==================== bf16_from_int16
bf16_from_int16, metal layers overlaid:
(4 px per um)
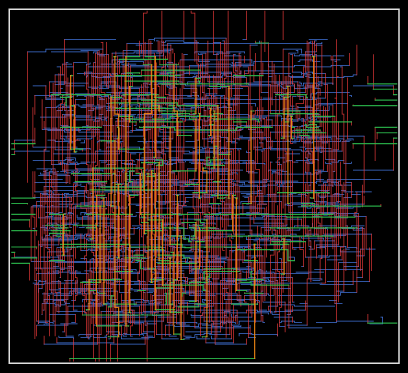

**src/rtl/bf16_from_int16.sv**
```systemverilog
// rtl/bf16_from_int16.sv - sequential 16-bit integer to BFloat16 encoder (normalise, then round-to-nearest-even)
// One conversion in flight; valid/ready handshake on both sides.
module bf16_from_int16 #(
    parameter bit SIGNED_IN = 1'b1
) (
    input  logic        clk,
    input  logic        rst_n,
    input  logic        in_valid,
    output logic        in_ready,
    input  logic [15:0] in_data,
    output logic        out_valid,
    input  logic        out_ready,
    output logic [15:0] out_data,
    output logic        out_inexact
);

    typedef enum logic [1:0] {
        S_IDLE,
        S_NORM,
        S_ROUND,
        S_DONE
    } state_t;

    state_t      r_state;
    logic [15:0] r_mag;
    logic [8:0]  r_exp;
    logic        r_sign;
    logic        r_in_ready;
    logic        r_out_valid;
    logic [15:0] r_out_data;
    logic        r_out_inexact;

    logic        w_sign;
    logic [15:0] w_mag;
    logic [6:0]  w_mant;
    logic        w_guard;
    logic        w_sticky;
    logic        w_round_up;
    logic [7:0]  w_mant_rnd;
    logic [7:0]  w_exp_rnd;
    logic        w_norm_done;

    assign w_sign = SIGNED_IN & in_data[15];
    // 0x8000 negates to itself, which is the correct 32768 magnitude when read unsigned
    assign w_mag  = w_sign ? (~in_data + 16'd1) : in_data;

    assign w_mant     = r_mag[14:8];
    assign w_guard    = r_mag[7];
    assign w_sticky   = |r_mag[6:0];
    assign w_round_up = w_guard & (w_sticky | r_mag[8]);
    assign w_mant_rnd = {1'b0, w_mant} + {7'd0, w_round_up};
    // A carry out of the mantissa leaves its low bits zero, so only the exponent moves
    assign w_exp_rnd  = r_exp[7:0] + {7'd0, w_mant_rnd[7]};

    assign w_norm_done = r_mag[15] | (r_exp <= 9'd127);

    always_ff @(posedge clk or negedge rst_n) begin
        if (!rst_n) begin
            r_state       <= S_IDLE;
            r_mag         <= 16'd0;
            r_exp         <= 9'd0;
            r_sign        <= 1'b0;
            r_in_ready    <= 1'b1;
            r_out_valid   <= 1'b0;
            r_out_data    <= 16'h0000;
            r_out_inexact <= 1'b0;
        end else begin
            case (r_state)
                S_IDLE: begin
                    if (in_valid) begin
                        r_sign     <= w_sign;
                        r_mag      <= w_mag;
                        r_exp      <= 9'd142;
                        r_in_ready <= 1'b0;
                        if (w_mag == 16'd0) begin
                            r_out_data    <= 16'h0000;
                            r_out_inexact <= 1'b0;
                            r_out_valid   <= 1'b1;
                            r_state       <= S_DONE;
                        end else begin
                            r_state <= S_NORM;
                        end
                    end
                end
                S_NORM: begin
                    if (w_norm_done) begin
                        r_state <= S_ROUND;
                    end else begin
                        r_mag <= {r_mag[14:0], 1'b0};
                        r_exp <= r_exp - 9'd1;
                    end
                end
                S_ROUND: begin
                    r_out_data    <= {r_sign, w_exp_rnd, w_mant_rnd[6:0]};
                    r_out_inexact <= w_guard | w_sticky;
                    r_out_valid   <= 1'b1;
                    r_state       <= S_DONE;
                end
                S_DONE: begin
                    if (out_ready) begin
                        r_out_valid <= 1'b0;
                        r_in_ready  <= 1'b1;
                        r_state     <= S_IDLE;
                    end
                end
                default: begin
                    r_state     <= S_IDLE;
                    r_in_ready  <= 1'b1;
                    r_out_valid <= 1'b0;
                end
            endcase
        end
    end

    assign in_ready    = r_in_ready;
    assign out_valid   = r_out_valid;
    assign out_data    = r_out_data;
    assign out_inexact = r_out_inexact;

endmodule

```
**config.mk**
```make
export PLATFORM = sky130hd
export DESIGN_NAME = bf16_from_int16
export DESIGN_NICKNAME = d
export VERILOG_FILES = /design/src/rtl/bf16_from_int16.sv
export SDC_FILE = /design/constraint.sdc
export NUM_CORES = 1
export LEC_CHECK = 0
export ABC_AREA = 1
export CAP_MARGIN = 25
export CORE_ASPECT_RATIO = 0.9
export CORE_MARGIN = 4
export CORE_UTILIZATION = 45
export CTS_CLUSTER_DIAMETER = 100
export DETAILED_ROUTE_END_ITERATION = 10
export PLACE_DENSITY = 0.77
export SYNTH_ARGS = -nofsm -noshare
export SYNTH_HDL_FRONTEND = slang
export SYNTH_SLANG_ARGS = --single-unit
```
**constraint.sdc**
```tcl
create_clock -name clk -period 1.76 [get_ports clk]
set_input_delay 0.352 -clock clk [delete_from_list [all_inputs] [get_ports clk]]
set_output_delay 0.352 -clock clk [all_outputs]
set_load 0.1 [all_outputs]
```
==================== fetch_unit
### src/rtl/fetch_unit.sv
// fetch_unit: instruction fetch stage; owns the PC, fetches over a req/gnt/rvalid
// handshake and presents pc, inst, pc+4 and the PC-relative target to IF/ID.
module fetch_unit #(
    parameter logic [31:0] RESET_PC = 32'h0000_0000
) (
    input  logic        clk_i,
    input  logic        reset_i,
    input  logic        hazard_i,
    input  logic        flush_i,
    input  logic [31:0] redirect_pc_i,
    output logic        imem_req_o,
    output logic [31:0] imem_addr_o,
    input  logic        imem_gnt_i,
    input  logic        imem_rvalid_i,
    input  logic [31:0] imem_rdata_i,
    output logic [31:0] pc_o,
    output logic [31:0] inst_o,
    output logic [31:0] pcplus4_o,
    output logic [31:0] pcr_o,
    output logic        fetch_valid_o
);
    typedef enum logic [1:0] {RUN, WAIT, HOLD, KILL} state_t;

    state_t      state;
    logic [31:0] pc_q;
    logic [31:0] inst_q;
    logic [31:0] redirect;
    logic [31:0] pc_next4;
    logic [31:0] imm_j;
    logic [31:0] imm_b;
    logic [31:0] target;

    assign redirect = {redirect_pc_i[31:2], 2'b00};
    assign pc_next4 = pc_q + 32'd4;
    assign imm_j    = {{11{inst_q[31]}}, inst_q[31], inst_q[19:12], inst_q[20], inst_q[30:21], 1'b0};
    assign imm_b    = {{19{inst_q[31]}}, inst_q[31], inst_q[7], inst_q[30:25], inst_q[11:8], 1'b0};

    always_comb begin
        target = pc_q;
        if (inst_q[6:0] == 7'b1101111) target = pc_q + imm_j;
        else if (inst_q[6:0] == 7'b1100011) target = pc_q + imm_b;
    end

    // HOLD requests the following word only when the instruction is consumed
    assign imem_req_o    = (state == RUN) || (state == HOLD && !flush_i && !hazard_i);
    assign imem_addr_o   = (state == HOLD) ? pc_next4 : pc_q;
    assign fetch_valid_o = (state == HOLD);
    assign pc_o          = pc_q;
    assign inst_o        = fetch_valid_o ? inst_q : 32'd0;
    assign pcplus4_o     = fetch_valid_o ? pc_next4 : 32'd0;
    assign pcr_o         = fetch_valid_o ? target : 32'd0;

    always_ff @(posedge clk_i) begin
        if (!reset_i) begin
            state  <= RUN;
            pc_q   <= RESET_PC;
            inst_q <= 32'd0;
        end else begin
            case (state)
                RUN: begin
                    if (flush_i) pc_q <= redirect;
                    if (imem_gnt_i) state <= flush_i ? KILL : WAIT;
                end
                WAIT: begin
                    if (flush_i) begin
                        pc_q  <= redirect;
                        state <= imem_rvalid_i ? RUN : KILL;
                    end else if (imem_rvalid_i) begin
                        inst_q <= imem_rdata_i;
                        state  <= HOLD;
                    end
                end
                KILL: begin
                    // a response drains the only outstanding request, so leave even when redirected again
                    if (flush_i) pc_q <= redirect;
                    if (imem_rvalid_i) state <= RUN;
                end
                HOLD: begin
                    if (flush_i) begin
                        pc_q  <= redirect;
                        state <= RUN;
                    end else if (!hazard_i) begin
                        pc_q  <= pc_next4;
                        state <= imem_gnt_i ? WAIT : RUN;
                    end
                end
                default: state <= RUN;
            endcase
        end
    end
endmodule

### config.mk
export PLATFORM = sky130hd
export DESIGN_NAME = fetch_unit
export DESIGN_NICKNAME = d
export VERILOG_FILES = /design/src/rtl/fetch_unit.sv
export SDC_FILE = /design/constraint.sdc
export NUM_CORES = 1
export LEC_CHECK = 0
export CORE_ASPECT_RATIO = 1.2
export CORE_MARGIN = 4
export CORE_UTILIZATION = 53
export CTS_CLUSTER_DIAMETER = 30
export CTS_CLUSTER_SIZE = 8
export DETAILED_ROUTE_END_ITERATION = 8
export PLACE_DENSITY = 0.89
export REMOVE_ABC_BUFFERS = 1
export SLEW_MARGIN = 40
export SYNTH_ARGS = -nofsm -noshare
export SYNTH_HDL_FRONTEND = slang
export SYNTH_SLANG_ARGS = --single-unit
### constraint.sdc
create_clock -name clk_i -period 4.8 [get_ports clk_i]
set_input_delay 0.72 -clock clk_i [delete_from_list [all_inputs] [get_ports clk_i]]
set_output_delay 0.72 -clock clk_i [all_outputs]
set_load 0.05 [all_outputs]
bf16_from_int16, congestion heat map:
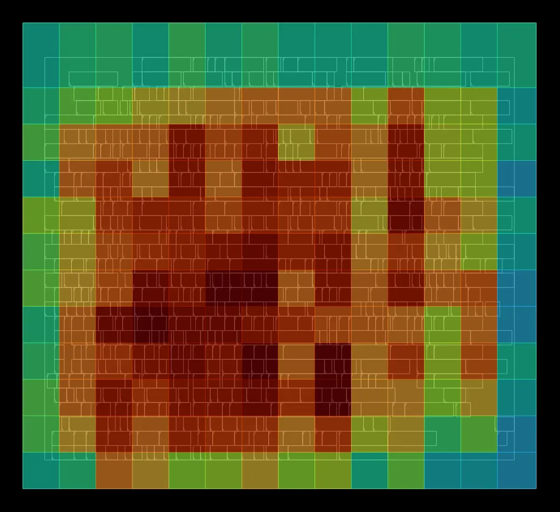
Most Used Layer, Global Route: met2
met3 Usage GRT: 7.01%
Total GRT Usage: 29.2%

Notes on 'metal layers overlaid' of bf16_from_int16 above:
layer	color	wire length
met3	green	1270 um
met4	orange	1060 um
met2	red	7180 um
met1	blue	5200 um

==> flow_results.xml, bf16_from_int16 <==
<?xml version="1.0" encoding="UTF-8"?>
<metrics>
  <group name="setup_path">
    <metric name="cpLargestDelayFamily" unit="">simple AND/OR/NAND/NOR gates</metric>
  </group>
  <group name="final_timing">
    <metric name="setup_viol" unit="">22</metric>
    <metric name="layout_setup_ws" unit="ns">-0.344</metric>
  </group>
  <group name="layout">
    <metric name="sh_seq_area" unit="%">20.5</metric>
  </group>
  <group name="power_and_ir_drop">
    <metric name="pwr-share-seq" unit="%">20.0</metric>
  </group>
  <group name="logic_synthesis">
    <metric name="synthTopLogicFamily" unit="">simple AND/OR/NAND/NOR gates</metric>
    <metric name="syn-cell-area" unit="mm2">0.00321</metric>
    <metric name="syn-num-nets" unit="">505</metric>
    <metric name="synthCells" unit="">474</metric>
    <metric name="area_share_top_type" unit="%">35.8</metric>
    <metric name="ys_seq_elements" unit="">47</metric>
    <metric name="synthAoiAreaFrac" unit="%">11.7</metric>
  </group>
  <group name="cts">
    <metric name="cts-htree-levels" unit="">2</metric>
    <metric name="ctsLongestPathBuffers" unit="">2</metric>
  </group>
  <group name="routing">
    <metric name="m1WireLength" unit="um">5200</metric>
    <metric name="finalWirelength" unit="um">14700</metric>
  </group>
  <group name="status">
    <metric name="violations" unit="">negative setup slack</metric>
    <metric name="run_status" unit="">finished with violations</metric>
  </group>
  <group name="placement">
    <metric name="detailed_place.area" unit="mm2">0.00456</metric>
  </group>
</metrics>
fetch_unit, congestion heat map:
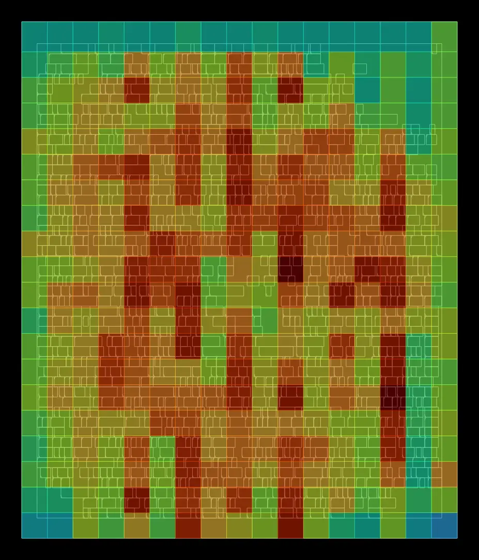
met3 Usage GRT: 5.75%
Post-Route Utilization: 73.5%

==> flow_results.xml, fetch_unit <==
<?xml version="1.0" encoding="UTF-8"?>
<metrics>
  <group name="status">
    <metric name="run_status" unit="">finished, final reports clean</metric>
  </group>
  <group name="setup_path">
    <metric name="critical_path.n_buffers_inverters" unit="">1</metric>
    <metric name="critPathCaptureType" unit="">output pin</metric>
    <metric name="slowest_cell_delay_on_critical_path" unit="ns">0.81</metric>
  </group>
  <group name="logic_synthesis">
    <metric name="mux_area_share" unit="%">1.07</metric>
    <metric name="async_flop_share" unit="%">0</metric>
  </group>
  <group name="grt">
    <metric name="grt_overflow_total" unit="">0</metric>
    <metric name="grt.busiest_layer" unit="">met2</metric>
  </group>
  <group name="power_and_ir_drop">
    <metric name="comb_power_share" unit="%">31.4</metric>
    <metric name="p_comb" unit="mW">0.604</metric>
    <metric name="total_switching_power" unit="mW">0.671</metric>
  </group>
  <group name="final_timing">
    <metric name="rsz0062_at_grt" unit="">false</metric>
  </group>
  <group name="flow_run">
    <metric name="openroad.warnings" unit="">29</metric>
  </group>
  <group name="cts">
    <metric name="cts-htree-levels" unit="">3</metric>
    <metric name="clock_sinks" unit="">64</metric>
  </group>
  <group name="die">
    <metric name="tap-cell-count" unit="">171</metric>
  </group>
  <group name="layout">
    <metric name="largest-register" unit="">inst_q</metric>
    <metric name="final_cells" unit="">1456</metric>
  </group>
</metrics>

==================== rr_mem_arbiter_n
rr_mem_arbiter_n, metal layers overlaid:
(6 px per um)
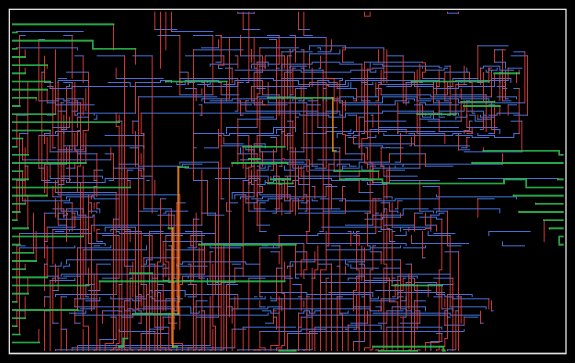

===== config.mk =====
export PLATFORM = sky130hd
export DESIGN_NAME = rr_mem_arbiter_n
export DESIGN_NICKNAME = d
export VERILOG_FILES = /design/src/rtl/rr_mem_arbiter_n.sv
export SDC_FILE = /design/constraint.sdc
export NUM_CORES = 1
export LEC_CHECK = 0
export ABC_AREA = 1
export CAP_MARGIN = 40
export CORE_ASPECT_RATIO = 0.6
export CORE_MARGIN = 2
export CORE_UTILIZATION = 35
export CTS_BUF_LIST = sky130_fd_sc_hd__clkbuf_16
export DETAILED_ROUTE_END_ITERATION = 6
export PLACE_DENSITY = 0.88
export SETUP_SLACK_MARGIN = 0.4
export SLEW_MARGIN = 40
export SYNTH_ARGS = -nofsm -noshare
export SYNTH_HDL_FRONTEND = slang
export SYNTH_SLANG_ARGS = --single-unit

===== constraint.sdc =====
create_clock -name clk -period 4.2 [get_ports clk]
set_clock_uncertainty 0.1 [all_clocks]
set_input_delay 0.84 -clock clk [delete_from_list [all_inputs] [get_ports clk]]
set_output_delay 0.84 -clock clk [all_outputs]
set_load 0.005 [all_outputs]

===== src/rtl/rr_mem_arbiter_n.sv =====
// rr_mem_arbiter_n: N-channel round-robin arbiter in front of one single-port
// synchronous RAM. The grant is registered, all RAM-side data is muxed from the
// granted channel, reads produce a per-channel valid one cycle after the access,
// and a watchdog revokes over-long grants and locks the channel out until it
// releases its request.
//
// Handshake: a channel raises req[i] and holds it for the whole burst. A
// transfer happens on every cycle where ack[i]=1. Dropping req[i] ends the burst;
// ack[i] follows req[i] combinationally inside a grant, so there is no
// transfer on the cycle req[i] is low.
module rr_mem_arbiter_n #(
  parameter int NUM_CH     = 4,
  parameter int ADDR_WIDTH = 12,
  parameter int DATA_WIDTH = 8,
  parameter int WD_WIDTH   = 6,
  parameter int WD_LIMIT   = 63
) (
  input  logic                           clk,
  input  logic                           reset,
  input  logic [NUM_CH-1:0]              req,
  output logic [NUM_CH-1:0]              ack,
  input  logic [NUM_CH*ADDR_WIDTH-1:0]   ch_addr,
  input  logic [NUM_CH*DATA_WIDTH-1:0]   ch_wrdata,
  input  logic [NUM_CH-1:0]              ch_rdwrn,
  output logic [DATA_WIDTH-1:0]          ch_rddata,
  output logic [NUM_CH-1:0]              ch_rvalid,
  output logic [NUM_CH-1:0]              timeout,
  output logic                           mem_en,
  output logic [ADDR_WIDTH-1:0]          mem_addr,
  output logic [DATA_WIDTH-1:0]          mem_wrdata,
  output logic                           mem_rdwrn,
  input  logic [DATA_WIDTH-1:0]          mem_rddata,
  output logic                           dbg_state
);

  localparam int IDX_W = (NUM_CH > 1) ? $clog2(NUM_CH) : 1;
  localparam bit WD_ON = (WD_LIMIT != 0);
  localparam logic [WD_WIDTH-1:0] WD_LIM = WD_WIDTH'(WD_LIMIT);
  localparam logic [IDX_W-1:0] LAST_RST = IDX_W'(NUM_CH - 1);

  typedef enum logic {IDLE = 1'b0, GRANT = 1'b1} state_t;

  state_t              state, state_n;
  logic [IDX_W-1:0]    grant_idx, grant_n;
  logic [IDX_W-1:0]    last_ptr, last_n;
  logic [WD_WIDTH-1:0] wd_cnt, wd_n;
  logic [NUM_CH-1:0]   blocked, blocked_n;
  logic [NUM_CH-1:0]   rvalid_q;

  logic [NUM_CH-1:0]   elig;
  logic [NUM_CH-1:0]   g_oh;
  logic [NUM_CH-1:0]   arb_set;
  logic                req_g;
  logic                expire;
  logic                win_found;
  logic [IDX_W-1:0]    win_idx;

  logic [ADDR_WIDTH-1:0] addr_arr  [NUM_CH];
  logic [DATA_WIDTH-1:0] wdata_arr [NUM_CH];

  for (genvar i = 0; i < NUM_CH; i++) begin : g_unpack
    assign addr_arr[i]  = ch_addr[i*ADDR_WIDTH +: ADDR_WIDTH];
    assign wdata_arr[i] = ch_wrdata[i*DATA_WIDTH +: DATA_WIDTH];
  end

  assign elig      = req & ~blocked;
  assign req_g     = req[grant_idx];
  assign dbg_state = (state == GRANT);
  assign ch_rvalid = rvalid_q;
  assign ch_rddata = mem_rddata;

  // One-hot of the current grant; while granted, the holder is excluded from
  // re-arbitration (it is either releasing or being revoked).
  always_comb begin
    g_oh = '0;
    g_oh[grant_idx] = 1'b1;
    arb_set = (state == GRANT) ? (elig & ~g_oh) : elig;
  end

  // Round-robin search starting just after the last-served channel.
  always_comb begin
    logic [IDX_W-1:0] cand;
    cand      = '0;
    win_found = 1'b0;
    win_idx   = '0;
    for (int k = 1; k <= NUM_CH; k++) begin
      cand = IDX_W'((int'(last_ptr) + k) % NUM_CH);
      if (!win_found && arb_set[cand]) begin
        win_found = 1'b1;
        win_idx   = cand;
      end
    end
  end

  // Next-state, ack, watchdog and timeout decisions.
  always_comb begin
    state_n = state;
    grant_n = grant_idx;
    last_n  = last_ptr;
    wd_n    = wd_cnt;
    ack     = '0;
    timeout = '0;
    expire  = 1'b0;
    case (state)
      IDLE: begin
        if (win_found) begin
          state_n = GRANT;
          grant_n = win_idx;
          last_n  = win_idx;
          wd_n    = '0;
        end
      end
      GRANT: begin
        if (req_g && (!WD_ON || (wd_cnt < WD_LIM))) begin
          ack[grant_idx] = 1'b1;
          wd_n = wd_cnt + 1'b1;
        end else begin
          // Either a release (req low) or a watchdog expiry (req still high).
          if (req_g) begin
            timeout[grant_idx] = 1'b1;
            expire = 1'b1;
          end
          wd_n = '0;
          if (win_found) begin
            grant_n = win_idx;
            last_n  = win_idx;
          end else begin
            state_n = IDLE;
          end
        end
      end
      default: state_n = IDLE;
    endcase
  end

  // A revoked channel stays locked out until it drops its request.
  always_comb begin
    blocked_n = (blocked | (expire ? g_oh : '0)) & req;
  end

  // RAM port mux; idle values whenever nobody is acknowledged.
  always_comb begin
    mem_en     = |ack;
    mem_addr   = '0;
    mem_wrdata = '0;
    mem_rdwrn  = 1'b1;
    if (mem_en) begin
      mem_addr   = addr_arr[grant_idx];
      mem_wrdata = wdata_arr[grant_idx];
      mem_rdwrn  = ch_rdwrn[grant_idx];
    end
  end

  // Registered arbiter state and the one-cycle-delayed read valid.
  always_ff @(posedge clk) begin
    if (reset) begin
      state     <= IDLE;
      grant_idx <= '0;
      last_ptr  <= LAST_RST;
      wd_cnt    <= '0;
      blocked   <= '0;
      rvalid_q  <= '0;
    end else begin
      state     <= state_n;
      grant_idx <= grant_n;
      last_ptr  <= last_n;
      wd_cnt    <= wd_n;
      blocked   <= blocked_n;
      rvalid_q  <= ack & ch_rdwrn;
    end
  end

endmodule


==================== sprite_rom_arbiter
$ cat config.mk
export PLATFORM = sky130hd
export DESIGN_NAME = sprite_rom_arbiter
export DESIGN_NICKNAME = d
export VERILOG_FILES = /design/src/rtl/sprite_rom_arbiter.sv
export SDC_FILE = /design/constraint.sdc
export NUM_CORES = 1
export LEC_CHECK = 0
export ABC_AREA = 1
export CORE_MARGIN = 5
export CORE_UTILIZATION = 42
export DETAILED_ROUTE_END_ITERATION = 10
export GPL_TIMING_DRIVEN = 1
export PLACE_DENSITY_LB_ADDON = 0.3
export SKIP_LAST_GASP = 1
export SYNTH_ARGS = -nofsm -noshare
export SYNTH_HDL_FRONTEND = slang
export SYNTH_SLANG_ARGS = --single-unit
$ cat constraint.sdc
create_clock -name vga_clk -period 2.6 [get_ports vga_clk]
set_input_delay 0.52 -clock vga_clk [delete_from_list [all_inputs] [get_ports vga_clk]]
set_output_delay 0.52 -clock vga_clk [all_outputs]
set_load 0.005 [all_outputs]
$ cat src/rtl/sprite_rom_arbiter.sv
// Sprite ROM arbiter: three readers share one ROM. The display fetch
// (requester 0) has absolute priority. Sprite engines 1 and 2 alternate
// round-robin when both ask. A tag pipeline follows each read through the
// ROM latency, so every response comes back marked with its requester.
module sprite_rom_arbiter #(
  parameter int ADDR_W  = 14,
  parameter int DATA_W  = 2,
  parameter int ROM_LAT = 1   // legal range 1..3
) (
  input  logic              vga_clk,
  input  logic              reset_n,
  input  logic [2:0]        req,
  input  logic [ADDR_W-1:0] addr0,
  input  logic [ADDR_W-1:0] addr1,
  input  logic [ADDR_W-1:0] addr2,
  output logic [2:0]        gnt,
  output logic [ADDR_W-1:0] rom_address,
  input  logic [DATA_W-1:0] rom_q,
  output logic [2:0]        rsp_valid,
  output logic [DATA_W-1:0] rsp_data
);

  // Which sprite engine wins when both sprite engines request in the same cycle.
  typedef enum logic {
    PREFER_1 = 1'b0,
    PREFER_2 = 1'b1
  } pref_e;

  pref_e             pref;
  logic [2:0]        accept;
  logic [ADDR_W-1:0] sel_addr;
  logic [2:0]        tag_pipe [ROM_LAT];

  // Combinational one-hot grant: display first, then round-robin between 1 and 2.
  always_comb begin
    // NOTE: every branch starts from this default, so no path can leave gnt unassigned and infer a latch.
    gnt = 3'b000;
    if (!reset_n) begin
      gnt = 3'b000;
    end else if (req[0]) begin
      gnt = 3'b001;
    end else if (req[1] && req[2]) begin
      gnt = (pref == PREFER_1) ? 3'b010 : 3'b100;
    end else if (req[1]) begin
      gnt = 3'b010;
    end else if (req[2]) begin
      gnt = 3'b100;
    end
  end

  assign accept = req & gnt;

  // Select the address of the requester that holds the grant.
  always_comb begin
    sel_addr = addr0;
    if (accept[1]) begin
      sel_addr = addr1;
    end else if (accept[2]) begin
      sel_addr = addr2;
    end
  end

  // Round-robin pointer: it moves only when sprite engine 1 or 2 is served.
  always_ff @(posedge vga_clk or negedge reset_n) begin
    if (!reset_n) begin
      // NOTE: state uses non-blocking assignments, so every flop samples values from before the clock edge.
      pref <= PREFER_1;
    end else if (accept[1]) begin
      pref <= PREFER_2;
    end else if (accept[2]) begin
      pref <= PREFER_1;
    end
  end

  // Register the granted address toward the ROM. Hold it when idle.
  always_ff @(posedge vga_clk or negedge reset_n) begin
    if (!reset_n) begin
      rom_address <= '0;
    end else if (|accept) begin
      rom_address <= sel_addr;
    end
  end

  // Tag pipeline: carries the one-hot grant in step with the ROM latency.
  always_ff @(posedge vga_clk or negedge reset_n) begin
    if (!reset_n) begin
      // NOTE: this array is a few flops, not a RAM, so it is reset. Reset discards all in-flight reads.
      for (int i = 0; i < ROM_LAT; i++) begin
        tag_pipe[i] <= 3'b000;
      end
    end else begin
      tag_pipe[0] <= accept;
      for (int i = 1; i < ROM_LAT; i++) begin
        tag_pipe[i] <= tag_pipe[i-1];
      end
    end
  end

  // Capture ROM data when a tagged read reaches the end of the pipeline. Otherwise hold it.
  always_ff @(posedge vga_clk or negedge reset_n) begin
    if (!reset_n) begin
      rsp_valid <= 3'b000;
      rsp_data  <= '0;
    end else begin
      rsp_valid <= tag_pipe[ROM_LAT-1];
      if (|tag_pipe[ROM_LAT-1]) begin
        rsp_data <= rom_q;
      end
    end
  end

endmodule

==================== instr_fetch_queue
File: src/rtl/ifq_pkg.sv
// Shared types and sizing for the instruction fetch queue.
//
// Contents:
//   IFQ_DEPTH, IFQ_INSTR_W, IFQ_ADDR_W  default geometry of the queue
//   IFQ_PTR_W                           pointer width (index bits + one wrap bit)
//   ifq_entry_t                         one queued {pc, instr} pair
package ifq_pkg;

    localparam int unsigned IFQ_DEPTH   = 8;
    localparam int unsigned IFQ_INSTR_W = 32;
    localparam int unsigned IFQ_ADDR_W  = 64;
    localparam int unsigned IFQ_PTR_W   = $clog2(IFQ_DEPTH) + 1;

    typedef struct packed {
        logic [IFQ_ADDR_W-1:0]  pc;
        logic [IFQ_INSTR_W-1:0] instr;
    } ifq_entry_t;

endpackage

File: src/rtl/ifq_ptr.sv
// Wrap-bit pointer register for the instruction fetch queue.
//
// The low PTR_W-1 bits index storage; the MSB toggles on every wrap so that
// equal pointers mean empty and equal-low/different-MSB pointers mean full.
//
// Ports:
//   clk    rising-edge clock
//   reset  asynchronous, active-low
//   clear  synchronous return to zero (wins over inc)
//   inc    advance by one on the next edge
//   ptr    current pointer value
module ifq_ptr
    import ifq_pkg::*;
#(
    parameter int unsigned PTR_W = IFQ_PTR_W
) (
    input  logic             clk,
    input  logic             reset,
    input  logic             clear,
    input  logic             inc,
    output logic [PTR_W-1:0] ptr
);

    logic [PTR_W-1:0] ptr_q;
    logic [PTR_W-1:0] ptr_d;

    always_comb begin
        ptr_d = ptr_q;
        if (clear) begin
            ptr_d = '0;
        end else if (inc) begin
            // Natural overflow of the full width gives the seamless wrap.
            ptr_d = ptr_q + PTR_W'(1);
        end
    end

    always_ff @(posedge clk or negedge reset) begin
        if (!reset) begin
            ptr_q <= '0;
        end else begin
            ptr_q <= ptr_d;
        end
    end

    assign ptr = ptr_q;

endmodule

File: src/rtl/instr_fetch_queue.sv
// Instruction fetch queue: in-order FIFO of {instr, pc} pairs between fetch
// and decode, with a flush for branch redirects.
//
// Optional feature (macro IFQ_BYPASS_EN): when the queue is empty, an
// incoming entry is presented to decode in the same cycle; if decode takes it
// the entry is never written.
//
// Ports:
//   clk        rising-edge clock
//   reset      asynchronous, active-low
//   flush      discard every queued entry on the next edge (highest priority)
//   enq_valid  fetch presents an entry
//   enq_ready  queue can accept an entry (depends only on registered state)
//   enq_instr  fetched instruction
//   enq_pc     PC of enq_instr
//   deq_valid  head entry available
//   deq_ready  decode consumes the head entry
//   deq_instr  head instruction (0 when deq_valid = 0)
//   deq_pc     head PC (0 when deq_valid = 0)
//   count      occupancy
//
// INSTR_W/ADDR_W must match the widths of ifq_entry_t in ifq_pkg.
module instr_fetch_queue
    import ifq_pkg::*;
#(
    parameter int unsigned DEPTH   = IFQ_DEPTH,
    parameter int unsigned INSTR_W = IFQ_INSTR_W,
    parameter int unsigned ADDR_W  = IFQ_ADDR_W
) (
    input  logic                     clk,
    input  logic                     reset,
    input  logic                     flush,
    input  logic                     enq_valid,
    output logic                     enq_ready,
    input  logic [INSTR_W-1:0]       enq_instr,
    input  logic [ADDR_W-1:0]        enq_pc,
    output logic                     deq_valid,
    input  logic                     deq_ready,
    output logic [INSTR_W-1:0]       deq_instr,
    output logic [ADDR_W-1:0]        deq_pc,
    output logic [$clog2(DEPTH):0]   count
);

    localparam int unsigned PTR_W = $clog2(DEPTH) + 1;
    localparam int unsigned IDX_W = PTR_W - 1;

    logic [PTR_W-1:0] rd_ptr;
    logic [PTR_W-1:0] wr_ptr;
    logic             empty;
    logic             full;
    logic             bypass_active;
    logic             rd_inc;
    logic             wr_inc;
    ifq_entry_t       head;
    ifq_entry_t       mem [DEPTH];

    assign empty = (rd_ptr == wr_ptr);
    assign full  = (rd_ptr[IDX_W-1:0] == wr_ptr[IDX_W-1:0]) &&
                   (rd_ptr[PTR_W-1] != wr_ptr[PTR_W-1]);

`ifdef IFQ_BYPASS_EN
    assign bypass_active = empty && enq_valid && !flush;
`else
    assign bypass_active = 1'b0;
`endif

    assign enq_ready = !full;
    assign deq_valid = !empty || bypass_active;

    // A bypassed entry consumed by decode never touches storage or pointers.
    assign rd_inc = !empty && deq_ready;
    assign wr_inc = enq_valid && !full && !(bypass_active && deq_ready);

    // Modulo-2*DEPTH difference of the wrap-bit pointers is the occupancy.
    assign count = wr_ptr - rd_ptr;

    ifq_ptr #(
        .PTR_W (PTR_W)
    ) u_rd_ptr (
        .clk   (clk),
        .reset (reset),
        .clear (flush),
        .inc   (rd_inc),
        .ptr   (rd_ptr)
    );

    ifq_ptr #(
        .PTR_W (PTR_W)
    ) u_wr_ptr (
        .clk   (clk),
        .reset (reset),
        .clear (flush),
        .inc   (wr_inc),
        .ptr   (wr_ptr)
    );

    // Storage is intentionally not reset; validity comes from the pointers.
    always_ff @(posedge clk) begin
        if (wr_inc && !flush) begin
            mem[wr_ptr[IDX_W-1:0]] <= '{pc: enq_pc, instr: enq_instr};
        end
    end

    assign head = mem[rd_ptr[IDX_W-1:0]];

    always_comb begin
        deq_instr = '0;
        deq_pc    = '0;
        if (!empty) begin
            deq_instr = head.instr;
            deq_pc    = head.pc;
        end else if (bypass_active) begin
            deq_instr = enq_instr;
            deq_pc    = enq_pc;
        end
    end

endmodule

File: config.mk
export PLATFORM = sky130hd
export DESIGN_NAME = instr_fetch_queue
export DESIGN_NICKNAME = d
export VERILOG_FILES = /design/src/rtl/ifq_pkg.sv /design/src/rtl/ifq_ptr.sv /design/src/rtl/instr_fetch_queue.sv
export SDC_FILE = /design/constraint.sdc
export NUM_CORES = 1
export LEC_CHECK = 0
export CORE_UTILIZATION = 50
export CTS_BUF_LIST = sky130_fd_sc_hd__clkbuf_16
export CTS_CLUSTER_DIAMETER = 100
export DETAILED_ROUTE_END_ITERATION = 12
export PLACE_DENSITY = 0.83
export SLEW_MARGIN = 10
export SYNTH_ARGS = -nofsm -noshare
export SYNTH_HDL_FRONTEND = slang
export SYNTH_SLANG_ARGS = --single-unit
File: constraint.sdc
create_clock -name clk -period 12.45 [get_ports clk]
set_input_delay 2.49 -clock clk [delete_from_list [all_inputs] [get_ports clk]]
set_output_delay 2.49 -clock clk [all_outputs]
set_load 0.01 [all_outputs]
==================== cc_flag_unit
File: src/rtl/cc_flag_unit.sv
// cc_flag_unit: carry/zero/TEST condition codes, JCN qualify bit and a flag save stack.
// Ports: clk, rstN, cycle, testIn, ccOp, carryIn, zeroIn, cond, push, pop, errClr ->
//   carryFlag, zeroFlag, testFlag, condTrue, stackLevel, stackEmpty, stackFull, stackErr.
module cc_flag_unit #(
  parameter int CYC_W        = 3,
  parameter int UPDATE_CYCLE = 7,
  parameter int EVAL_CYCLE   = 6,
  parameter int SYNC_STAGES  = 2,
  parameter int DEPTH        = 3,
  parameter int WRAP         = 1,
  parameter int LVL_W        = 2
) (
  input  logic             clk,
  input  logic             rstN,
  input  logic [CYC_W-1:0] cycle,
  input  logic             testIn,
  input  logic [2:0]       ccOp,
  input  logic             carryIn,
  input  logic             zeroIn,
  input  logic [3:0]       cond,
  input  logic             push,
  input  logic             pop,
  input  logic             errClr,
  output logic             carryFlag,
  output logic             zeroFlag,
  output logic             testFlag,
  output logic             condTrue,
  output logic [LVL_W-1:0] stackLevel,
  output logic             stackEmpty,
  output logic             stackFull,
  output logic             stackErr
);

  localparam int PTR_W = (DEPTH > 1) ? $clog2(DEPTH) : 1;
  localparam logic [CYC_W-1:0] UPD  = CYC_W'(UPDATE_CYCLE);
  localparam logic [CYC_W-1:0] EVL  = CYC_W'(EVAL_CYCLE);
  localparam logic [LVL_W-1:0] FULL = LVL_W'(DEPTH);
  localparam logic [PTR_W-1:0] LAST = PTR_W'(DEPTH - 1);
  localparam logic             WRP  = (WRAP != 0);

  logic [SYNC_STAGES-1:0] syncQ;
  logic [1:0]             mem [DEPTH];
  logic [PTR_W-1:0]       wrPtr;
  logic [PTR_W-1:0]       rdPtr;
  logic [PTR_W-1:0]       wrNext;
  logic [LVL_W-1:0]       level;

  logic full;
  logic empty;
  logic popOnly;
  logic pushOnly;
  logic doPush;
  logic doPop;
  logic errSet;
  logic cEval;
  logic cNext;
  logic zNext;

  assign empty    = (level == '0);
  assign full     = (level == FULL);
  assign popOnly  = pop & ~push;
  assign pushOnly = push & ~pop;
  assign doPush   = pushOnly & (~full | WRP);
  assign doPop    = popOnly & ~empty;
  assign errSet   = (push & pop)
                  | (popOnly & empty)
                  | (pushOnly & full & ~WRP);

  // Newest entry sits just behind the write pointer.
  assign rdPtr  = (wrPtr == '0) ? LAST : wrPtr - PTR_W'(1);
  assign wrNext = (wrPtr == LAST) ? '0 : wrPtr + PTR_W'(1);

  assign cEval = (~testFlag & cond[0])
               | (carryFlag & cond[1])
               | (zeroFlag & cond[2]);

  // A pop (even a failed one on an empty stack) masks ccOp.
  always_comb begin
    cNext = carryFlag;
    zNext = zeroFlag;
    if (doPop) begin
      {cNext, zNext} = mem[rdPtr];
    end else if (!popOnly && cycle == UPD) begin
      case (ccOp)
        3'd1: begin
          cNext = carryIn;
          zNext = zeroIn;
        end
        3'd2: zNext = zeroIn;
        3'd3: cNext = 1'b0;
        3'd4: cNext = 1'b1;
        3'd5: cNext = ~carryFlag;
        3'd6: begin
          cNext = 1'b0;
          zNext = 1'b1;
        end
        default: ;
      endcase
    end
  end

  always_ff @(posedge clk or negedge rstN) begin
    if (!rstN) begin
      syncQ     <= '0;
      carryFlag <= 1'b0;
      zeroFlag  <= 1'b0;
      condTrue  <= 1'b0;
      level     <= '0;
      wrPtr     <= '0;
      stackErr  <= 1'b0;
    end else begin
      syncQ     <= (syncQ << 1) | SYNC_STAGES'(testIn);
      carryFlag <= cNext;
      zeroFlag  <= zNext;
      if (cycle == EVL) begin
        condTrue <= cEval ^ cond[3];
      end
      if (doPush) begin
        wrPtr <= wrNext;
        if (!full) begin
          level <= level + LVL_W'(1);
        end
      end else if (doPop) begin
        wrPtr <= rdPtr;
        level <= level - LVL_W'(1);
      end
      if (errSet) begin
        stackErr <= 1'b1;
      end else if (errClr) begin
        stackErr <= 1'b0;
      end
    end
  end

  // Stack storage carries no reset; the level counter alone defines validity.
  always_ff @(posedge clk) begin
    if (doPush && rstN) begin
      mem[wrPtr] <= {carryFlag, zeroFlag};
    end
  end

  assign testFlag   = syncQ[SYNC_STAGES-1];
  assign stackLevel = level;
  assign stackEmpty = empty;
  assign stackFull  = full;

endmodule
File: config.mk
export PLATFORM = sky130hd
export DESIGN_NAME = cc_flag_unit
export DESIGN_NICKNAME = d
export VERILOG_FILES = /design/src/rtl/cc_flag_unit.sv
export SDC_FILE = /design/constraint.sdc
export NUM_CORES = 1
export LEC_CHECK = 0
export CAP_MARGIN = 20
export CELL_PAD_IN_SITES_DETAIL_PLACEMENT = 2
export CELL_PAD_IN_SITES_GLOBAL_PLACEMENT = 2
export CORE_MARGIN = 2
export CORE_UTILIZATION = 28
export DETAILED_ROUTE_END_ITERATION = 10
export PLACE_DENSITY_LB_ADDON = 0.12
export SLEW_MARGIN = 15
export SYNTH_ARGS = -nofsm -noshare
export SYNTH_HDL_FRONTEND = slang
export SYNTH_SLANG_ARGS = --single-unit
File: constraint.sdc
create_clock -name clk -period 1.8 [get_ports clk]
set_clock_uncertainty 0.15 [all_clocks]
set_input_delay 0.18 -clock clk [delete_from_list [all_inputs] [get_ports clk]]
set_output_delay 0.18 -clock clk [all_outputs]
set_load 0.03 [all_outputs]
sprite_rom_arbiter, a small window of the routed layout:
Region (40, 7) to (60, 27) um. Cells in gray, sequential cells in the stronger gray; small squares are vias.
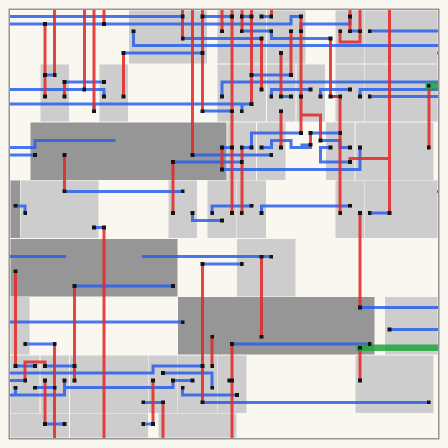
layer	color
met2	red
met3	green
met1	blue
netlist names of flops here include	rsp_data (2), rom_address (1)
cells with their middle in the window	34
most frequent	nand2_1 (9), clkdlybuf4s50_1 (9), nor2_1 (6)
sequential cells in the window	3

sprite_rom_arbiter, metal layers overlaid:
(6 px per um)
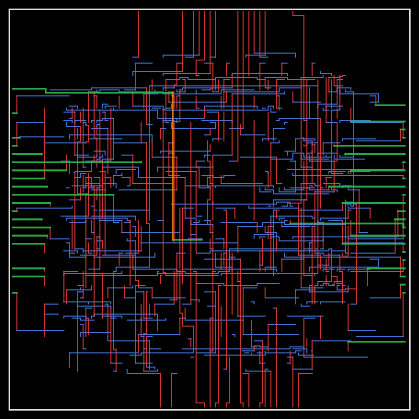
layer	color	wire length
met3	green	267 um
met4	orange	24.5 um
met2	red	1760 um
met1	blue	1690 um
Total GRT Usage: 17.6%
Wirelength per Cell: 12.9 um
number of vias in the routed layout: 1357
wire length after detailed routing: 3740 um

==> flow_results.xml, sprite_rom_arbiter <==
<?xml version="1.0" encoding="UTF-8"?>
<metrics>
  <group name="status">
    <metric name="run_status" unit="">finished, final reports clean</metric>
  </group>
  <group name="logic_synthesis">
    <metric name="synth_cell_types" unit="">23</metric>
    <metric name="synth.cellmix.simpleShare" unit="%">46.4</metric>
  </group>
  <group name="cts">
    <metric name="clock_sinks" unit="">23</metric>
    <metric name="clk_latency" unit="ns">0.31</metric>
    <metric name="ctsLongestPathBuffers" unit="">2</metric>
    <metric name="clock-root-buffer" unit="">sky130_fd_sc_hd__clkbuf_4</metric>
  </group>
  <group name="layout">
    <metric name="largestRegisters" unit="">rom_address: 14 flops, rsp_valid: 3 flops, tag_pipe: 3 flops</metric>
    <metric name="final_cells" unit="">290</metric>
    <metric name="sh_seq_area" unit="%">27.6</metric>
    <metric name="area_share_clock_buf_inv" unit="%">1.32</metric>
    <metric name="regArea" unit="um2">576</metric>
  </group>
  <group name="final_timing">
    <metric name="final_hold_viol_count" unit="">0</metric>
    <metric name="finalCritPeriodShare" unit="%">95.7</metric>
    <metric name="finalMaxSlewViolations" unit="">0</metric>
    <metric name="totalNegativeSetupSlack" unit="ns">0</metric>
  </group>
  <group name="die">
    <metric name="tap-cell-count" unit="">44</metric>
    <metric name="io-pin-count" unit="">71</metric>
    <metric name="dieWidth" unit="um">66.5</metric>
  </group>
  <group name="setup_path">
    <metric name="worst_r2r_path_depth" unit="">7</metric>
    <metric name="cp_slowest_cell" unit="">sky130_fd_sc_hd__clkdlybuf4s50_1</metric>
    <metric name="critical_path_arrival" unit="ns">1.97</metric>
    <metric name="cp_depth" unit="">6</metric>
  </group>
  <group name="routing">
    <metric name="drt-pass1-iter-count" unit="">4</metric>
    <metric name="detail_route.iter0.violations" unit="">75</metric>
  </group>
  <group name="power_and_ir_drop">
    <metric name="vdd_ir_drop_max" unit="mV">0.341</metric>
    <metric name="p_leak" unit="nW">1.02</metric>
  </group>
  <group name="grt">
    <metric name="met3_usage" unit="%">3.37</metric>
    <metric name="gr-usage-met2" unit="%">28.5</metric>
  </group>
</metrics>
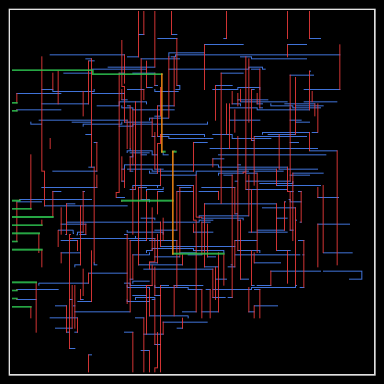
cc_flag_unit: metal layers overlaid
(6 px per um)
layer	color	wire length
met4	orange	29.9 um
met3	green	78.2 um
met2	red	1110 um
met1	blue	1060 um

cc_flag_unit, congestion heat map:
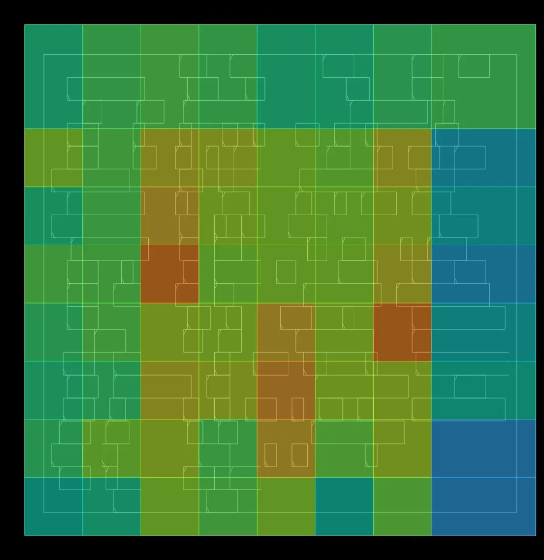
fraction of met1 tracks used by global routing: 18.7%
Most Used Layer, Global Route: met2
met3 Usage GRT: 4.05%
Total GRT Usage: 14.7%
Wirelength per Cell: 13.8 um

==> flow_results.xml, cc_flag_unit <==
<?xml version="1.0" encoding="UTF-8"?>
<metrics>
  <group name="power_and_ir_drop">
    <metric name="vdd_ir_drop_max" unit="mV">0.621</metric>
    <metric name="p_clk" unit="mW">0.197</metric>
    <metric name="clock_power_share" unit="%">12.9</metric>
    <metric name="p_comb" unit="mW">0.749</metric>
  </group>
  <group name="logic_synthesis">
    <metric name="synth_cell_types" unit="">32</metric>
  </group>
  <group name="cts">
    <metric name="cts_repair_resize_count" unit="">4</metric>
  </group>
  <group name="setup_path">
    <metric name="startpoint_type" unit="">register</metric>
    <metric name="cp_slowest_cell" unit="">sky130_fd_sc_hd__clkdlybuf4s50_1</metric>
    <metric name="timing.rr.end" unit="">zeroFlag$_DFFE_PN0P_</metric>
    <metric name="cp-endpoint" unit="">stackLevel[0]</metric>
  </group>
  <group name="placement">
    <metric name="dpl_worst_slack" unit="ns">0.0265</metric>
  </group>
  <group name="routing">
    <metric name="route.met3.wl" unit="um">78</metric>
    <metric name="finalWirelength" unit="um">2280</metric>
    <metric name="drt-vias-per-instance" unit="">4.72</metric>
  </group>
  <group name="layout">
    <metric name="num-clock-buffers" unit="">3</metric>
    <metric name="inverters_excl_clock" unit="">5</metric>
    <metric name="final_design_area_no_fill" unit="mm2">0.00128</metric>
    <metric name="most_frequent_logic_cell_in_the_layout" unit="">sky130_fd_sc_hd__clkdlybuf4s50_1</metric>
  </group>
  <group name="grt">
    <metric name="initial_antenna_violation_count" unit="">0</metric>
    <metric name="grt_first_pass_wirelength" unit="um">3970</metric>
  </group>
  <group name="die">
    <metric name="chipArea" unit="mm2">0.00368</metric>
    <metric name="initial_core_util" unit="%">29.5</metric>
    <metric name="row_cnt" unit="">20</metric>
  </group>
  <group name="status">
    <metric name="run_status" unit="">finished, final reports clean</metric>
  </group>
  <group name="final_timing">
    <metric name="max_clock_freq" unit="MHz">588</metric>
  </group>
</metrics>
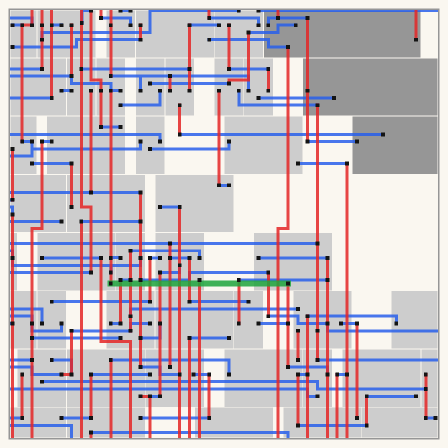
rr_mem_arbiter_n: a small window of the routed layout
Region (59, 4) to (79, 24) um. Cells in gray, sequential cells in the stronger gray; small squares are vias.
layer	color
met2	red
met3	green
met1	blue
netlist names of flops here include	ch_rvalid (3)
cells with their middle in the window	44
sequential cells in the window	3
most frequent	clkdlybuf4s50_1 (19), nand2_1 (8), nor2_1 (6)

About 'metal layers overlaid' of rr_mem_arbiter_n:
layer	color	wire length
met1	blue	2920 um
met3	green	494 um
met4	orange	53.0 um
met2	red	3090 um
Total GRT Usage: 24.3%
Wirelength per Cell: 14.8 um
wire length after detailed routing: 6560 um
number of vias in the routed layout: 2260

==> flow_results.xml, rr_mem_arbiter_n <==
<?xml version="1.0" encoding="UTF-8"?>
<metrics>
  <group name="status">
    <metric name="run_status" unit="">finished, final reports clean</metric>
  </group>
  <group name="final_timing">
    <metric name="rsz0062_at_grt" unit="">false</metric>
    <metric name="worst_tran_pin_value" unit="ns">0.723</metric>
  </group>
  <group name="logic_synthesis">
    <metric name="area_share_top_type" unit="%">23.1</metric>
    <metric name="common_cells" unit="">sky130_fd_sc_hd__nand2_1, sky130_fd_sc_hd__nor2_1, sky130_fd_sc_hd__nand3_1</metric>
    <metric name="synthAoiAreaFrac" unit="%">25.5</metric>
  </group>
  <group name="layout">
    <metric name="area_share_clock_buf_inv" unit="%">2.67</metric>
    <metric name="combGateArea" unit="mm2">0.00107</metric>
    <metric name="comb.multi_input.count" unit="">209</metric>
  </group>
  <group name="setup_path">
    <metric name="timing.critical_path.from" unit="">req[3]</metric>
    <metric name="cpLargestDelayFamily" unit="">buffers and inverters</metric>
    <metric name="cp_depth" unit="">10</metric>
    <metric name="critical_path.n_buffers_inverters" unit="">5</metric>
  </group>
  <group name="power_and_ir_drop">
    <metric name="p_seq" unit="mW">0.246</metric>
    <metric name="p_comb" unit="mW">0.749</metric>
    <metric name="p_clk" unit="mW">0.188</metric>
  </group>
  <group name="grt">
    <metric name="gr-usage-met2" unit="%">39.9</metric>
  </group>
  <group name="routing">
    <metric name="highest-signal-layer" unit="">met4</metric>
  </group>
  <group name="flow_run">
    <metric name="maxCapViolations" unit="">0</metric>
  </group>
  <group name="cts">
    <metric name="clk_transition_reported_paths" unit="ns">0.05</metric>
  </group>
  <group name="die">
    <metric name="core_area" unit="mm2">0.00454</metric>
    <metric name="initial_core_util" unit="%">36.3</metric>
  </group>
  <group name="hold_path">
    <metric name="hold_path.startpoint" unit="">wd_cnt[4]$_SDFFE_PP0P_</metric>
  </group>
</metrics>
instr_fetch_queue, metal layers overlaid:
(1.5 px per um)
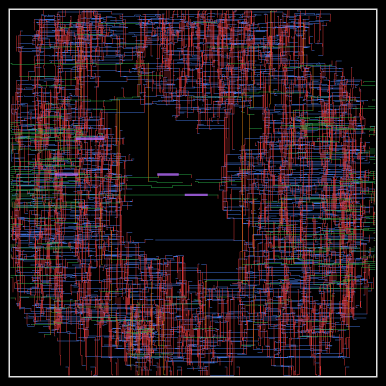
layer	color	wire length
met2	red	30.0 mm
met5	purple	58.0 um
met4	orange	1440 um
met3	green	4230 um
met1	blue	23.0 mm
Total GRT Usage: 20.2%
number of vias in the routed layout: 13300

instr_fetch_queue, the metal 4 layer:
(1.5 px per um) Cells faint in the background.
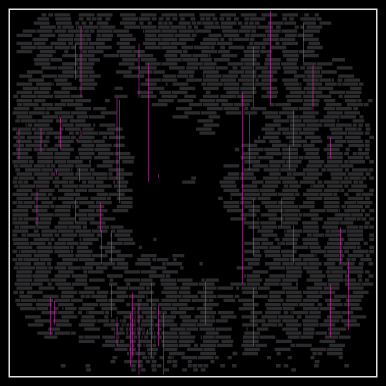
share of all routed wire	2.5%
nets with wire on the layer	26
longest straight run	127 um

==> flow_results.xml, instr_fetch_queue <==
<?xml version="1.0" encoding="UTF-8"?>
<metrics>
  <group name="placement">
    <metric name="place.detailed.instances" unit="">2118</metric>
    <metric name="dpl_worst_slack" unit="ns">5.70</metric>
  </group>
  <group name="routing">
    <metric name="drt-vias-per-instance" unit="">5.92</metric>
    <metric name="drt-pass1-iter-count" unit="">5</metric>
    <metric name="drc" unit="">0</metric>
    <metric name="ant_nets" unit="">0</metric>
  </group>
  <group name="final_timing">
    <metric name="finalCritPeriodShare" unit="%">58.3</metric>
    <metric name="final_hold_viol_count" unit="">0</metric>
    <metric name="totalNegativeSetupSlack" unit="ns">0</metric>
    <metric name="final_period_minus_worst_setup_slack" unit="ns">7.26</metric>
  </group>
  <group name="logic_synthesis">
    <metric name="area_share_top_type" unit="%">78.8</metric>
    <metric name="synthAdderAreaFrac" unit="%">0.282</metric>
    <metric name="syn-num-nets" unit="">1301</metric>
    <metric name="post-synth-top-count-cell" unit="">sky130_fd_sc_hd__edfxtp_1</metric>
    <metric name="synth-cells-yosys" unit="">1194</metric>
    <metric name="enable_flop_cells" unit="">768</metric>
  </group>
  <group name="die">
    <metric name="row_cnt" unit="">88</metric>
    <metric name="tap-cell-count" unit="">765</metric>
  </group>
  <group name="setup_path">
    <metric name="setup.worst_path.class" unit="">reg2out</metric>
    <metric name="critPathCaptureType" unit="">output pin</metric>
  </group>
  <group name="layout">
    <metric name="nNonClkBuffers" unit="">225</metric>
    <metric name="sh_seq_area" unit="%">67.3</metric>
    <metric name="area_dominant_class" unit="">flip-flops and latches</metric>
    <metric name="num-clock-buffers" unit="">78</metric>
    <metric name="fillers" unit="">3889</metric>
    <metric name="final_design_area_no_fill" unit="mm2">0.0346</metric>
  </group>
  <group name="flow_run">
    <metric name="maxCapViolations" unit="">0</metric>
  </group>
  <group name="power_and_ir_drop">
    <metric name="p_comb" unit="mW">0.968</metric>
    <metric name="p_leak" unit="nW">10.8</metric>
    <metric name="p_clk" unit="mW">2.23</metric>
    <metric name="cellPowerDensity" unit="mW/mm2">178</metric>
    <metric name="internal_power" unit="mW">4.74</metric>
  </group>
  <group name="cts">
    <metric name="clock-root-buffer" unit="">sky130_fd_sc_hd__clkbuf_16</metric>
    <metric name="clk_latency" unit="ns">0.61</metric>
    <metric name="ctsLongestPathBuffers" unit="">3</metric>
    <metric name="clock_sinks" unit="">776</metric>
    <metric name="holdBufCountCts" unit="">0</metric>
  </group>
  <group name="status">
    <metric name="run_status" unit="">finished, final reports clean</metric>
  </group>
  <group name="grt">
    <metric name="initial_antenna_violation_count" unit="">5</metric>
    <metric name="grt_overflow_total" unit="">0</metric>
    <metric name="maximum_number_of_pins_on_one_net_before_global_route_repair" unit="">109</metric>
  </group>
  <group name="hold_path">
    <metric name="hp-class" unit="">reg2reg</metric>
  </group>
</metrics>

==> layout pictures side by side <==
Clock distribution.
image #1
(4 px per um)
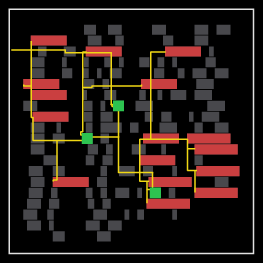
image #2
(4 px per um)
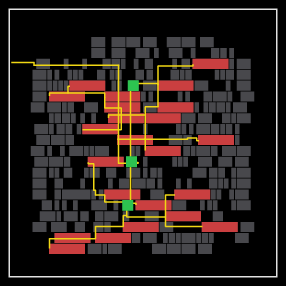
image #3
(4 px per um)
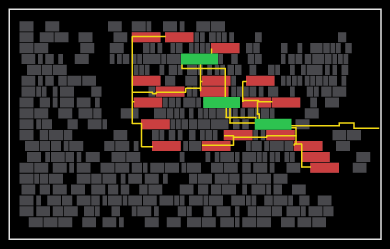
image #4
(1 px per um)
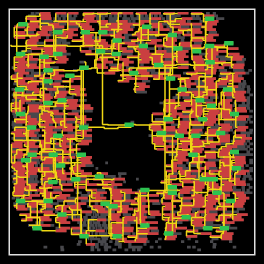
cc_flag_unit: image #1
sprite_rom_arbiter: image #2
instr_fetch_queue: image #4
rr_mem_arbiter_n: image #3
Of these, most sequential cells: image #4
Of these, smallest die: image #1

Key to image #2:
[clock wires] yellow | length: 281 um
[flip-flops] red | count: 23
[cells driving clock nets] green | count: 3
routed clock nets	4


==================== common_pseudo_lru_victim_alloc_flat
common_pseudo_lru_victim_alloc_flat, metal layers overlaid:
(10 px per um)
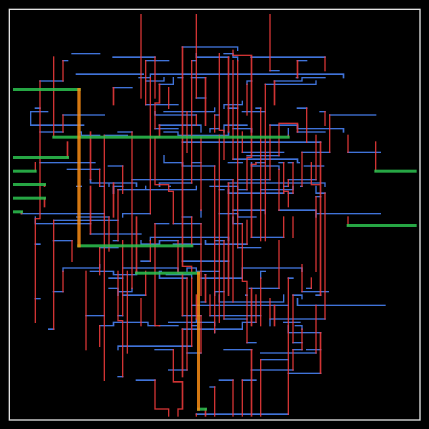

[config.mk]
export PLATFORM = sky130hd
export DESIGN_NAME = common_pseudo_lru_victim_alloc_flat
export DESIGN_NICKNAME = d
export VERILOG_FILES = /design/src/rtl/common_pseudo_lru_victim_alloc_if.sv /design/src/rtl/common_pseudo_lru_victim_alloc.sv /design/src/flat_wrapper.sv
export SDC_FILE = /design/constraint.sdc
export NUM_CORES = 1
export LEC_CHECK = 0
export ABC_AREA = 1
export CORE_MARGIN = 2
export CORE_UTILIZATION = 39
export DETAILED_ROUTE_END_ITERATION = 8
export GPL_TIMING_DRIVEN = 1
export HOLD_SLACK_MARGIN = 0.03
export MAX_ROUTING_LAYER = met4
export PLACE_DENSITY_LB_ADDON = 0.3
export SYNTH_ARGS = -nofsm -noshare
export SYNTH_HDL_FRONTEND = slang
export SYNTH_SLANG_ARGS = --single-unit
[constraint.sdc]
create_clock -name clk -period 1.2 [get_ports clk]
set_input_delay 0.12 -clock clk [delete_from_list [all_inputs] [get_ports clk]]
set_output_delay 0.12 -clock clk [all_outputs]
set_load 0.01 [all_outputs]
[src/rtl/common_pseudo_lru_victim_alloc_if.sv]
// Handshake bundle between the victim-allocation controller, its requesters,
// the refill engine and the pseudo-LRU tracker write port.
interface common_pseudo_lru_victim_alloc_if #(
    parameter int SUBJECT_COUNT_LOG2 = 1
);
    localparam int L = SUBJECT_COUNT_LOG2;
    localparam int W = 1 << SUBJECT_COUNT_LOG2;

    logic         hit_valid;
    logic [L-1:0] hit_way;
    logic         inval_valid;
    logic [L-1:0] inval_way;
    logic         alloc_req;
    logic         alloc_ready;
    logic         fill_start;
    logic [L-1:0] fill_way;
    logic         fill_done;
    logic         fill_abort;
    logic         alloc_done;
    logic [L-1:0] alloc_way;
    logic [L-1:0] lru_qaddr;
    logic [L-1:0] lru_waddr;
    logic         lru_wen;
    logic [W-1:0] way_valid;
    logic         busy;

    // master: the surrounding cache pipeline / refill engine / tracker
    modport master (
        output hit_valid, hit_way, inval_valid, inval_way, alloc_req,
               fill_done, fill_abort, lru_qaddr,
        input  alloc_ready, fill_start, fill_way, alloc_done, alloc_way,
               lru_waddr, lru_wen, way_valid, busy
    );

    // slave: the allocation controller
    modport slave (
        input  hit_valid, hit_way, inval_valid, inval_way, alloc_req,
               fill_done, fill_abort, lru_qaddr,
        output alloc_ready, fill_start, fill_way, alloc_done, alloc_way,
               lru_waddr, lru_wen, way_valid, busy
    );
endinterface

[src/rtl/common_pseudo_lru_victim_alloc.sv]
// Victim allocator feeding a pseudo-LRU tracker: merges hit touches and refill commits
// into one LRU write per cycle, runs start/done/abort refill handshake, tracks way valids.
// Latency: accept N, fill_start N+1, commit N+3; alloc_ready held low while an allocation is in flight.
// Optional COMMON_PSEUDO_LRU_VICTIM_INVALID_FIRST_EN: prefer the lowest invalid way as victim.
module common_pseudo_lru_victim_alloc #(
    parameter int SUBJECT_COUNT_LOG2 = 1
) (
    input  logic                            clk,
    input  logic                            reset,
    common_pseudo_lru_victim_alloc_if.slave bus
);
    localparam int L = SUBJECT_COUNT_LOG2;
    localparam int W = 1 << SUBJECT_COUNT_LOG2;

    typedef enum logic [1:0] {IDLE, START, FILL, COMMIT} state_t;

    state_t       state, state_nxt;
    logic [L-1:0] victim_r, victim_sel;
    logic         accept, commit_now, abort_now, hit_ok;
    logic         pend_vld;
    logic [L-1:0] pend_way;
    logic [W-1:0] way_valid_q, valid_nxt;

    assign bus.alloc_ready = (state == IDLE) && !reset;
    assign accept          = bus.alloc_req && bus.alloc_ready;
    assign bus.way_valid   = way_valid_q;
    // a touch on the way being refilled would be stale once the fill lands
    assign hit_ok = bus.hit_valid && !((state != IDLE) && (bus.hit_way == victim_r));

`ifdef COMMON_PSEUDO_LRU_VICTIM_INVALID_FIRST_EN
    always_comb begin
        victim_sel = bus.lru_qaddr;
        for (int i = W - 1; i >= 0; i--) begin
            if (!way_valid_q[i]) victim_sel = L'(i);
        end
    end
`else
    assign victim_sel = bus.lru_qaddr;
`endif

    always_comb begin
        state_nxt  = state;
        commit_now = 1'b0;
        abort_now  = 1'b0;
        case (state)
            IDLE:   if (accept) state_nxt = START;
            START:  state_nxt = FILL;
            FILL: begin
                if (bus.fill_abort) begin
                    abort_now = 1'b1;
                    state_nxt = IDLE;
                end else if (bus.fill_done) begin
                    commit_now = 1'b1;
                    state_nxt  = COMMIT;
                end
            end
            COMMIT: state_nxt = IDLE;
            default: state_nxt = IDLE;
        endcase
    end

    // the set is applied entering COMMIT and re-asserted during it, so an
    // invalidate of the committed way in either cycle loses to the set
    always_comb begin
        valid_nxt = way_valid_q;
        if (bus.inval_valid) valid_nxt[bus.inval_way] = 1'b0;
        if (abort_now) valid_nxt[victim_r] = 1'b0;
        if (commit_now || state == COMMIT) valid_nxt[victim_r] = 1'b1;
    end

    always_ff @(posedge clk) begin
        if (reset) begin
            state          <= IDLE;
            victim_r       <= '0;
            pend_vld       <= 1'b0;
            pend_way       <= '0;
            way_valid_q    <= '0;
            bus.fill_start <= 1'b0;
            bus.fill_way   <= '0;
            bus.alloc_done <= 1'b0;
            bus.alloc_way  <= '0;
            bus.lru_wen    <= 1'b0;
            bus.lru_waddr  <= '0;
            bus.busy       <= 1'b0;
        end else begin
            state          <= state_nxt;
            way_valid_q    <= valid_nxt;
            bus.busy       <= (state_nxt != IDLE);
            bus.fill_start <= accept;
            bus.alloc_done <= commit_now;
            if (accept) begin
                victim_r     <= victim_sel;
                bus.fill_way <= victim_sel;
            end
            if (commit_now) bus.alloc_way <= victim_r;

            // commit owns the write slot; a fresh hit beats an older pending touch
            if (commit_now) begin
                bus.lru_wen   <= 1'b1;
                bus.lru_waddr <= victim_r;
                if (hit_ok) begin
                    pend_vld <= 1'b1;
                    pend_way <= bus.hit_way;
                end
            end else if (hit_ok) begin
                bus.lru_wen   <= 1'b1;
                bus.lru_waddr <= bus.hit_way;
                pend_vld      <= 1'b0;
            end else if (pend_vld) begin
                bus.lru_wen   <= 1'b1;
                bus.lru_waddr <= pend_way;
                pend_vld      <= 1'b0;
            end else begin
                bus.lru_wen <= 1'b0;
            end
        end
    end
endmodule

[src/flat_wrapper.sv]
// flat-port wrapper written by rule: the top's interface ports become plain ports
module common_pseudo_lru_victim_alloc_flat 
#(
    parameter int SUBJECT_COUNT_LOG2 = 1
)
  (clk, reset, bus_hit_valid, bus_hit_way, bus_inval_valid, bus_inval_way, bus_alloc_req, bus_fill_done, bus_fill_abort, bus_lru_qaddr, bus_alloc_ready, bus_fill_start, bus_fill_way, bus_alloc_done, bus_alloc_way, bus_lru_waddr, bus_lru_wen, bus_way_valid, bus_busy);
  common_pseudo_lru_victim_alloc_if #(.SUBJECT_COUNT_LOG2(SUBJECT_COUNT_LOG2)) bus_i ();
  input  logic clk;
  input  logic reset;
  input wire logic [$bits(bus_i.hit_valid)-1:0] bus_hit_valid;
  input wire logic [$bits(bus_i.hit_way)-1:0] bus_hit_way;
  input wire logic [$bits(bus_i.inval_valid)-1:0] bus_inval_valid;
  input wire logic [$bits(bus_i.inval_way)-1:0] bus_inval_way;
  input wire logic [$bits(bus_i.alloc_req)-1:0] bus_alloc_req;
  input wire logic [$bits(bus_i.fill_done)-1:0] bus_fill_done;
  input wire logic [$bits(bus_i.fill_abort)-1:0] bus_fill_abort;
  input wire logic [$bits(bus_i.lru_qaddr)-1:0] bus_lru_qaddr;
  output wire logic [$bits(bus_i.alloc_ready)-1:0] bus_alloc_ready;
  output wire logic [$bits(bus_i.fill_start)-1:0] bus_fill_start;
  output wire logic [$bits(bus_i.fill_way)-1:0] bus_fill_way;
  output wire logic [$bits(bus_i.alloc_done)-1:0] bus_alloc_done;
  output wire logic [$bits(bus_i.alloc_way)-1:0] bus_alloc_way;
  output wire logic [$bits(bus_i.lru_waddr)-1:0] bus_lru_waddr;
  output wire logic [$bits(bus_i.lru_wen)-1:0] bus_lru_wen;
  output wire logic [$bits(bus_i.way_valid)-1:0] bus_way_valid;
  output wire logic [$bits(bus_i.busy)-1:0] bus_busy;
  assign bus_i.hit_valid = bus_hit_valid;
  assign bus_i.hit_way = bus_hit_way;
  assign bus_i.inval_valid = bus_inval_valid;
  assign bus_i.inval_way = bus_inval_way;
  assign bus_i.alloc_req = bus_alloc_req;
  assign bus_i.fill_done = bus_fill_done;
  assign bus_i.fill_abort = bus_fill_abort;
  assign bus_i.lru_qaddr = bus_lru_qaddr;
  assign bus_alloc_ready = bus_i.alloc_ready;
  assign bus_fill_start = bus_i.fill_start;
  assign bus_fill_way = bus_i.fill_way;
  assign bus_alloc_done = bus_i.alloc_done;
  assign bus_alloc_way = bus_i.alloc_way;
  assign bus_lru_waddr = bus_i.lru_waddr;
  assign bus_lru_wen = bus_i.lru_wen;
  assign bus_way_valid = bus_i.way_valid;
  assign bus_busy = bus_i.busy;
  common_pseudo_lru_victim_alloc #(.SUBJECT_COUNT_LOG2(SUBJECT_COUNT_LOG2)) u_core (.clk(clk), .reset(reset), .bus(bus_i));
endmodule
==================== axis_cmd_arbiter
`src/rtl/axis_cmd_arbiter_pkg.sv`:
```
// Shared constants for the command arbiter: command word width, reset polarity
// and the round-robin index helper.
package axis_cmd_arbiter_pkg;

    localparam int CMD_W = 32;

    // Reset is synchronous; the arbiter and the downstream reg_maps reset when rst equals this.
    localparam logic RST_ASSERTED = 1'b0;

    localparam int MIN_REQ = 2;
    localparam int MAX_REQ = 8;

    function automatic int rr_index(input int base, input int offset, input int n);
        return (base + offset) % n;
    endfunction

endpackage

```
`src/rtl/axis_cmd_arbiter_rr_arbiter.sv`:
```
// Round-robin winner search: the first requester after last_grant, wrapping
// from N_REQ-1 back to 0.
module rr_arbiter
    import axis_cmd_arbiter_pkg::*;
#(
    parameter int N_REQ = 4,
    parameter int GW    = $clog2(N_REQ)
)
(
    input  logic [N_REQ-1:0] req,
    input  logic [GW-1:0]    last_grant,
    output logic             any,
    output logic [GW-1:0]    winner
);

    always_comb begin
        any    = 1'b0;
        winner = '0;
        for (int k = 1; k <= N_REQ; k++) begin
            if (!any && req[GW'(rr_index(int'(last_grant), k, N_REQ))]) begin
                any    = 1'b1;
                winner = GW'(rr_index(int'(last_grant), k, N_REQ));
            end
        end
    end

endmodule

```
`src/rtl/axis_cmd_arbiter.sv`:
```
// Merges N_REQ address/data command pair streams onto the single reg_map
// daisy-chain head; a grant is held until both words of the pair have passed.
//
// state   | meaning
// --------+---------------------------------------------------------------
// ST_IDLE | no pair in flight; grant a new requester when en is high
// ST_ADDR | granted requester's address word is being accepted
// ST_DATA | granted requester's data word is being accepted (may stall)
module axis_cmd_arbiter
    import axis_cmd_arbiter_pkg::*;
#(
    parameter int N_REQ = 4,
    parameter int GW    = $clog2(N_REQ)
)
(
    input  logic                   clk,
    input  logic                   rst,
    input  logic                   en,
    input  logic [CMD_W*N_REQ-1:0] req_TDATA,
    input  logic [N_REQ-1:0]       req_TVALID,
    output logic [N_REQ-1:0]       req_TREADY,
    output logic [CMD_W-1:0]       cmd_out_TDATA,
    output logic                   cmd_out_TVALID,
    output logic [GW-1:0]          grant_id,
    output logic                   busy
);

    if (N_REQ < MIN_REQ || N_REQ > MAX_REQ) begin : g_bad_n_req
        $error("axis_cmd_arbiter: N_REQ out of range");
    end

    typedef enum logic [1:0] {
        ST_IDLE = 2'd0,
        ST_ADDR = 2'd1,
        ST_DATA = 2'd2
    } state_t;

    state_t          state;
    state_t          state_nxt;
    logic [GW-1:0]   grant_nxt;
    logic [GW-1:0]   last_grant;
    logic [GW-1:0]   last_grant_nxt;
    logic            rr_any;
    logic [GW-1:0]   rr_winner;
    logic            beat_acc;
    logic [CMD_W-1:0] req_word [N_REQ];

    for (genvar i = 0; i < N_REQ; i++) begin : g_unpack
        assign req_word[i] = req_TDATA[CMD_W*i +: CMD_W];
    end

    rr_arbiter #(
        .N_REQ (N_REQ),
        .GW    (GW)
    ) u_rr (
        .req        (req_TVALID),
        .last_grant (last_grant),
        .any        (rr_any),
        .winner     (rr_winner)
    );

    assign busy = (state != ST_IDLE);

    // Ready decodes only registered state so no path exists from TVALID to TREADY.
    always_comb begin
        req_TREADY = '0;
        if (busy) begin
            req_TREADY[grant_id] = 1'b1;
        end
    end

    assign beat_acc = busy && req_TVALID[grant_id];

    always_comb begin
        state_nxt      = state;
        grant_nxt      = grant_id;
        last_grant_nxt = last_grant;
        case (state)
            ST_IDLE: begin
                if (en && rr_any) begin
                    state_nxt = ST_ADDR;
                    grant_nxt = rr_winner;
                end
            end
            ST_ADDR: begin
                if (beat_acc) begin
                    state_nxt = ST_DATA;
                end
            end
            ST_DATA: begin
                // en is deliberately ignored here: a started pair always finishes.
                if (beat_acc) begin
                    state_nxt      = ST_IDLE;
                    last_grant_nxt = grant_id;
                end
            end
            default: begin
                state_nxt = ST_IDLE;
            end
        endcase
    end

    always_ff @(posedge clk) begin
        if (rst == RST_ASSERTED) begin
            state          <= ST_IDLE;
            grant_id       <= '0;
            last_grant     <= GW'(N_REQ - 1);
            cmd_out_TVALID <= 1'b0;
            cmd_out_TDATA  <= '0;
        end else begin
            state          <= state_nxt;
            grant_id       <= grant_nxt;
            last_grant     <= last_grant_nxt;
            cmd_out_TVALID <= beat_acc;
            if (beat_acc) begin
                cmd_out_TDATA <= req_word[grant_id];
            end
        end
    end

endmodule
```
`config.mk`:
```
export PLATFORM = sky130hd
export DESIGN_NAME = axis_cmd_arbiter
export DESIGN_NICKNAME = d
export VERILOG_FILES = /design/src/rtl/axis_cmd_arbiter_pkg.sv /design/src/rtl/axis_cmd_arbiter_rr_arbiter.sv /design/src/rtl/axis_cmd_arbiter.sv
export SDC_FILE = /design/constraint.sdc
export NUM_CORES = 1
export LEC_CHECK = 0
export CORE_ASPECT_RATIO = 0.5
export CORE_MARGIN = 2
export CORE_UTILIZATION = 35
export DETAILED_ROUTE_END_ITERATION = 8
export MAX_ROUTING_LAYER = met4
export PLACE_DENSITY = 0.82
export REMOVE_ABC_BUFFERS = 1
export SLEW_MARGIN = 0
export SYNTH_ARGS = -nofsm -noshare
export SYNTH_HDL_FRONTEND = slang
export SYNTH_HIERARCHICAL = 1
export SYNTH_SLANG_ARGS = --single-unit
export TNS_END_PERCENT = 5
```
`constraint.sdc`:
```
create_clock -name clk -period 2.2 [get_ports clk]
set_clock_uncertainty 0.15 [all_clocks]
set_input_delay 0.44 -clock clk [delete_from_list [all_inputs] [get_ports clk]]
set_output_delay 0.44 -clock clk [all_outputs]
set_load 0.02 [all_outputs]
```
==================== ads1115_responder
**src/rtl/ads1115_pkg.sv**
```systemverilog
// ads1115_pkg
// Shared definitions for the ADS1115 register-interface responder:
// register pointer codes, register reset values, the responder FSM
// state encoding, the default bus address and the config read view.
package ads1115_pkg;

    // Register pointer codes, as carried in the low two bits of the pointer byte
    localparam logic [1:0] PTR_CONV = 2'd0;
    localparam logic [1:0] PTR_CFG  = 2'd1;
    localparam logic [1:0] PTR_LO   = 2'd2;
    localparam logic [1:0] PTR_HI   = 2'd3;

    // Register reset values
    localparam logic [15:0] CFG_RST  = 16'h8583;
    localparam logic [15:0] LO_RST   = 16'h8000;
    localparam logic [15:0] HI_RST   = 16'h7FFF;
    localparam logic [15:0] CONV_RST = 16'h0000;

    // Default 7-bit target address
    localparam logic [6:0] DEF_DEV_ADDR = 7'h48;

    // Responder FSM states
    typedef enum logic [3:0] {
        ST_IDLE      = 4'd0,
        ST_ADDR      = 4'd1,
        ST_ADDR_ACK  = 4'd2,
        ST_PTR       = 4'd3,
        ST_PTR_ACK   = 4'd4,
        ST_WR_BYTE   = 4'd5,
        ST_WR_ACK    = 4'd6,
        ST_RD_BYTE   = 4'd7,
        ST_RD_ACK    = 4'd8,
        ST_WAIT_STOP = 4'd9
    } resp_state_t;

    // Config as seen from outside: OS (bit 15) reads 0 while a conversion
    // is running and 1 otherwise; every other bit is the stored value.
    function automatic logic [15:0] cfg_view(input logic [15:0] cfg, input logic busy);
        return {~busy, cfg[14:0]};
    endfunction

endpackage

```
**src/rtl/ads1115_responder_bus_monitor.sv**
```systemverilog
// i2c_bus_monitor
// Synchronizes the raw SCL/SDA levels and produces single-cycle event
// pulses for SCL edges and for START/STOP conditions.
// Ports:
//   clk, rst_n          system clock, asynchronous active-low reset
//   scl_i, sda_i        raw bus levels
//   sda                 synchronized SDA level
//   scl_rise, scl_fall  one-cycle pulses on synchronized SCL edges
//   start_det           SDA fell while SCL stayed high
//   stop_det            SDA rose while SCL stayed high
module i2c_bus_monitor #(
    parameter int SYNC_STAGES = 2
) (
    input  logic clk,
    input  logic rst_n,
    input  logic scl_i,
    input  logic sda_i,
    output logic sda,
    output logic scl_rise,
    output logic scl_fall,
    output logic start_det,
    output logic stop_det
);

    // Anything below two stages is not a real synchronizer, so clamp it.
    localparam int STAGES = (SYNC_STAGES < 2) ? 2 : SYNC_STAGES;

    logic [STAGES-1:0] scl_sync;
    logic [STAGES-1:0] sda_sync;
    logic              scl_s;
    logic              scl_prev;
    logic              sda_prev;

    // Synchronizer chains plus one history flop per line for edge detection.
    // Everything resets to the idle-bus level (high) so that leaving reset
    // on an idle bus produces no spurious edges.
    always_ff @(posedge clk or negedge rst_n) begin
        if (!rst_n) begin
            scl_sync <= '1;
            sda_sync <= '1;
            scl_prev <= 1'b1;
            sda_prev <= 1'b1;
        end else begin
            scl_sync <= {scl_sync[STAGES-2:0], scl_i};
            sda_sync <= {sda_sync[STAGES-2:0], sda_i};
            scl_prev <= scl_sync[STAGES-1];
            sda_prev <= sda_sync[STAGES-1];
        end
    end

    assign scl_s     = scl_sync[STAGES-1];
    assign sda       = sda_sync[STAGES-1];
    assign scl_rise  = scl_s & ~scl_prev;
    assign scl_fall  = ~scl_s & scl_prev;
    // SCL must be high on both sides of the SDA transition
    assign start_det = scl_s & scl_prev & sda_prev & ~sda;
    assign stop_det  = scl_s & scl_prev & ~sda_prev & sda;

endmodule

```
**src/rtl/ads1115_responder.sv**
```systemverilog
// ads1115_responder
// I2C target emulating the ADS1115 register interface. Holds the
// conversion, config, lo_thresh and hi_thresh registers, accepts pointer
// and 16-bit register writes, returns 16-bit words on reads, and models
// conversion timing with a cycle counter that latches sample_in.
// Ports:
//   clk, rst_n   system clock (>= 8x SCL), asynchronous active-low reset
//   scl_i, sda_i bus levels
//   sda_oe       1 = pull SDA low, 0 = release (open drain)
//   sample_in    analog value captured at end of conversion
//   cfg_out      config register with the live OS bit
//   conv_done    one-cycle pulse when the conversion register updates
//   busy         conversion in progress
module ads1115_responder
    import ads1115_pkg::*;
#(
    parameter logic [6:0] DEV_ADDR    = DEF_DEV_ADDR,
    parameter int         CONV_CYCLES = 1000,
    parameter int         SYNC_STAGES = 2
) (
    input  logic        clk,
    input  logic        rst_n,
    input  logic        scl_i,
    input  logic        sda_i,
    output logic        sda_oe,
    input  logic [15:0] sample_in,
    output logic [15:0] cfg_out,
    output logic        conv_done,
    output logic        busy
);

    localparam int          CW        = (CONV_CYCLES > 1) ? $clog2(CONV_CYCLES) : 1;
    localparam logic [CW-1:0] CNT_LOAD = CW'(CONV_CYCLES - 1);

    logic sda;
    logic scl_rise;
    logic scl_fall;
    logic start_det;
    logic stop_det;

    i2c_bus_monitor #(
        .SYNC_STAGES(SYNC_STAGES)
    ) u_bus_monitor (
        .clk      (clk),
        .rst_n    (rst_n),
        .scl_i    (scl_i),
        .sda_i    (sda_i),
        .sda      (sda),
        .scl_rise (scl_rise),
        .scl_fall (scl_fall),
        .start_det(start_det),
        .stop_det (stop_det)
    );

    resp_state_t   state;
    logic [3:0]    bit_cnt;
    logic [7:0]    shift_in;
    logic [15:0]   shift_out;
    logic          rw;
    logic          ack_bit;
    logic [7:0]    hi_byte;
    logic          hi_pending;
    logic          lsb_phase;
    logic [1:0]    pointer;

    logic          wr_en;
    logic [1:0]    wr_ptr;
    logic [15:0]   wr_data;

    logic [15:0]   cfg_reg;
    logic [15:0]   lo_reg;
    logic [15:0]   hi_reg;
    logic [15:0]   conv_reg;
    logic [CW-1:0] conv_cnt;
    logic [15:0]   rd_word;

    // Word presented for a read snapshot. Because conversion results land
    // through a register, a snapshot taken on the latch cycle sees the old
    // value.
    always_comb begin
        rd_word = conv_reg;
        case (pointer)
            PTR_CONV: rd_word = conv_reg;
            PTR_CFG:  rd_word = cfg_view(cfg_reg, busy);
            PTR_LO:   rd_word = lo_reg;
            default:  rd_word = hi_reg;
        endcase
    end

    // Bus protocol FSM. Bits are sampled on SCL rise; every change of
    // sda_oe is made on an SCL fall so it lands while SCL is low. START and
    // STOP override whatever the FSM was doing. A completed 16-bit write is
    // handed to the register block as a one-cycle commit.
    always_ff @(posedge clk or negedge rst_n) begin
        if (!rst_n) begin
            state      <= ST_IDLE;
            bit_cnt    <= 4'd0;
            shift_in   <= 8'h00;
            shift_out  <= 16'h0000;
            rw         <= 1'b0;
            ack_bit    <= 1'b1;
            hi_byte    <= 8'h00;
            hi_pending <= 1'b0;
            lsb_phase  <= 1'b0;
            pointer    <= PTR_CONV;
            sda_oe     <= 1'b0;
            wr_en      <= 1'b0;
            wr_ptr     <= PTR_CONV;
            wr_data    <= 16'h0000;
        end else begin
            wr_en <= 1'b0;
            if (start_det) begin
                state   <= ST_ADDR;
                bit_cnt <= 4'd0;
                sda_oe  <= 1'b0;
            end else if (stop_det) begin
                state  <= ST_IDLE;
                sda_oe <= 1'b0;
            end else begin
                if (scl_rise) begin
                    shift_in <= {shift_in[6:0], sda};
                    ack_bit  <= sda;
                    bit_cnt  <= bit_cnt + 4'd1;
                end
                if (scl_fall) begin
                    case (state)
                        ST_ADDR: begin
                            if (bit_cnt == 4'd8) begin
                                if (shift_in[7:1] == DEV_ADDR) begin
                                    state  <= ST_ADDR_ACK;
                                    sda_oe <= 1'b1;
                                    rw     <= shift_in[0];
                                end else begin
                                    state  <= ST_WAIT_STOP;
                                    sda_oe <= 1'b0;
                                end
                            end
                        end
                        ST_ADDR_ACK: begin
                            bit_cnt <= 4'd0;
                            if (rw) begin
                                state     <= ST_RD_BYTE;
                                shift_out <= rd_word;
                                sda_oe    <= ~rd_word[15];
                                lsb_phase <= 1'b0;
                            end else begin
                                state  <= ST_PTR;
                                sda_oe <= 1'b0;
                            end
                        end
                        ST_PTR: begin
                            if (bit_cnt == 4'd8) begin
                                state   <= ST_PTR_ACK;
                                sda_oe  <= 1'b1;
                                pointer <= shift_in[1:0];
                            end
                        end
                        ST_PTR_ACK: begin
                            state      <= ST_WR_BYTE;
                            sda_oe     <= 1'b0;
                            bit_cnt    <= 4'd0;
                            hi_pending <= 1'b0;
                        end
                        ST_WR_BYTE: begin
                            if (bit_cnt == 4'd8) begin
                                state  <= ST_WR_ACK;
                                sda_oe <= 1'b1;
                                if (!hi_pending) begin
                                    hi_byte    <= shift_in;
                                    hi_pending <= 1'b1;
                                end else begin
                                    hi_pending <= 1'b0;
                                    // The conversion register is read-only
                                    if (pointer != PTR_CONV) begin
                                        wr_en   <= 1'b1;
                                        wr_ptr  <= pointer;
                                        wr_data <= {hi_byte, shift_in};
                                    end
                                end
                            end
                        end
                        ST_WR_ACK: begin
                            state   <= ST_WR_BYTE;
                            sda_oe  <= 1'b0;
                            bit_cnt <= 4'd0;
                        end
                        ST_RD_BYTE: begin
                            // Shift on every fall so shift_out[15] is always
                            // the bit to be driven next.
                            shift_out <= {shift_out[14:0], 1'b0};
                            if (bit_cnt == 4'd8) begin
                                state  <= ST_RD_ACK;
                                sda_oe <= 1'b0;
                            end else begin
                                sda_oe <= ~shift_out[14];
                            end
                        end
                        ST_RD_ACK: begin
                            bit_cnt <= 4'd0;
                            if (ack_bit) begin
                                state  <= ST_WAIT_STOP;
                                sda_oe <= 1'b0;
                            end else if (!lsb_phase) begin
                                state     <= ST_RD_BYTE;
                                lsb_phase <= 1'b1;
                                sda_oe    <= ~shift_out[15];
                            end else begin
                                state     <= ST_RD_BYTE;
                                lsb_phase <= 1'b0;
                                shift_out <= rd_word;
                                sda_oe    <= ~rd_word[15];
                            end
                        end
                        default: ;
                    endcase
                end
            end
        end
    end

    // Register file and conversion timer. A config commit with OS set, or
    // any config commit in continuous mode (bit 8 = 0), (re)starts the
    // counter; the commit wins over a completion on the same cycle. At
    // zero the sample is latched; single-shot stops, continuous reloads.
    always_ff @(posedge clk or negedge rst_n) begin
        if (!rst_n) begin
            cfg_reg   <= CFG_RST;
            lo_reg    <= LO_RST;
            hi_reg    <= HI_RST;
            conv_reg  <= CONV_RST;
            conv_cnt  <= '0;
            busy      <= 1'b0;
            conv_done <= 1'b0;
        end else begin
            conv_done <= 1'b0;
            if (busy) begin
                if (conv_cnt == '0) begin
                    conv_reg  <= sample_in;
                    conv_done <= 1'b1;
                    if (cfg_reg[8]) begin
                        busy <= 1'b0;
                    end else begin
                        conv_cnt <= CNT_LOAD;
                    end
                end else begin
                    conv_cnt <= conv_cnt - CW'(1);
                end
            end
            if (wr_en) begin
                case (wr_ptr)
                    PTR_CFG: begin
                        cfg_reg <= wr_data;
                        if (wr_data[15] || !wr_data[8]) begin
                            busy     <= 1'b1;
                            conv_cnt <= CNT_LOAD;
                        end
                    end
                    PTR_LO:  lo_reg <= wr_data;
                    PTR_HI:  hi_reg <= wr_data;
                    default: ;
                endcase
            end
        end
    end

    assign cfg_out = cfg_view(cfg_reg, busy);

endmodule
```
**config.mk**
```make
export PLATFORM = sky130hd
export DESIGN_NAME = ads1115_responder
export DESIGN_NICKNAME = d
export VERILOG_FILES = /design/src/rtl/ads1115_pkg.sv /design/src/rtl/ads1115_responder_bus_monitor.sv /design/src/rtl/ads1115_responder.sv
export SDC_FILE = /design/constraint.sdc
export NUM_CORES = 1
export LEC_CHECK = 0
export CORE_AREA = 2 2 121 123
export CTS_BUF_LIST = sky130_fd_sc_hd__clkbuf_4
export DETAILED_ROUTE_END_ITERATION = 8
export DIE_AREA = 0 0 123 125
export PLACE_DENSITY = 0.78
export SETUP_SLACK_MARGIN = 0.05
export SLEW_MARGIN = 25
export SYNTH_ARGS = -nofsm -noshare
export SYNTH_HDL_FRONTEND = slang
export SYNTH_SLANG_ARGS = --single-unit
export TNS_END_PERCENT = 30
```
**constraint.sdc**
```tcl
create_clock -name clk -period 1.8 [get_ports clk]
set_input_delay 0.27 -clock clk [delete_from_list [all_inputs] [get_ports clk]]
set_output_delay 0.27 -clock clk [all_outputs]
set_load 0.03 [all_outputs]
```
common_pseudo_lru_victim_alloc_flat, logic cells by family:
(10 px per um)
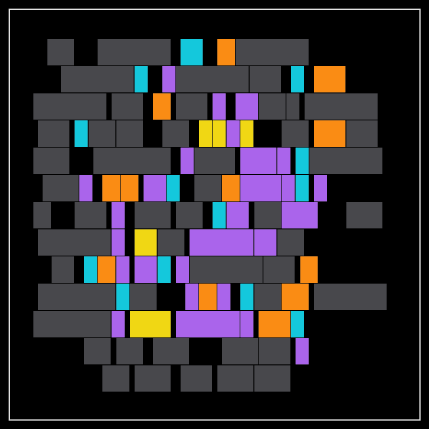
family	color	cells
inverters	cyan	13
NAND gates	purple	27
NOR gates	yellow	5
inverting AOI/OAI gates	orange	12

Notes on 'metal layers overlaid' of common_pseudo_lru_victim_alloc_flat above:
layer	color	wire length
met3	green	72.8 um
met1	blue	560 um
met2	red	725 um
met4	orange	29.2 um

==> flow_results.xml, common_pseudo_lru_victim_alloc_flat <==
<?xml version="1.0" encoding="UTF-8"?>
<metrics>
  <group name="status">
    <metric name="run_status" unit="">finished, final reports clean</metric>
  </group>
  <group name="cts">
    <metric name="clk_latency" unit="ns">0.28</metric>
    <metric name="number_of_buffers_created_by_cts" unit="">3</metric>
    <metric name="clock_sinks" unit="">13</metric>
    <metric name="cts-htree-levels" unit="">1</metric>
  </group>
  <group name="setup_path">
    <metric name="worst_r2r_path_depth" unit="">6</metric>
    <metric name="critical_path_arrival" unit="ns">1.33</metric>
    <metric name="crit_chain" unit="">inv_2 &gt; buf_4 &gt; nor2_4 &gt; nand3_4 &gt; o21ai_0 &gt; a21oi_2</metric>
    <metric name="setup.worst_path.class" unit="">reg2reg</metric>
    <metric name="crit_required" unit="ns">1.37</metric>
  </group>
  <group name="final_timing">
    <metric name="final_hold_viol_count" unit="">0</metric>
  </group>
  <group name="logic_synthesis">
    <metric name="synth_area_leader_cell" unit="">sky130_fd_sc_hd__dfxtp_1</metric>
    <metric name="synthTopLogicFamily" unit="">simple AND/OR/NAND/NOR gates</metric>
    <metric name="synth_cell_types" unit="">15</metric>
    <metric name="ys_warn_count" unit="">0</metric>
    <metric name="synthAoiAreaFrac" unit="%">12.5</metric>
    <metric name="synth.yosys.chip_area" unit="um2">532</metric>
    <metric name="synth-main-ff-cell" unit="">sky130_fd_sc_hd__dfxtp_1</metric>
  </group>
  <group name="die">
    <metric name="io-pin-count" unit="">20</metric>
    <metric name="tap-cell-count" unit="">15</metric>
    <metric name="row_cnt" unit="">13</metric>
    <metric name="die-height" unit="um">40.9</metric>
  </group>
  <group name="placement">
    <metric name="place.detailed.instances" unit="">120</metric>
    <metric name="dp_hpwl" unit="um">976</metric>
  </group>
  <group name="hold_path">
    <metric name="holdPathEnd" unit="">u_core.bus.fill_way$_SDFFE_PP0P_</metric>
  </group>
  <group name="power_and_ir_drop">
    <metric name="vdd_ir_drop_max" unit="mV">0.613</metric>
    <metric name="p_comb" unit="mW">0.201</metric>
    <metric name="clock_power_share" unit="%">28.7</metric>
    <metric name="power.total" unit="mW">0.934</metric>
    <metric name="comb_power_share" unit="%">21.6</metric>
  </group>
  <group name="layout">
    <metric name="comb.multi_input.count" unit="">45</metric>
    <metric name="area_growth_syn_to_layout" unit="%">71.8</metric>
    <metric name="final_cells" unit="">123</metric>
    <metric name="flop_count" unit="">13</metric>
  </group>
  <group name="grt">
    <metric name="gr-usage-met2" unit="%">32.4</metric>
    <metric name="met3_usage" unit="%">8.70</metric>
  </group>
  <group name="routing">
    <metric name="highest-signal-layer" unit="">met4</metric>
  </group>
</metrics>
ads1115_responder, metal layers overlaid:
(3 px per um)
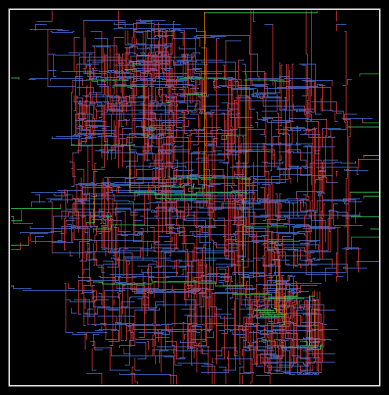
layer	color	wire length
met1	blue	6640 um
met4	orange	241 um
met2	red	7870 um
met3	green	581 um

==> flow_results.xml, ads1115_responder <==
<?xml version="1.0" encoding="UTF-8"?>
<metrics>
  <group name="layout">
    <metric name="comb.multi_input.count" unit="">337</metric>
    <metric name="area.share.combinational" unit="%">37.1</metric>
  </group>
  <group name="routing">
    <metric name="detailroute.via_count" unit="">4662</metric>
    <metric name="wl_met2" unit="um">7870</metric>
  </group>
  <group name="final_timing">
    <metric name="layout_setup_ws" unit="ns">-0.0392</metric>
    <metric name="finalCritPeriodShare" unit="%">102</metric>
    <metric name="setup_viol" unit="">6</metric>
    <metric name="worst_tran_pin_value" unit="ns">0.439</metric>
    <metric name="final_hold_viol_count" unit="">0</metric>
  </group>
  <group name="status">
    <metric name="violations" unit="">negative setup slack</metric>
    <metric name="run_status" unit="">finished with violations</metric>
  </group>
  <group name="logic_synthesis">
    <metric name="ys_seq_elements" unit="">147</metric>
    <metric name="synthCells" unit="">519</metric>
    <metric name="synthAdderAreaFrac" unit="%">0.745</metric>
    <metric name="ys_warn_count" unit="">0</metric>
  </group>
  <group name="power_and_ir_drop">
    <metric name="total_switching_power" unit="mW">1.78</metric>
    <metric name="cellPowerDensity" unit="mW/mm2">795</metric>
    <metric name="p_clk" unit="mW">2.27</metric>
    <metric name="p_seq" unit="mW">3.64</metric>
  </group>
  <group name="setup_path">
    <metric name="worst_r2r_path_depth" unit="">5</metric>
    <metric name="slowest_cell_delay_on_critical_path" unit="ns">0.55</metric>
  </group>
  <group name="hold_path">
    <metric name="holdPathEnd" unit="">u_bus_monitor.sda_sync[0]$_DFF_PN1_</metric>
  </group>
  <group name="placement">
    <metric name="dp_hpwl" unit="um">10200</metric>
  </group>
</metrics>
axis_cmd_arbiter, a small window of the routed layout:
Region (82, 6) to (102, 26) um. Cells in gray, sequential cells in the stronger gray; small squares are vias.
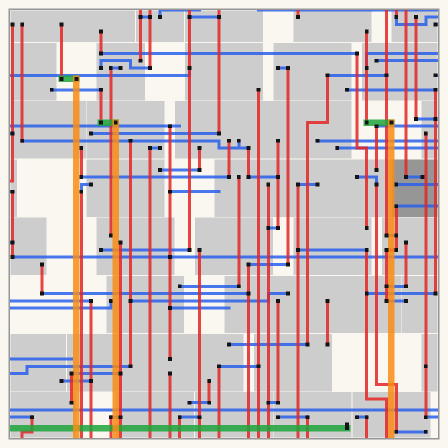
layer	color
met3	green
met2	red
met4	orange
met1	blue
sequential cells in the window	0
most frequent	clkdlybuf4s50_1 (17), mux4_2 (5), mux2i_1 (4)
cells with their middle in the window	29

==> flow_results.xml, axis_cmd_arbiter <==
<?xml version="1.0" encoding="UTF-8"?>
<metrics>
  <group name="power_and_ir_drop">
    <metric name="cellPowerDensity" unit="mW/mm2">503</metric>
    <metric name="clock_power_share" unit="%">30.1</metric>
    <metric name="p_clk" unit="mW">0.674</metric>
    <metric name="power.total" unit="mW">2.24</metric>
    <metric name="p_leak" unit="nW">1.54</metric>
    <metric name="switching_share" unit="%">25.3</metric>
    <metric name="vdd_ir_drop_max" unit="mV">0.340</metric>
  </group>
  <group name="hold_path">
    <metric name="min_delay_path_depth" unit="">2</metric>
    <metric name="hp-class" unit="">reg2reg</metric>
  </group>
  <group name="logic_synthesis">
    <metric name="post-synth-top-count-cell" unit="">sky130_fd_sc_hd__dfxtp_1</metric>
    <metric name="synth_cell_types" unit="">26</metric>
    <metric name="synth.yosys.chip_area" unit="mm2">0.00244</metric>
    <metric name="synth_area_leader_cell" unit="">sky130_fd_sc_hd__dfxtp_1</metric>
    <metric name="area_share_top_type" unit="%">32.0</metric>
    <metric name="ys_seq_elements" unit="">39</metric>
    <metric name="mux_area_share" unit="%">46.3</metric>
    <metric name="postSynthSeqShare" unit="%">32.0</metric>
    <metric name="synthCells" unit="">195</metric>
  </group>
  <group name="setup_path">
    <metric name="cp-endpoint" unit="">grant_id[0]</metric>
    <metric name="crit_path_max_fanout" unit="">17</metric>
    <metric name="timing.rr.end" unit="">cmd_out_TDATA[30]$_SDFFE_PN0P_</metric>
    <metric name="cp_depth" unit="">2</metric>
    <metric name="slowest_cell_delay_on_critical_path" unit="ns">0.64</metric>
  </group>
  <group name="cts">
    <metric name="tritoncts" unit="">yes</metric>
    <metric name="clk_transition_reported_paths" unit="ns">0.06</metric>
    <metric name="cts-htree-levels" unit="">2</metric>
    <metric name="clk_latency" unit="ns">0.28</metric>
  </group>
  <group name="routing">
    <metric name="drt-pass1-iter-count" unit="">6</metric>
    <metric name="drc" unit="">0</metric>
    <metric name="detailroute.via_count" unit="">2280</metric>
    <metric name="wl_met2" unit="um">4430</metric>
  </group>
  <group name="status">
    <metric name="run_status" unit="">finished, final reports clean</metric>
  </group>
  <group name="grt">
    <metric name="grt_overflow_total" unit="">0</metric>
    <metric name="maximum_number_of_pins_on_one_net_before_global_route_repair" unit="">32</metric>
    <metric name="grt_pass1_vias" unit="">2517</metric>
  </group>
  <group name="die">
    <metric name="chipArea" unit="mm2">0.00770</metric>
    <metric name="dieWidth" unit="um">122</metric>
    <metric name="tap-cell-count" unit="">92</metric>
  </group>
  <group name="flow_run">
    <metric name="maxCapViolations" unit="">0</metric>
  </group>
  <group name="final_timing">
    <metric name="worst_tran_pin_value" unit="ns">0.385</metric>
  </group>
  <group name="layout">
    <metric name="final_design_area_no_fill" unit="mm2">0.00445</metric>
  </group>
</metrics>

==> notes/layouts.md <==
Pictures saved along the way, in no particular order.

Clock distribution.
panel A
(3 px per um)
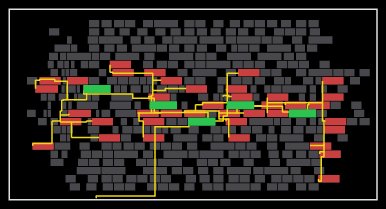
panel B
(6 px per um)
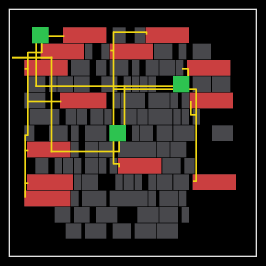
panel C
(2 px per um)
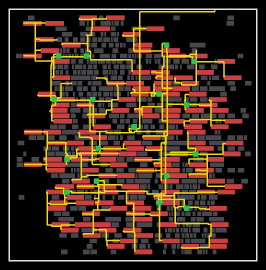
Panel C comes from ads1115_responder.
Panel B comes from common_pseudo_lru_victim_alloc_flat.
Panel A comes from axis_cmd_arbiter.
- most sequential cells: panel C
- fewest sequential cells: panel B

Key to panel A:
[clock wires] yellow | length: 445 um
[flip-flops] red | count: 39
[cells driving clock nets] green | count: 5
routed clock nets	6


==================== dotp_mac_engine
--- src/rtl/dotp_pkg.sv ---
// dotp_pkg: shared state type, pipeline depth, default accumulator width and lane-slicing helper for dotp_mac_engine
package dotp_pkg;
  typedef enum logic [1:0] {IDLE, RUN, DRAIN, DONE} state_t;
  localparam int PIPE_LATENCY = 4;
  localparam int DOTP_ACC_WIDTH = 48;
  function automatic int lane_lo(input int k, input int w);
    return 2 * w * k;
  endfunction
endpackage

--- src/rtl/dotp_lane_mul.sv ---
// dotp_lane_mul: registered signed WIDTH x WIDTH multiply, one DSP lane
module dotp_lane_mul #(
  parameter int WIDTH = 16
) (
  input  logic                 clk,
  input  logic [WIDTH-1:0]     a,
  input  logic [WIDTH-1:0]     b,
  output logic [2*WIDTH-1:0]   p
);
  always_ff @(posedge clk) p <= $signed(a) * $signed(b);
endmodule

--- src/rtl/dotp_mac_engine.sv ---
// dotp_mac_engine: streamed 4-lane signed dot product over RAM words; DOTP_SATURATE_EN selects saturating accumulation
module dotp_mac_engine
  import dotp_pkg::*;
#(
  parameter int DATA_WIDTH = 128,
  parameter int ADDR_WIDTH = 6,
  parameter int LANE_WIDTH = 16,
  parameter int LANES      = 4,
  parameter int ACC_WIDTH  = DOTP_ACC_WIDTH
) (
  input  logic                  clk,
  input  logic                  reset,
  input  logic                  start,
  input  logic [ADDR_WIDTH-1:0] base_addr,
  input  logic [ADDR_WIDTH:0]   word_count,
  output logic                  busy,
  output logic [ADDR_WIDTH-1:0] ram_addr,
  input  logic [DATA_WIDTH-1:0] ram_q,
  output logic [ACC_WIDTH-1:0]  result,
  output logic                  result_valid,
  input  logic                  result_ready,
  output logic                  overflow
);
  localparam int SUM_W = 2 * LANE_WIDTH + $clog2(LANES);
  localparam logic signed [ACC_WIDTH-1:0] SAT_MAX = {1'b0, {(ACC_WIDTH-1){1'b1}}};
  localparam logic signed [ACC_WIDTH-1:0] SAT_MIN = {1'b1, {(ACC_WIDTH-1){1'b0}}};
  state_t state, state_n;
  logic [ADDR_WIDTH:0] cnt;
  logic [PIPE_LATENCY-2:0] vld;
  logic accept, ovf_n;
  logic signed [2*LANE_WIDTH-1:0] prod [LANES];
  logic signed [SUM_W-1:0] sum_n, sum_q;
  logic signed [ACC_WIDTH:0] wide;
  logic signed [ACC_WIDTH-1:0] acc, acc_n;
  for (genvar k = 0; k < LANES; k++) begin : g_lane
    localparam int LO = lane_lo(k, LANE_WIDTH);
    dotp_lane_mul #(.WIDTH(LANE_WIDTH)) u_mul (
      .clk (clk),
      .a   (ram_q[LO +: LANE_WIDTH]),
      .b   (ram_q[LO+LANE_WIDTH +: LANE_WIDTH]),
      .p   (prod[k])
    );
  end
  assign accept = start && (state == IDLE || (state == DONE && result_ready));
  assign result_valid = state == DONE;
  assign busy = state != IDLE && !(result_valid && result_ready);
  assign result = acc;
  always_ff @(posedge clk)
    if (reset) state <= IDLE;
    else state <= state_n;
  always_comb begin
    state_n = accept ? (word_count == '0 ? DONE : RUN)
            : state == RUN   ? (cnt == (ADDR_WIDTH+1)'(1) ? DRAIN : RUN)
            : state == DRAIN ? (vld[0] || vld[1] ? DRAIN : DONE)
            : state == DONE  ? (result_ready ? IDLE : DONE)
            : IDLE;
  end
  always_comb begin
    sum_n = '0;
    for (int i = 0; i < LANES; i++) sum_n = sum_n + SUM_W'(prod[i]);
    wide = (ACC_WIDTH+1)'(acc) + (ACC_WIDTH+1)'(sum_q);
    ovf_n = wide[ACC_WIDTH] ^ wide[ACC_WIDTH-1];
`ifdef DOTP_SATURATE_EN
    acc_n = ovf_n ? (wide[ACC_WIDTH] ? SAT_MIN : SAT_MAX) : wide[ACC_WIDTH-1:0];
`else
    acc_n = wide[ACC_WIDTH-1:0];
`endif
  end
  always_ff @(posedge clk)
    if (reset) begin
      ram_addr <= '0;
      cnt      <= '0;
      vld      <= '0;
      sum_q    <= '0;
      acc      <= '0;
      overflow <= 1'b0;
    end else begin
      vld   <= {vld[PIPE_LATENCY-3:0], state == RUN};
      sum_q <= sum_n;
      if (accept) begin
        cnt      <= word_count;
        acc      <= '0;
        overflow <= 1'b0;
        if (word_count != '0) ram_addr <= base_addr;
      end else begin
        if (state == RUN) begin
          cnt <= cnt - 1'b1;
          if (cnt != (ADDR_WIDTH+1)'(1)) ram_addr <= ram_addr + 1'b1;
        end
        if (vld[PIPE_LATENCY-2]) begin
          acc      <= acc_n;
          overflow <= overflow | ovf_n;
        end
      end
    end
endmodule

--- config.mk ---
export PLATFORM = sky130hd
export DESIGN_NAME = dotp_mac_engine
export DESIGN_NICKNAME = d
export VERILOG_FILES = /design/src/rtl/dotp_pkg.sv /design/src/rtl/dotp_lane_mul.sv /design/src/rtl/dotp_mac_engine.sv
export SDC_FILE = /design/constraint.sdc
export NUM_CORES = 2
export LEC_CHECK = 0
export CAP_MARGIN = 25
export CORE_ASPECT_RATIO = 0.5
export CORE_MARGIN = 10
export CORE_UTILIZATION = 30
export CTS_CLUSTER_SIZE = 8
export DETAILED_ROUTE_END_ITERATION = 10
export GPL_ROUTABILITY_DRIVEN = 0
export PLACE_DENSITY = 0.43
export SYNTH_ARGS = -nofsm -noshare
export SYNTH_HDL_FRONTEND = slang
export SYNTH_SLANG_ARGS = --single-unit
--- constraint.sdc ---
create_clock -name clk -period 10.7 [get_ports clk]
set_input_delay 2.14 -clock clk [delete_from_list [all_inputs] [get_ports clk]]
set_output_delay 2.14 -clock clk [all_outputs]
set_load 0.02 [all_outputs]
==================== cmd_serializer_flat
### config.mk
export PLATFORM = sky130hd
export DESIGN_NAME = cmd_serializer_flat
export DESIGN_NICKNAME = d
export VERILOG_FILES = /design/src/rtl/sd_cmd_pkg.sv /design/src/rtl/cmd_serializer_if.sv /design/src/rtl/crc7_bit.sv /design/src/rtl/cmd_serializer.sv /design/src/flat_wrapper.sv
export SDC_FILE = /design/constraint.sdc
export NUM_CORES = 1
export LEC_CHECK = 0
export CAP_MARGIN = 20
export CORE_UTILIZATION = 55
export DETAILED_ROUTE_END_ITERATION = 10
export GPL_TIMING_DRIVEN = 1
export PLACE_DENSITY = 0.83
export SYNTH_ARGS = -nofsm -noshare
export SYNTH_HDL_FRONTEND = slang
export SYNTH_SLANG_ARGS = --single-unit
### constraint.sdc
create_clock -name clk -period 2.3 [get_ports clk]
set_input_delay 0.345 -clock clk [delete_from_list [all_inputs] [get_ports clk]]
set_output_delay 0.345 -clock clk [all_outputs]
set_load 0.02 [all_outputs]
### src/rtl/sd_cmd_pkg.sv
// Shared definitions for the SD CMD-line transmit path: FSM encoding,
// CRC7 polynomial, CRC byte position and default packet geometry.
package sd_cmd_pkg;

  typedef enum logic [1:0] {
    ST_IDLE,
    ST_LOAD,
    ST_SHIFT,
    ST_FIN
  } state_t;

  // x^7 + x^3 + 1, the implicit x^7 term dropped
  localparam logic [6:0] CRC7_POLY = 7'h09;

  localparam int CRC_BYTE_IDX   = 5;
  localparam int DEF_PKTBYTES   = 6;
  localparam int DEF_TRAILBYTES = 1;

endpackage

### src/rtl/cmd_serializer_if.sv
// Signal bundle between the CMD serializer, its packet multiplexor,
// the SD clock strobe source and the CMD pad driver.
interface cmd_serializer_if;

  logic       clken;
  logic       start;
  logic [7:0] muxbyte;
  logic [4:0] ptcmdpntr;
  logic [7:0] crc7;
  logic       cmd;
  logic       cmdoe;
  logic       busy;
  logic       done;

  modport master (
    input  clken, start, muxbyte,
    output ptcmdpntr, crc7, cmd, cmdoe, busy, done
  );

  modport slave (
    output clken, start, muxbyte,
    input  ptcmdpntr, crc7, cmd, cmdoe, busy, done
  );

endinterface

### src/rtl/crc7_bit.sv
// One-bit CRC7 step; purely combinational so the data-line logic can
// chain or reuse it as needed.
module crc7_bit
  import sd_cmd_pkg::*;
(
  input  logic [6:0] crc_in,
  input  logic       bit_in,
  output logic [6:0] crc_out
);

  logic fb;

  assign fb      = bit_in ^ crc_in[6];
  assign crc_out = {crc_in[5:0], 1'b0} ^ (fb ? CRC7_POLY : 7'h00);

endmodule

### src/rtl/cmd_serializer.sv
// Walks the CMD packet multiplexor byte by byte and shifts each byte out
// MSB-first on SD clock strobes, accumulating CRC7 over header and argument.
module cmd_serializer
  import sd_cmd_pkg::*;
#(
  parameter int PKTBYTES   = DEF_PKTBYTES,
  parameter int TRAILBYTES = DEF_TRAILBYTES
) (
  input  logic                    clk,
  input  logic                    rst,
  cmd_serializer_if.master        bus
);

  localparam logic [4:0] LAST_PTR = 5'(PKTBYTES + TRAILBYTES - 1);
  localparam logic [4:0] CRC_PTR  = 5'(CRC_BYTE_IDX);

  state_t     state_reg,  state_next;
  logic [4:0] ptr_reg,    ptr_next;
  logic [6:0] crc_reg,    crc_next;
  logic [7:0] shreg_reg,  shreg_next;
  logic [2:0] bitcnt_reg, bitcnt_next;
  logic       cmd_reg,    cmd_next;
  logic       cmdoe_reg,  cmdoe_next;
  logic       done_reg,   done_next;

  logic [6:0] crc_upd;
  logic       shift_en;
  logic       last_bit;

  crc7_bit u_crc7_bit (
    .crc_in  (crc_reg),
    .bit_in  (shreg_reg[7]),
    .crc_out (crc_upd)
  );

  // a strobe landing in LOAD is a spacing violation and is simply ignored
  assign shift_en = (state_reg == ST_SHIFT) && bus.clken;
  assign last_bit = (bitcnt_reg == 3'd7);

  always_ff @(posedge clk or posedge rst) begin
    if (rst) begin
      state_reg  <= ST_IDLE;
      ptr_reg    <= '0;
      crc_reg    <= '0;
      shreg_reg  <= '0;
      bitcnt_reg <= '0;
      cmd_reg    <= 1'b1;
      cmdoe_reg  <= 1'b0;
      done_reg   <= 1'b0;
    end else begin
      state_reg  <= state_next;
      ptr_reg    <= ptr_next;
      crc_reg    <= crc_next;
      shreg_reg  <= shreg_next;
      bitcnt_reg <= bitcnt_next;
      cmd_reg    <= cmd_next;
      cmdoe_reg  <= cmdoe_next;
      done_reg   <= done_next;
    end
  end

  always_comb begin
    state_next = state_reg;
    case (state_reg)
      ST_IDLE:  if (bus.start) state_next = ST_LOAD;
      ST_LOAD:  state_next = ST_SHIFT;
      ST_SHIFT: if (shift_en && last_bit)
                  state_next = (ptr_reg == LAST_PTR) ? ST_FIN : ST_LOAD;
      ST_FIN:   if (bus.clken) state_next = ST_IDLE;
      default:  state_next = ST_IDLE;
    endcase
  end

  always_comb begin
    ptr_next    = ptr_reg;
    crc_next    = crc_reg;
    shreg_next  = shreg_reg;
    bitcnt_next = bitcnt_reg;
    cmd_next    = cmd_reg;
    cmdoe_next  = cmdoe_reg;
    done_next   = 1'b0;
    case (state_reg)
      ST_IDLE: begin
        if (bus.start) begin
          ptr_next    = '0;
          crc_next    = '0;
          bitcnt_next = '0;
        end
      end
      ST_LOAD: shreg_next = bus.muxbyte;
      ST_SHIFT: begin
        if (shift_en) begin
          cmd_next    = shreg_reg[7];
          cmdoe_next  = 1'b1;
          shreg_next  = {shreg_reg[6:0], 1'b0};
          bitcnt_next = bitcnt_reg + 3'd1;
          // CRC covers header and argument only; it is frozen for the CRC byte
          if (ptr_reg < CRC_PTR)
            crc_next = crc_upd;
          if (last_bit && (ptr_reg != LAST_PTR)) begin
            ptr_next    = ptr_reg + 5'd1;
            bitcnt_next = '0;
          end
        end
      end
      ST_FIN: begin
        if (bus.clken) begin
          cmd_next   = 1'b1;
          cmdoe_next = 1'b0;
          done_next  = 1'b1;
        end
      end
      default: ;
    endcase
  end

  assign bus.ptcmdpntr = ptr_reg;
  assign bus.crc7      = {1'b0, crc_reg};
  assign bus.cmd       = cmd_reg;
  assign bus.cmdoe     = cmdoe_reg;
  assign bus.done      = done_reg;
  assign bus.busy      = (state_reg != ST_IDLE) || done_reg;

endmodule

### src/flat_wrapper.sv
// flat-port wrapper written by rule: the top's interface ports become plain ports
module cmd_serializer_flat import sd_cmd_pkg::*;
#(
  parameter int PKTBYTES   = DEF_PKTBYTES,
  parameter int TRAILBYTES = DEF_TRAILBYTES
)
  (clk, rst, bus_clken, bus_start, bus_muxbyte, bus_ptcmdpntr, bus_crc7, bus_cmd, bus_cmdoe, bus_busy, bus_done);
  cmd_serializer_if bus_i ();
  input  logic clk;
  input  logic rst;
  input wire logic [$bits(bus_i.clken)-1:0] bus_clken;
  input wire logic [$bits(bus_i.start)-1:0] bus_start;
  input wire logic [$bits(bus_i.muxbyte)-1:0] bus_muxbyte;
  output wire logic [$bits(bus_i.ptcmdpntr)-1:0] bus_ptcmdpntr;
  output wire logic [$bits(bus_i.crc7)-1:0] bus_crc7;
  output wire logic [$bits(bus_i.cmd)-1:0] bus_cmd;
  output wire logic [$bits(bus_i.cmdoe)-1:0] bus_cmdoe;
  output wire logic [$bits(bus_i.busy)-1:0] bus_busy;
  output wire logic [$bits(bus_i.done)-1:0] bus_done;
  assign bus_i.clken = bus_clken;
  assign bus_i.start = bus_start;
  assign bus_i.muxbyte = bus_muxbyte;
  assign bus_ptcmdpntr = bus_i.ptcmdpntr;
  assign bus_crc7 = bus_i.crc7;
  assign bus_cmd = bus_i.cmd;
  assign bus_cmdoe = bus_i.cmdoe;
  assign bus_busy = bus_i.busy;
  assign bus_done = bus_i.done;
  cmd_serializer #(.PKTBYTES(PKTBYTES), .TRAILBYTES(TRAILBYTES)) u_core (.clk(clk), .rst(rst), .bus(bus_i));
endmodule
==================== inv_shift_rows_unit
**src/rtl/inv_shift_rows_unit.sv**
```systemverilog
// inv_shift_rows_unit: byte-serial AES InvShiftRows stage.
// Collects 16 state bytes, permutes the rows and hands the block on as one word.
//
// Ports:
//   clk, rst              rising-edge clock, synchronous active-high reset
//   in_data/in_valid      byte stream in; in_ready = assembly buffer not full
//   stateOut/out_valid    permuted 128-bit block out ([0:127], byte i = bits 8i..8i+7)
//   out_ready             downstream accepts stateOut
//   dir                   only with INV_SR_DIR_SEL_EN: 1 = forward ShiftRows, 0 = inverse
//
// Build option: define INV_SR_DIR_SEL_EN to add the dir port and a per-block
// direction flop; without it the inverse map is hard-wired.
module inv_shift_rows_unit #(
    parameter int BLOCK_BYTES = 16
) (
    input  logic         clk,
    input  logic         rst,
    input  logic [7:0]   in_data,
    input  logic         in_valid,
    output logic         in_ready,
    output logic [0:127] stateOut,
    output logic         out_valid,
    input  logic         out_ready
`ifdef INV_SR_DIR_SEL_EN
    ,
    input  logic         dir
`endif
);

    if (BLOCK_BYTES != 16) begin : g_bad_block_bytes
        $error("inv_shift_rows_unit: BLOCK_BYTES must be 16");
    end

    // Byte (r, c) sits at index r + 4c, so the source index is {col, row}.
    function automatic logic [0:127] shift_map(
        input logic [15:0][7:0] a,
        input logic             fwd
    );
        logic [0:127] res;
        logic [1:0]   col;
        res = '0;
        for (int r = 0; r < 4; r++) begin
            for (int c = 0; c < 4; c++) begin
                col = fwd ? 2'(c + r) : 2'(c - r);
                res[8*(r+4*c) +: 8] = a[{col, 2'(r)}];
            end
        end
        return res;
    endfunction

    logic [15:0][7:0] asm_q, asm_d;
    logic [3:0]       cnt_q, cnt_d;
    logic             asm_full_q, asm_full_d;
    logic             out_valid_q, out_valid_d;
    logic [0:127]     state_q, state_d;
    logic             accept;
    logic             xfer;
    logic             fwd_sel;

`ifdef INV_SR_DIR_SEL_EN
    logic dir_q, dir_d;
    assign fwd_sel = dir_q;
`else
    assign fwd_sel = 1'b0;
`endif

    assign in_ready  = !asm_full_q;
    assign out_valid = out_valid_q;
    assign stateOut  = state_q;

    assign accept = in_valid && !asm_full_q;
    assign xfer   = asm_full_q && (!out_valid_q || out_ready);

    always_comb begin
        asm_d       = asm_q;
        cnt_d       = cnt_q;
        asm_full_d  = asm_full_q;
        out_valid_d = out_valid_q;
        state_d     = state_q;
`ifdef INV_SR_DIR_SEL_EN
        dir_d       = dir_q;
        // Direction is latched with byte 0 and ignored for the rest of the block.
        if (accept && cnt_q == 4'd0) begin
            dir_d = dir;
        end
`endif
        if (accept) begin
            asm_d[cnt_q] = in_data;
            cnt_d        = cnt_q + 4'd1;
            if (cnt_q == 4'd15) begin
                asm_full_d = 1'b1;
            end
        end
        // accept and xfer are mutually exclusive: accept needs !asm_full.
        if (xfer) begin
            state_d     = shift_map(asm_q, fwd_sel);
            out_valid_d = 1'b1;
            asm_full_d  = 1'b0;
        end else if (out_valid_q && out_ready) begin
            out_valid_d = 1'b0;
        end
    end

    always_ff @(posedge clk) begin
        asm_q <= asm_d;
        if (rst) begin
            cnt_q       <= 4'd0;
            asm_full_q  <= 1'b0;
            out_valid_q <= 1'b0;
            state_q     <= '0;
        end else begin
            cnt_q       <= cnt_d;
            asm_full_q  <= asm_full_d;
            out_valid_q <= out_valid_d;
            state_q     <= state_d;
        end
    end

`ifdef INV_SR_DIR_SEL_EN
    always_ff @(posedge clk) begin
        if (rst) begin
            dir_q <= 1'b0;
        end else begin
            dir_q <= dir_d;
        end
    end
`endif

endmodule

```
**config.mk**
```make
export PLATFORM = sky130hd
export DESIGN_NAME = inv_shift_rows_unit
export DESIGN_NICKNAME = d
export VERILOG_FILES = /design/src/rtl/inv_shift_rows_unit.sv
export SDC_FILE = /design/constraint.sdc
export NUM_CORES = 1
export LEC_CHECK = 0
export ABC_CLOCK_PERIOD_IN_PS = 2000
export CORE_MARGIN = 8
export CORE_UTILIZATION = 35
export DETAILED_ROUTE_END_ITERATION = 6
export GPL_ROUTABILITY_DRIVEN = 1
export SLEW_MARGIN = 10
export SYNTH_ARGS = -nofsm -noshare
export SYNTH_HDL_FRONTEND = slang
export SYNTH_SLANG_ARGS = --single-unit
```
**constraint.sdc**
```tcl
create_clock -name clk -period 2 [get_ports clk]
set_clock_uncertainty 0.2 [all_clocks]
set_input_delay 0.3 -clock clk [delete_from_list [all_inputs] [get_ports clk]]
set_output_delay 0.3 -clock clk [all_outputs]
set_load 0.1 [all_outputs]
```
inv_shift_rows_unit, the metal 4 layer:
(2 px per um) Cells faint in the background.
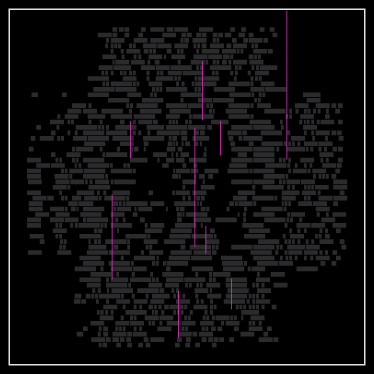
wire length on this layer	292 um
main direction	vertical
share of all routed wire	1.2%
nets with wire on the layer	5
longest straight run	74.1 um
wire length after detailed routing: 24200 um
number of vias in the routed layout: 6414

==> flow_results.xml, inv_shift_rows_unit <==
<?xml version="1.0" encoding="UTF-8"?>
<metrics>
  <group name="logic_synthesis">
    <metric name="ys_seq_elements" unit="">262</metric>
    <metric name="synth-main-ff-cell" unit="">sky130_fd_sc_hd__dfxtp_1</metric>
    <metric name="synth_cell_types" unit="">28</metric>
    <metric name="syn-num-nets" unit="">783</metric>
    <metric name="synthTopLogicFamily" unit="">AND-OR/OR-AND gates</metric>
    <metric name="mux_area_share" unit="%">0.234</metric>
  </group>
  <group name="final_timing">
    <metric name="finalCritPeriodShare" unit="%">95.5</metric>
    <metric name="totalNegativeSetupSlack" unit="ns">0</metric>
    <metric name="layout_setup_ws" unit="ns">0.0907</metric>
  </group>
  <group name="layout">
    <metric name="sh_seq_area" unit="%">54.1</metric>
    <metric name="area_growth_syn_to_layout" unit="%">33.0</metric>
    <metric name="final_cells" unit="">1264</metric>
    <metric name="nNonClkBuffers" unit="">188</metric>
    <metric name="most_frequent_logic_cell_in_the_layout" unit="">sky130_fd_sc_hd__dfxtp_1</metric>
    <metric name="area_dominant_class" unit="">flip-flops and latches</metric>
    <metric name="final_layout_size_suffix_gt1_share" unit="%">23.4</metric>
  </group>
  <group name="routing">
    <metric name="ant_nets" unit="">0</metric>
    <metric name="detail_route.iter0.violations" unit="">678</metric>
    <metric name="m1WireLength" unit="um">10500</metric>
  </group>
  <group name="flow_run">
    <metric name="maxCapViolations" unit="">0</metric>
  </group>
  <group name="cts">
    <metric name="clock-root-buffer" unit="">sky130_fd_sc_hd__clkbuf_16</metric>
  </group>
  <group name="grt">
    <metric name="grt_pass1_vias" unit="">6327</metric>
    <metric name="gr-usage-all-layers" unit="%">14.8</metric>
    <metric name="gr-usage-met2" unit="%">25.5</metric>
    <metric name="grt.busiest_layer" unit="">met2</metric>
  </group>
  <group name="die">
    <metric name="row_cnt" unit="">59</metric>
    <metric name="chipArea" unit="mm2">0.0313</metric>
    <metric name="io-pin-count" unit="">142</metric>
  </group>
  <group name="hold_path">
    <metric name="hold_path.startpoint" unit="">stateOut[26]$_SDFFE_PP0P_</metric>
    <metric name="min_delay_path_depth" unit="">2</metric>
  </group>
  <group name="setup_path">
    <metric name="cpLargestDelayFamily" unit="">buffers and inverters</metric>
    <metric name="cp_slowest_cell" unit="">sky130_fd_sc_hd__dfxtp_4</metric>
    <metric name="worstReg2RegStart" unit="">cnt_q[0]$_SDFFE_PP0P_</metric>
  </group>
  <group name="placement">
    <metric name="dpl_worst_slack" unit="ns">-0.148</metric>
    <metric name="detailed_place.area" unit="mm2">0.0112</metric>
  </group>
  <group name="status">
    <metric name="run_status" unit="">finished, final reports clean</metric>
  </group>
</metrics>
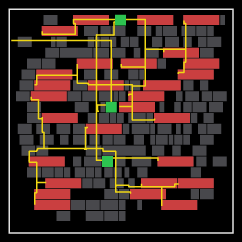
cmd_serializer_flat: clock distribution
(4 px per um)
[clock wires] yellow | length: 339 um
[cells driving clock nets] green | count: 3
[flip-flops] red | count: 28
routed clock nets	4

cmd_serializer_flat, sequential cells grouped by signal name:
(8 px per um)
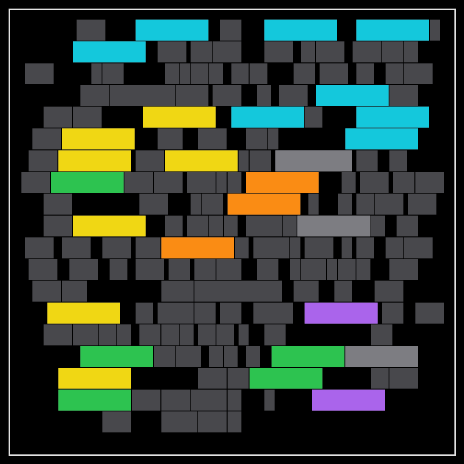
name in the netlist	color	placed flops
u_core.shreg_reg	cyan	8
u_core.bus.ptcmdpntr	green	5
u_core.crc_reg	yellow	7
u_core.bitcnt_reg	orange	3
u_core.state_reg	purple	2
not colored	3

==> flow_results.xml, cmd_serializer_flat <==
<?xml version="1.0" encoding="UTF-8"?>
<metrics>
  <group name="setup_path">
    <metric name="cp_slowest_cell" unit="">sky130_fd_sc_hd__clkdlybuf4s50_1</metric>
    <metric name="worst_r2r_setup_slack" unit="ns">0.59</metric>
    <metric name="crit_required" unit="ns">1.96</metric>
    <metric name="cp_depth" unit="">2</metric>
  </group>
  <group name="layout">
    <metric name="finish.utilization" unit="%">69.8</metric>
    <metric name="flop_count" unit="">28</metric>
    <metric name="sh_seq_area" unit="%">36.8</metric>
    <metric name="area_share_clock_buf_inv" unit="%">2.75</metric>
    <metric name="num-clock-buffers" unit="">3</metric>
    <metric name="nNonClkBuffers" unit="">32</metric>
  </group>
  <group name="routing">
    <metric name="detail_route.iter0.violations" unit="">58</metric>
    <metric name="wire_per_inst" unit="um">17.4</metric>
    <metric name="drt-vias-per-instance" unit="">6.43</metric>
  </group>
  <group name="logic_synthesis">
    <metric name="synth.yosys.chip_area" unit="mm2">0.00158</metric>
    <metric name="ys_seq_elements" unit="">28</metric>
    <metric name="synth.cellmix.simpleShare" unit="%">14.4</metric>
    <metric name="synth-main-ff-cell" unit="">sky130_fd_sc_hd__dfrtp_1</metric>
    <metric name="postSynthSeqShare" unit="%">44.5</metric>
  </group>
  <group name="cts">
    <metric name="number_of_buffers_created_by_cts" unit="">3</metric>
    <metric name="holdBufCountCts" unit="">0</metric>
    <metric name="tritoncts" unit="">yes</metric>
    <metric name="clk_latency" unit="ns">0.35</metric>
  </group>
  <group name="grt">
    <metric name="gr-usage-met2" unit="%">43.7</metric>
  </group>
  <group name="final_timing">
    <metric name="slew_headroom" unit="%">62.0</metric>
    <metric name="rsz0062_at_grt" unit="">false</metric>
    <metric name="max_clock_freq" unit="MHz">501</metric>
    <metric name="totalNegativeSetupSlack" unit="ns">0</metric>
    <metric name="hold_slack_final" unit="ns">0.341</metric>
  </group>
  <group name="status">
    <metric name="run_status" unit="">finished, final reports clean</metric>
  </group>
  <group name="placement">
    <metric name="io_buffers" unit="">27</metric>
  </group>
  <group name="die">
    <metric name="io-pin-count" unit="">29</metric>
  </group>
</metrics>
dotp_mac_engine, the metal 4 layer:
(1 px per um) Cells faint in the background.
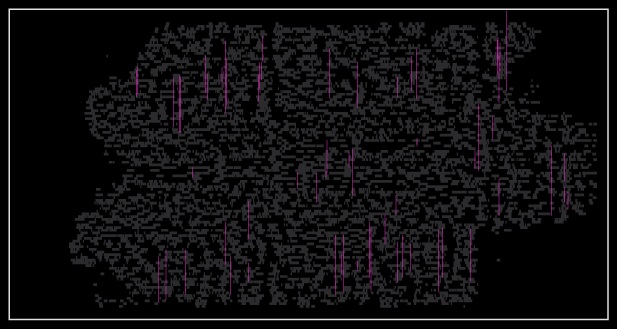
longest straight run	80.2 um
nets with wire on the layer	51
share of all routed wire	1.6%

dotp_mac_engine, clock distribution:
(1 px per um)
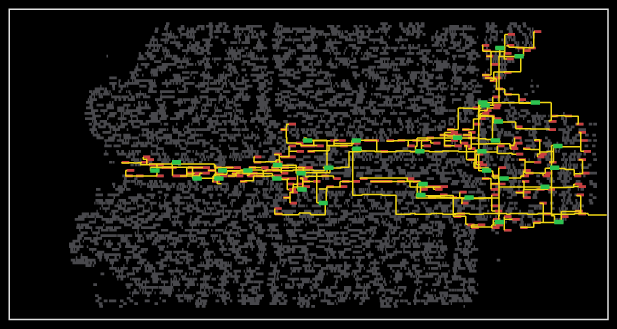
[cells driving clock nets] green | count: 35
[clock wires] yellow | length: 4510 um
[flip-flops] red | count: 229
routed clock nets	36

==> flow_results.xml, dotp_mac_engine <==
<?xml version="1.0" encoding="UTF-8"?>
<metrics>
  <group name="status">
    <metric name="run_status" unit="">finished, final reports clean</metric>
  </group>
  <group name="routing">
    <metric name="highest-signal-layer" unit="">met5</metric>
    <metric name="finalWirelength" unit="um">138000</metric>
    <metric name="drt-vias-per-instance" unit="">4.63</metric>
    <metric name="wl_met2" unit="um">68600</metric>
    <metric name="route.met3.wl" unit="um">6340</metric>
    <metric name="drc" unit="">0</metric>
  </group>
  <group name="setup_path">
    <metric name="timing.critical_path.from" unit="">ram_q[40]</metric>
    <metric name="crit_path_max_fanout" unit="">16</metric>
    <metric name="cp_slowest_cell" unit="">sky130_fd_sc_hd__clkdlybuf4s50_1</metric>
    <metric name="worstReg2RegStart" unit="">g_lane[2].u_mul.p[1]$_DFF_P_</metric>
    <metric name="slowest_cell_delay_on_critical_path" unit="ns">0.88</metric>
    <metric name="worst_r2r_setup_slack" unit="ns">5.61</metric>
  </group>
  <group name="logic_synthesis">
    <metric name="common_cells" unit="">sky130_fd_sc_hd__inv_1, sky130_fd_sc_hd__fa_1, sky130_fd_sc_hd__nand2_1</metric>
    <metric name="postSynthAreaPerCell" unit="um2">9.34</metric>
    <metric name="syn-cell-area" unit="mm2">0.0500</metric>
    <metric name="netlist_top_cells_area" unit="">sky130_fd_sc_hd__fa_1, sky130_fd_sc_hd__ha_1, sky130_fd_sc_hd__dfxtp_1, sky130_fd_sc_hd__inv_1, sky130_fd_sc_hd__and2_1</metric>
    <metric name="synthAoiAreaFrac" unit="%">6.63</metric>
  </group>
  <group name="layout">
    <metric name="inverters_excl_clock" unit="">1218</metric>
    <metric name="sh_seq_area" unit="%">8.30</metric>
    <metric name="nNonClkBuffers" unit="">215</metric>
  </group>
  <group name="die">
    <metric name="io-pin-count" unit="">202</metric>
    <metric name="chipArea" unit="mm2">0.184</metric>
    <metric name="core_area" unit="mm2">0.165</metric>
  </group>
  <group name="final_timing">
    <metric name="finalMaxSlewViolations" unit="">0</metric>
    <metric name="totalNegativeSetupSlack" unit="ns">0</metric>
  </group>
  <group name="grt">
    <metric name="met1_usage" unit="%">20.0</metric>
    <metric name="grt_pass1_vias" unit="">40200</metric>
    <metric name="met3_usage" unit="%">2.23</metric>
    <metric name="grt_overflow_total" unit="">0</metric>
  </group>
  <group name="flow_run">
    <metric name="maxCapViolations" unit="">0</metric>
  </group>
  <group name="cts">
    <metric name="clk_latency" unit="ns">0.57</metric>
  </group>
</metrics>

==> gallery <==
Metal layers overlaid.
Plate I
(6 px per um)
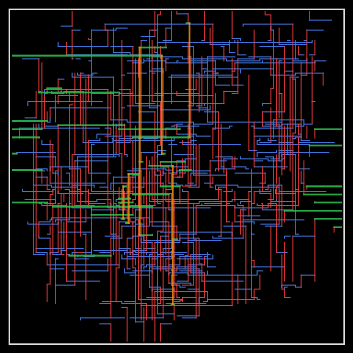
Plate II
(2 px per um)
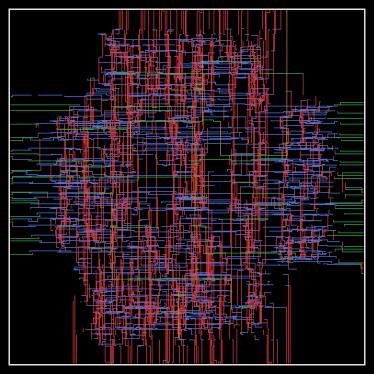
Plate III
(1 px per um)
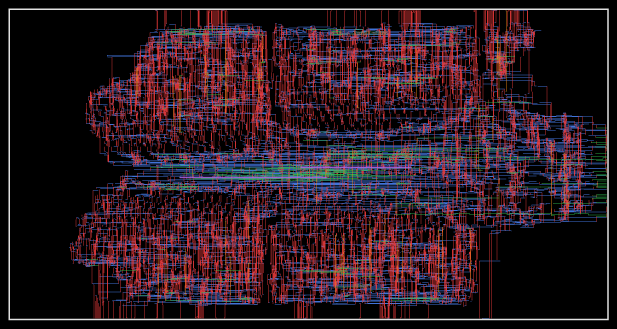
cmd_serializer_flat -> Plate I
dotp_mac_engine -> Plate III
inv_shift_rows_unit -> Plate II
Of these, largest die: Plate III
Of these, most wire: Plate III

Key to Plate II:
layer	color	wire length
met2	red	12000 um
met4	orange	292 um
met1	blue	10500 um
met3	green	1400 um



## Gallery

A small window of the routed layout.
(a)
Region (173, 51) to (193, 71) um. Cells in gray, sequential cells in the stronger gray; small squares are vias.
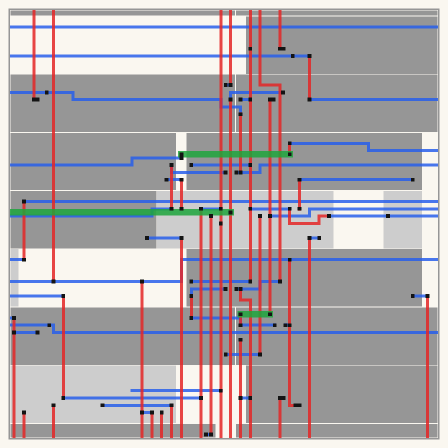
(b)
Region (21, 0) to (41, 20) um. Cells in gray, sequential cells in the stronger gray; small squares are vias.
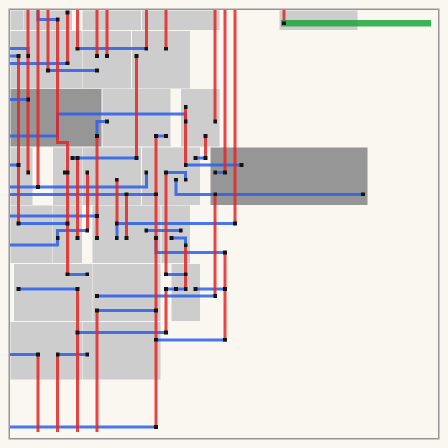
(c)
Region (82, 21) to (102, 41) um. Cells in gray, sequential cells in the stronger gray; small squares are vias.
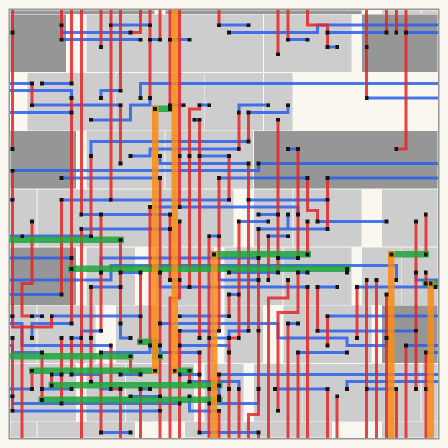
(d)
Region (78, 25) to (98, 45) um. Cells in gray, sequential cells in the stronger gray; small squares are vias.
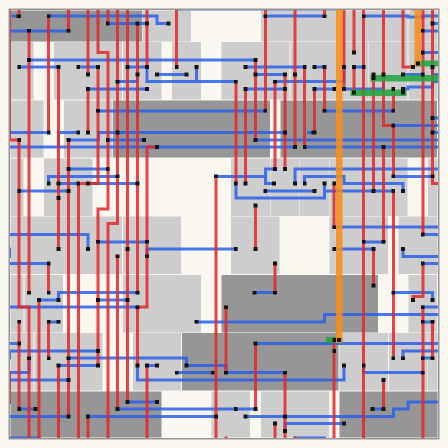
(e)
Region (63, 12) to (83, 32) um. Cells in gray, sequential cells in the stronger gray; small squares are vias.
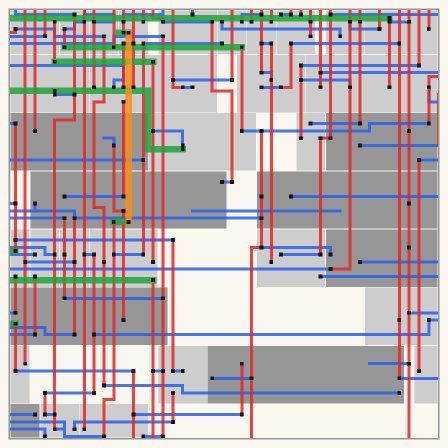
(f)
Region (36, 5) to (56, 25) um. Cells in gray, sequential cells in the stronger gray; small squares are vias.
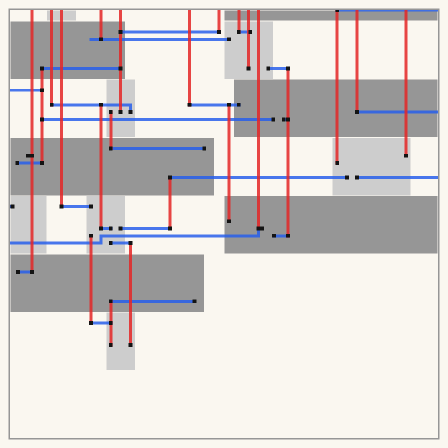
| from | picture |
|---|---|
| fetch_unit | (d) |
| ads1115_responder | (c) |
| cc_flag_unit | (f) |
| common_pseudo_lru_victim_alloc_flat | (b) |
| instr_fetch_queue | (a) |
| bf16_from_int16 | (e) |

Key to (f):
layer	color
met2	red
met1	blue
cells with their middle in the window	11
netlist names of flops here include	mem (4), zeroFlag (1)
sequential cells in the window	5
most frequent	edfxtp_1 (4), nor2_1 (2)


==> screenshots <==
The metal 4 layer.
shot_01.png
(3 px per um) Cells faint in the background.
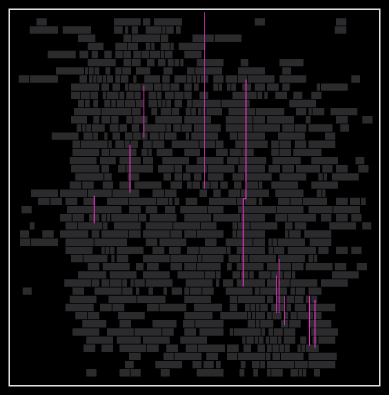
shot_02.png
(3 px per um) Cells faint in the background.
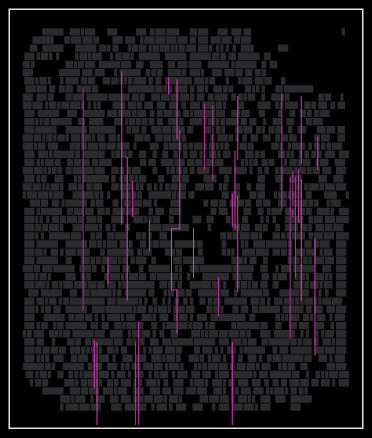
shot_03.png
(4 px per um) Cells faint in the background.
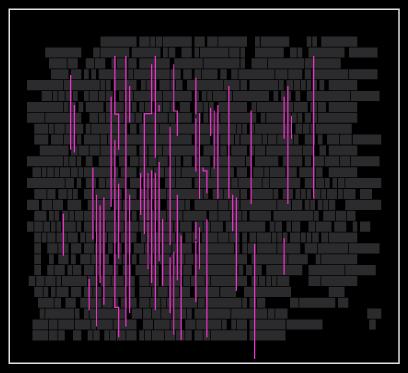
shot_04.png
(4 px per um) Cells faint in the background.
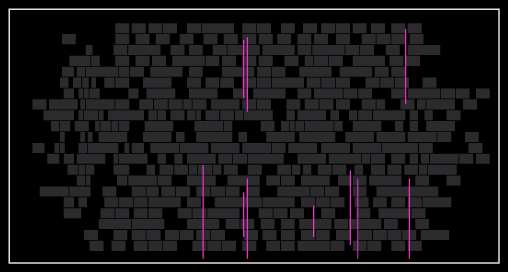
ads1115_responder -> shot_01.png
fetch_unit -> shot_02.png
bf16_from_int16 -> shot_03.png
axis_cmd_arbiter -> shot_04.png

Key to shot_02.png:
longest straight run	74.1 um
nets with wire on the layer	28
share of all routed wire	3.3%
main direction	vertical

Power and IR drop assume default switching activity.
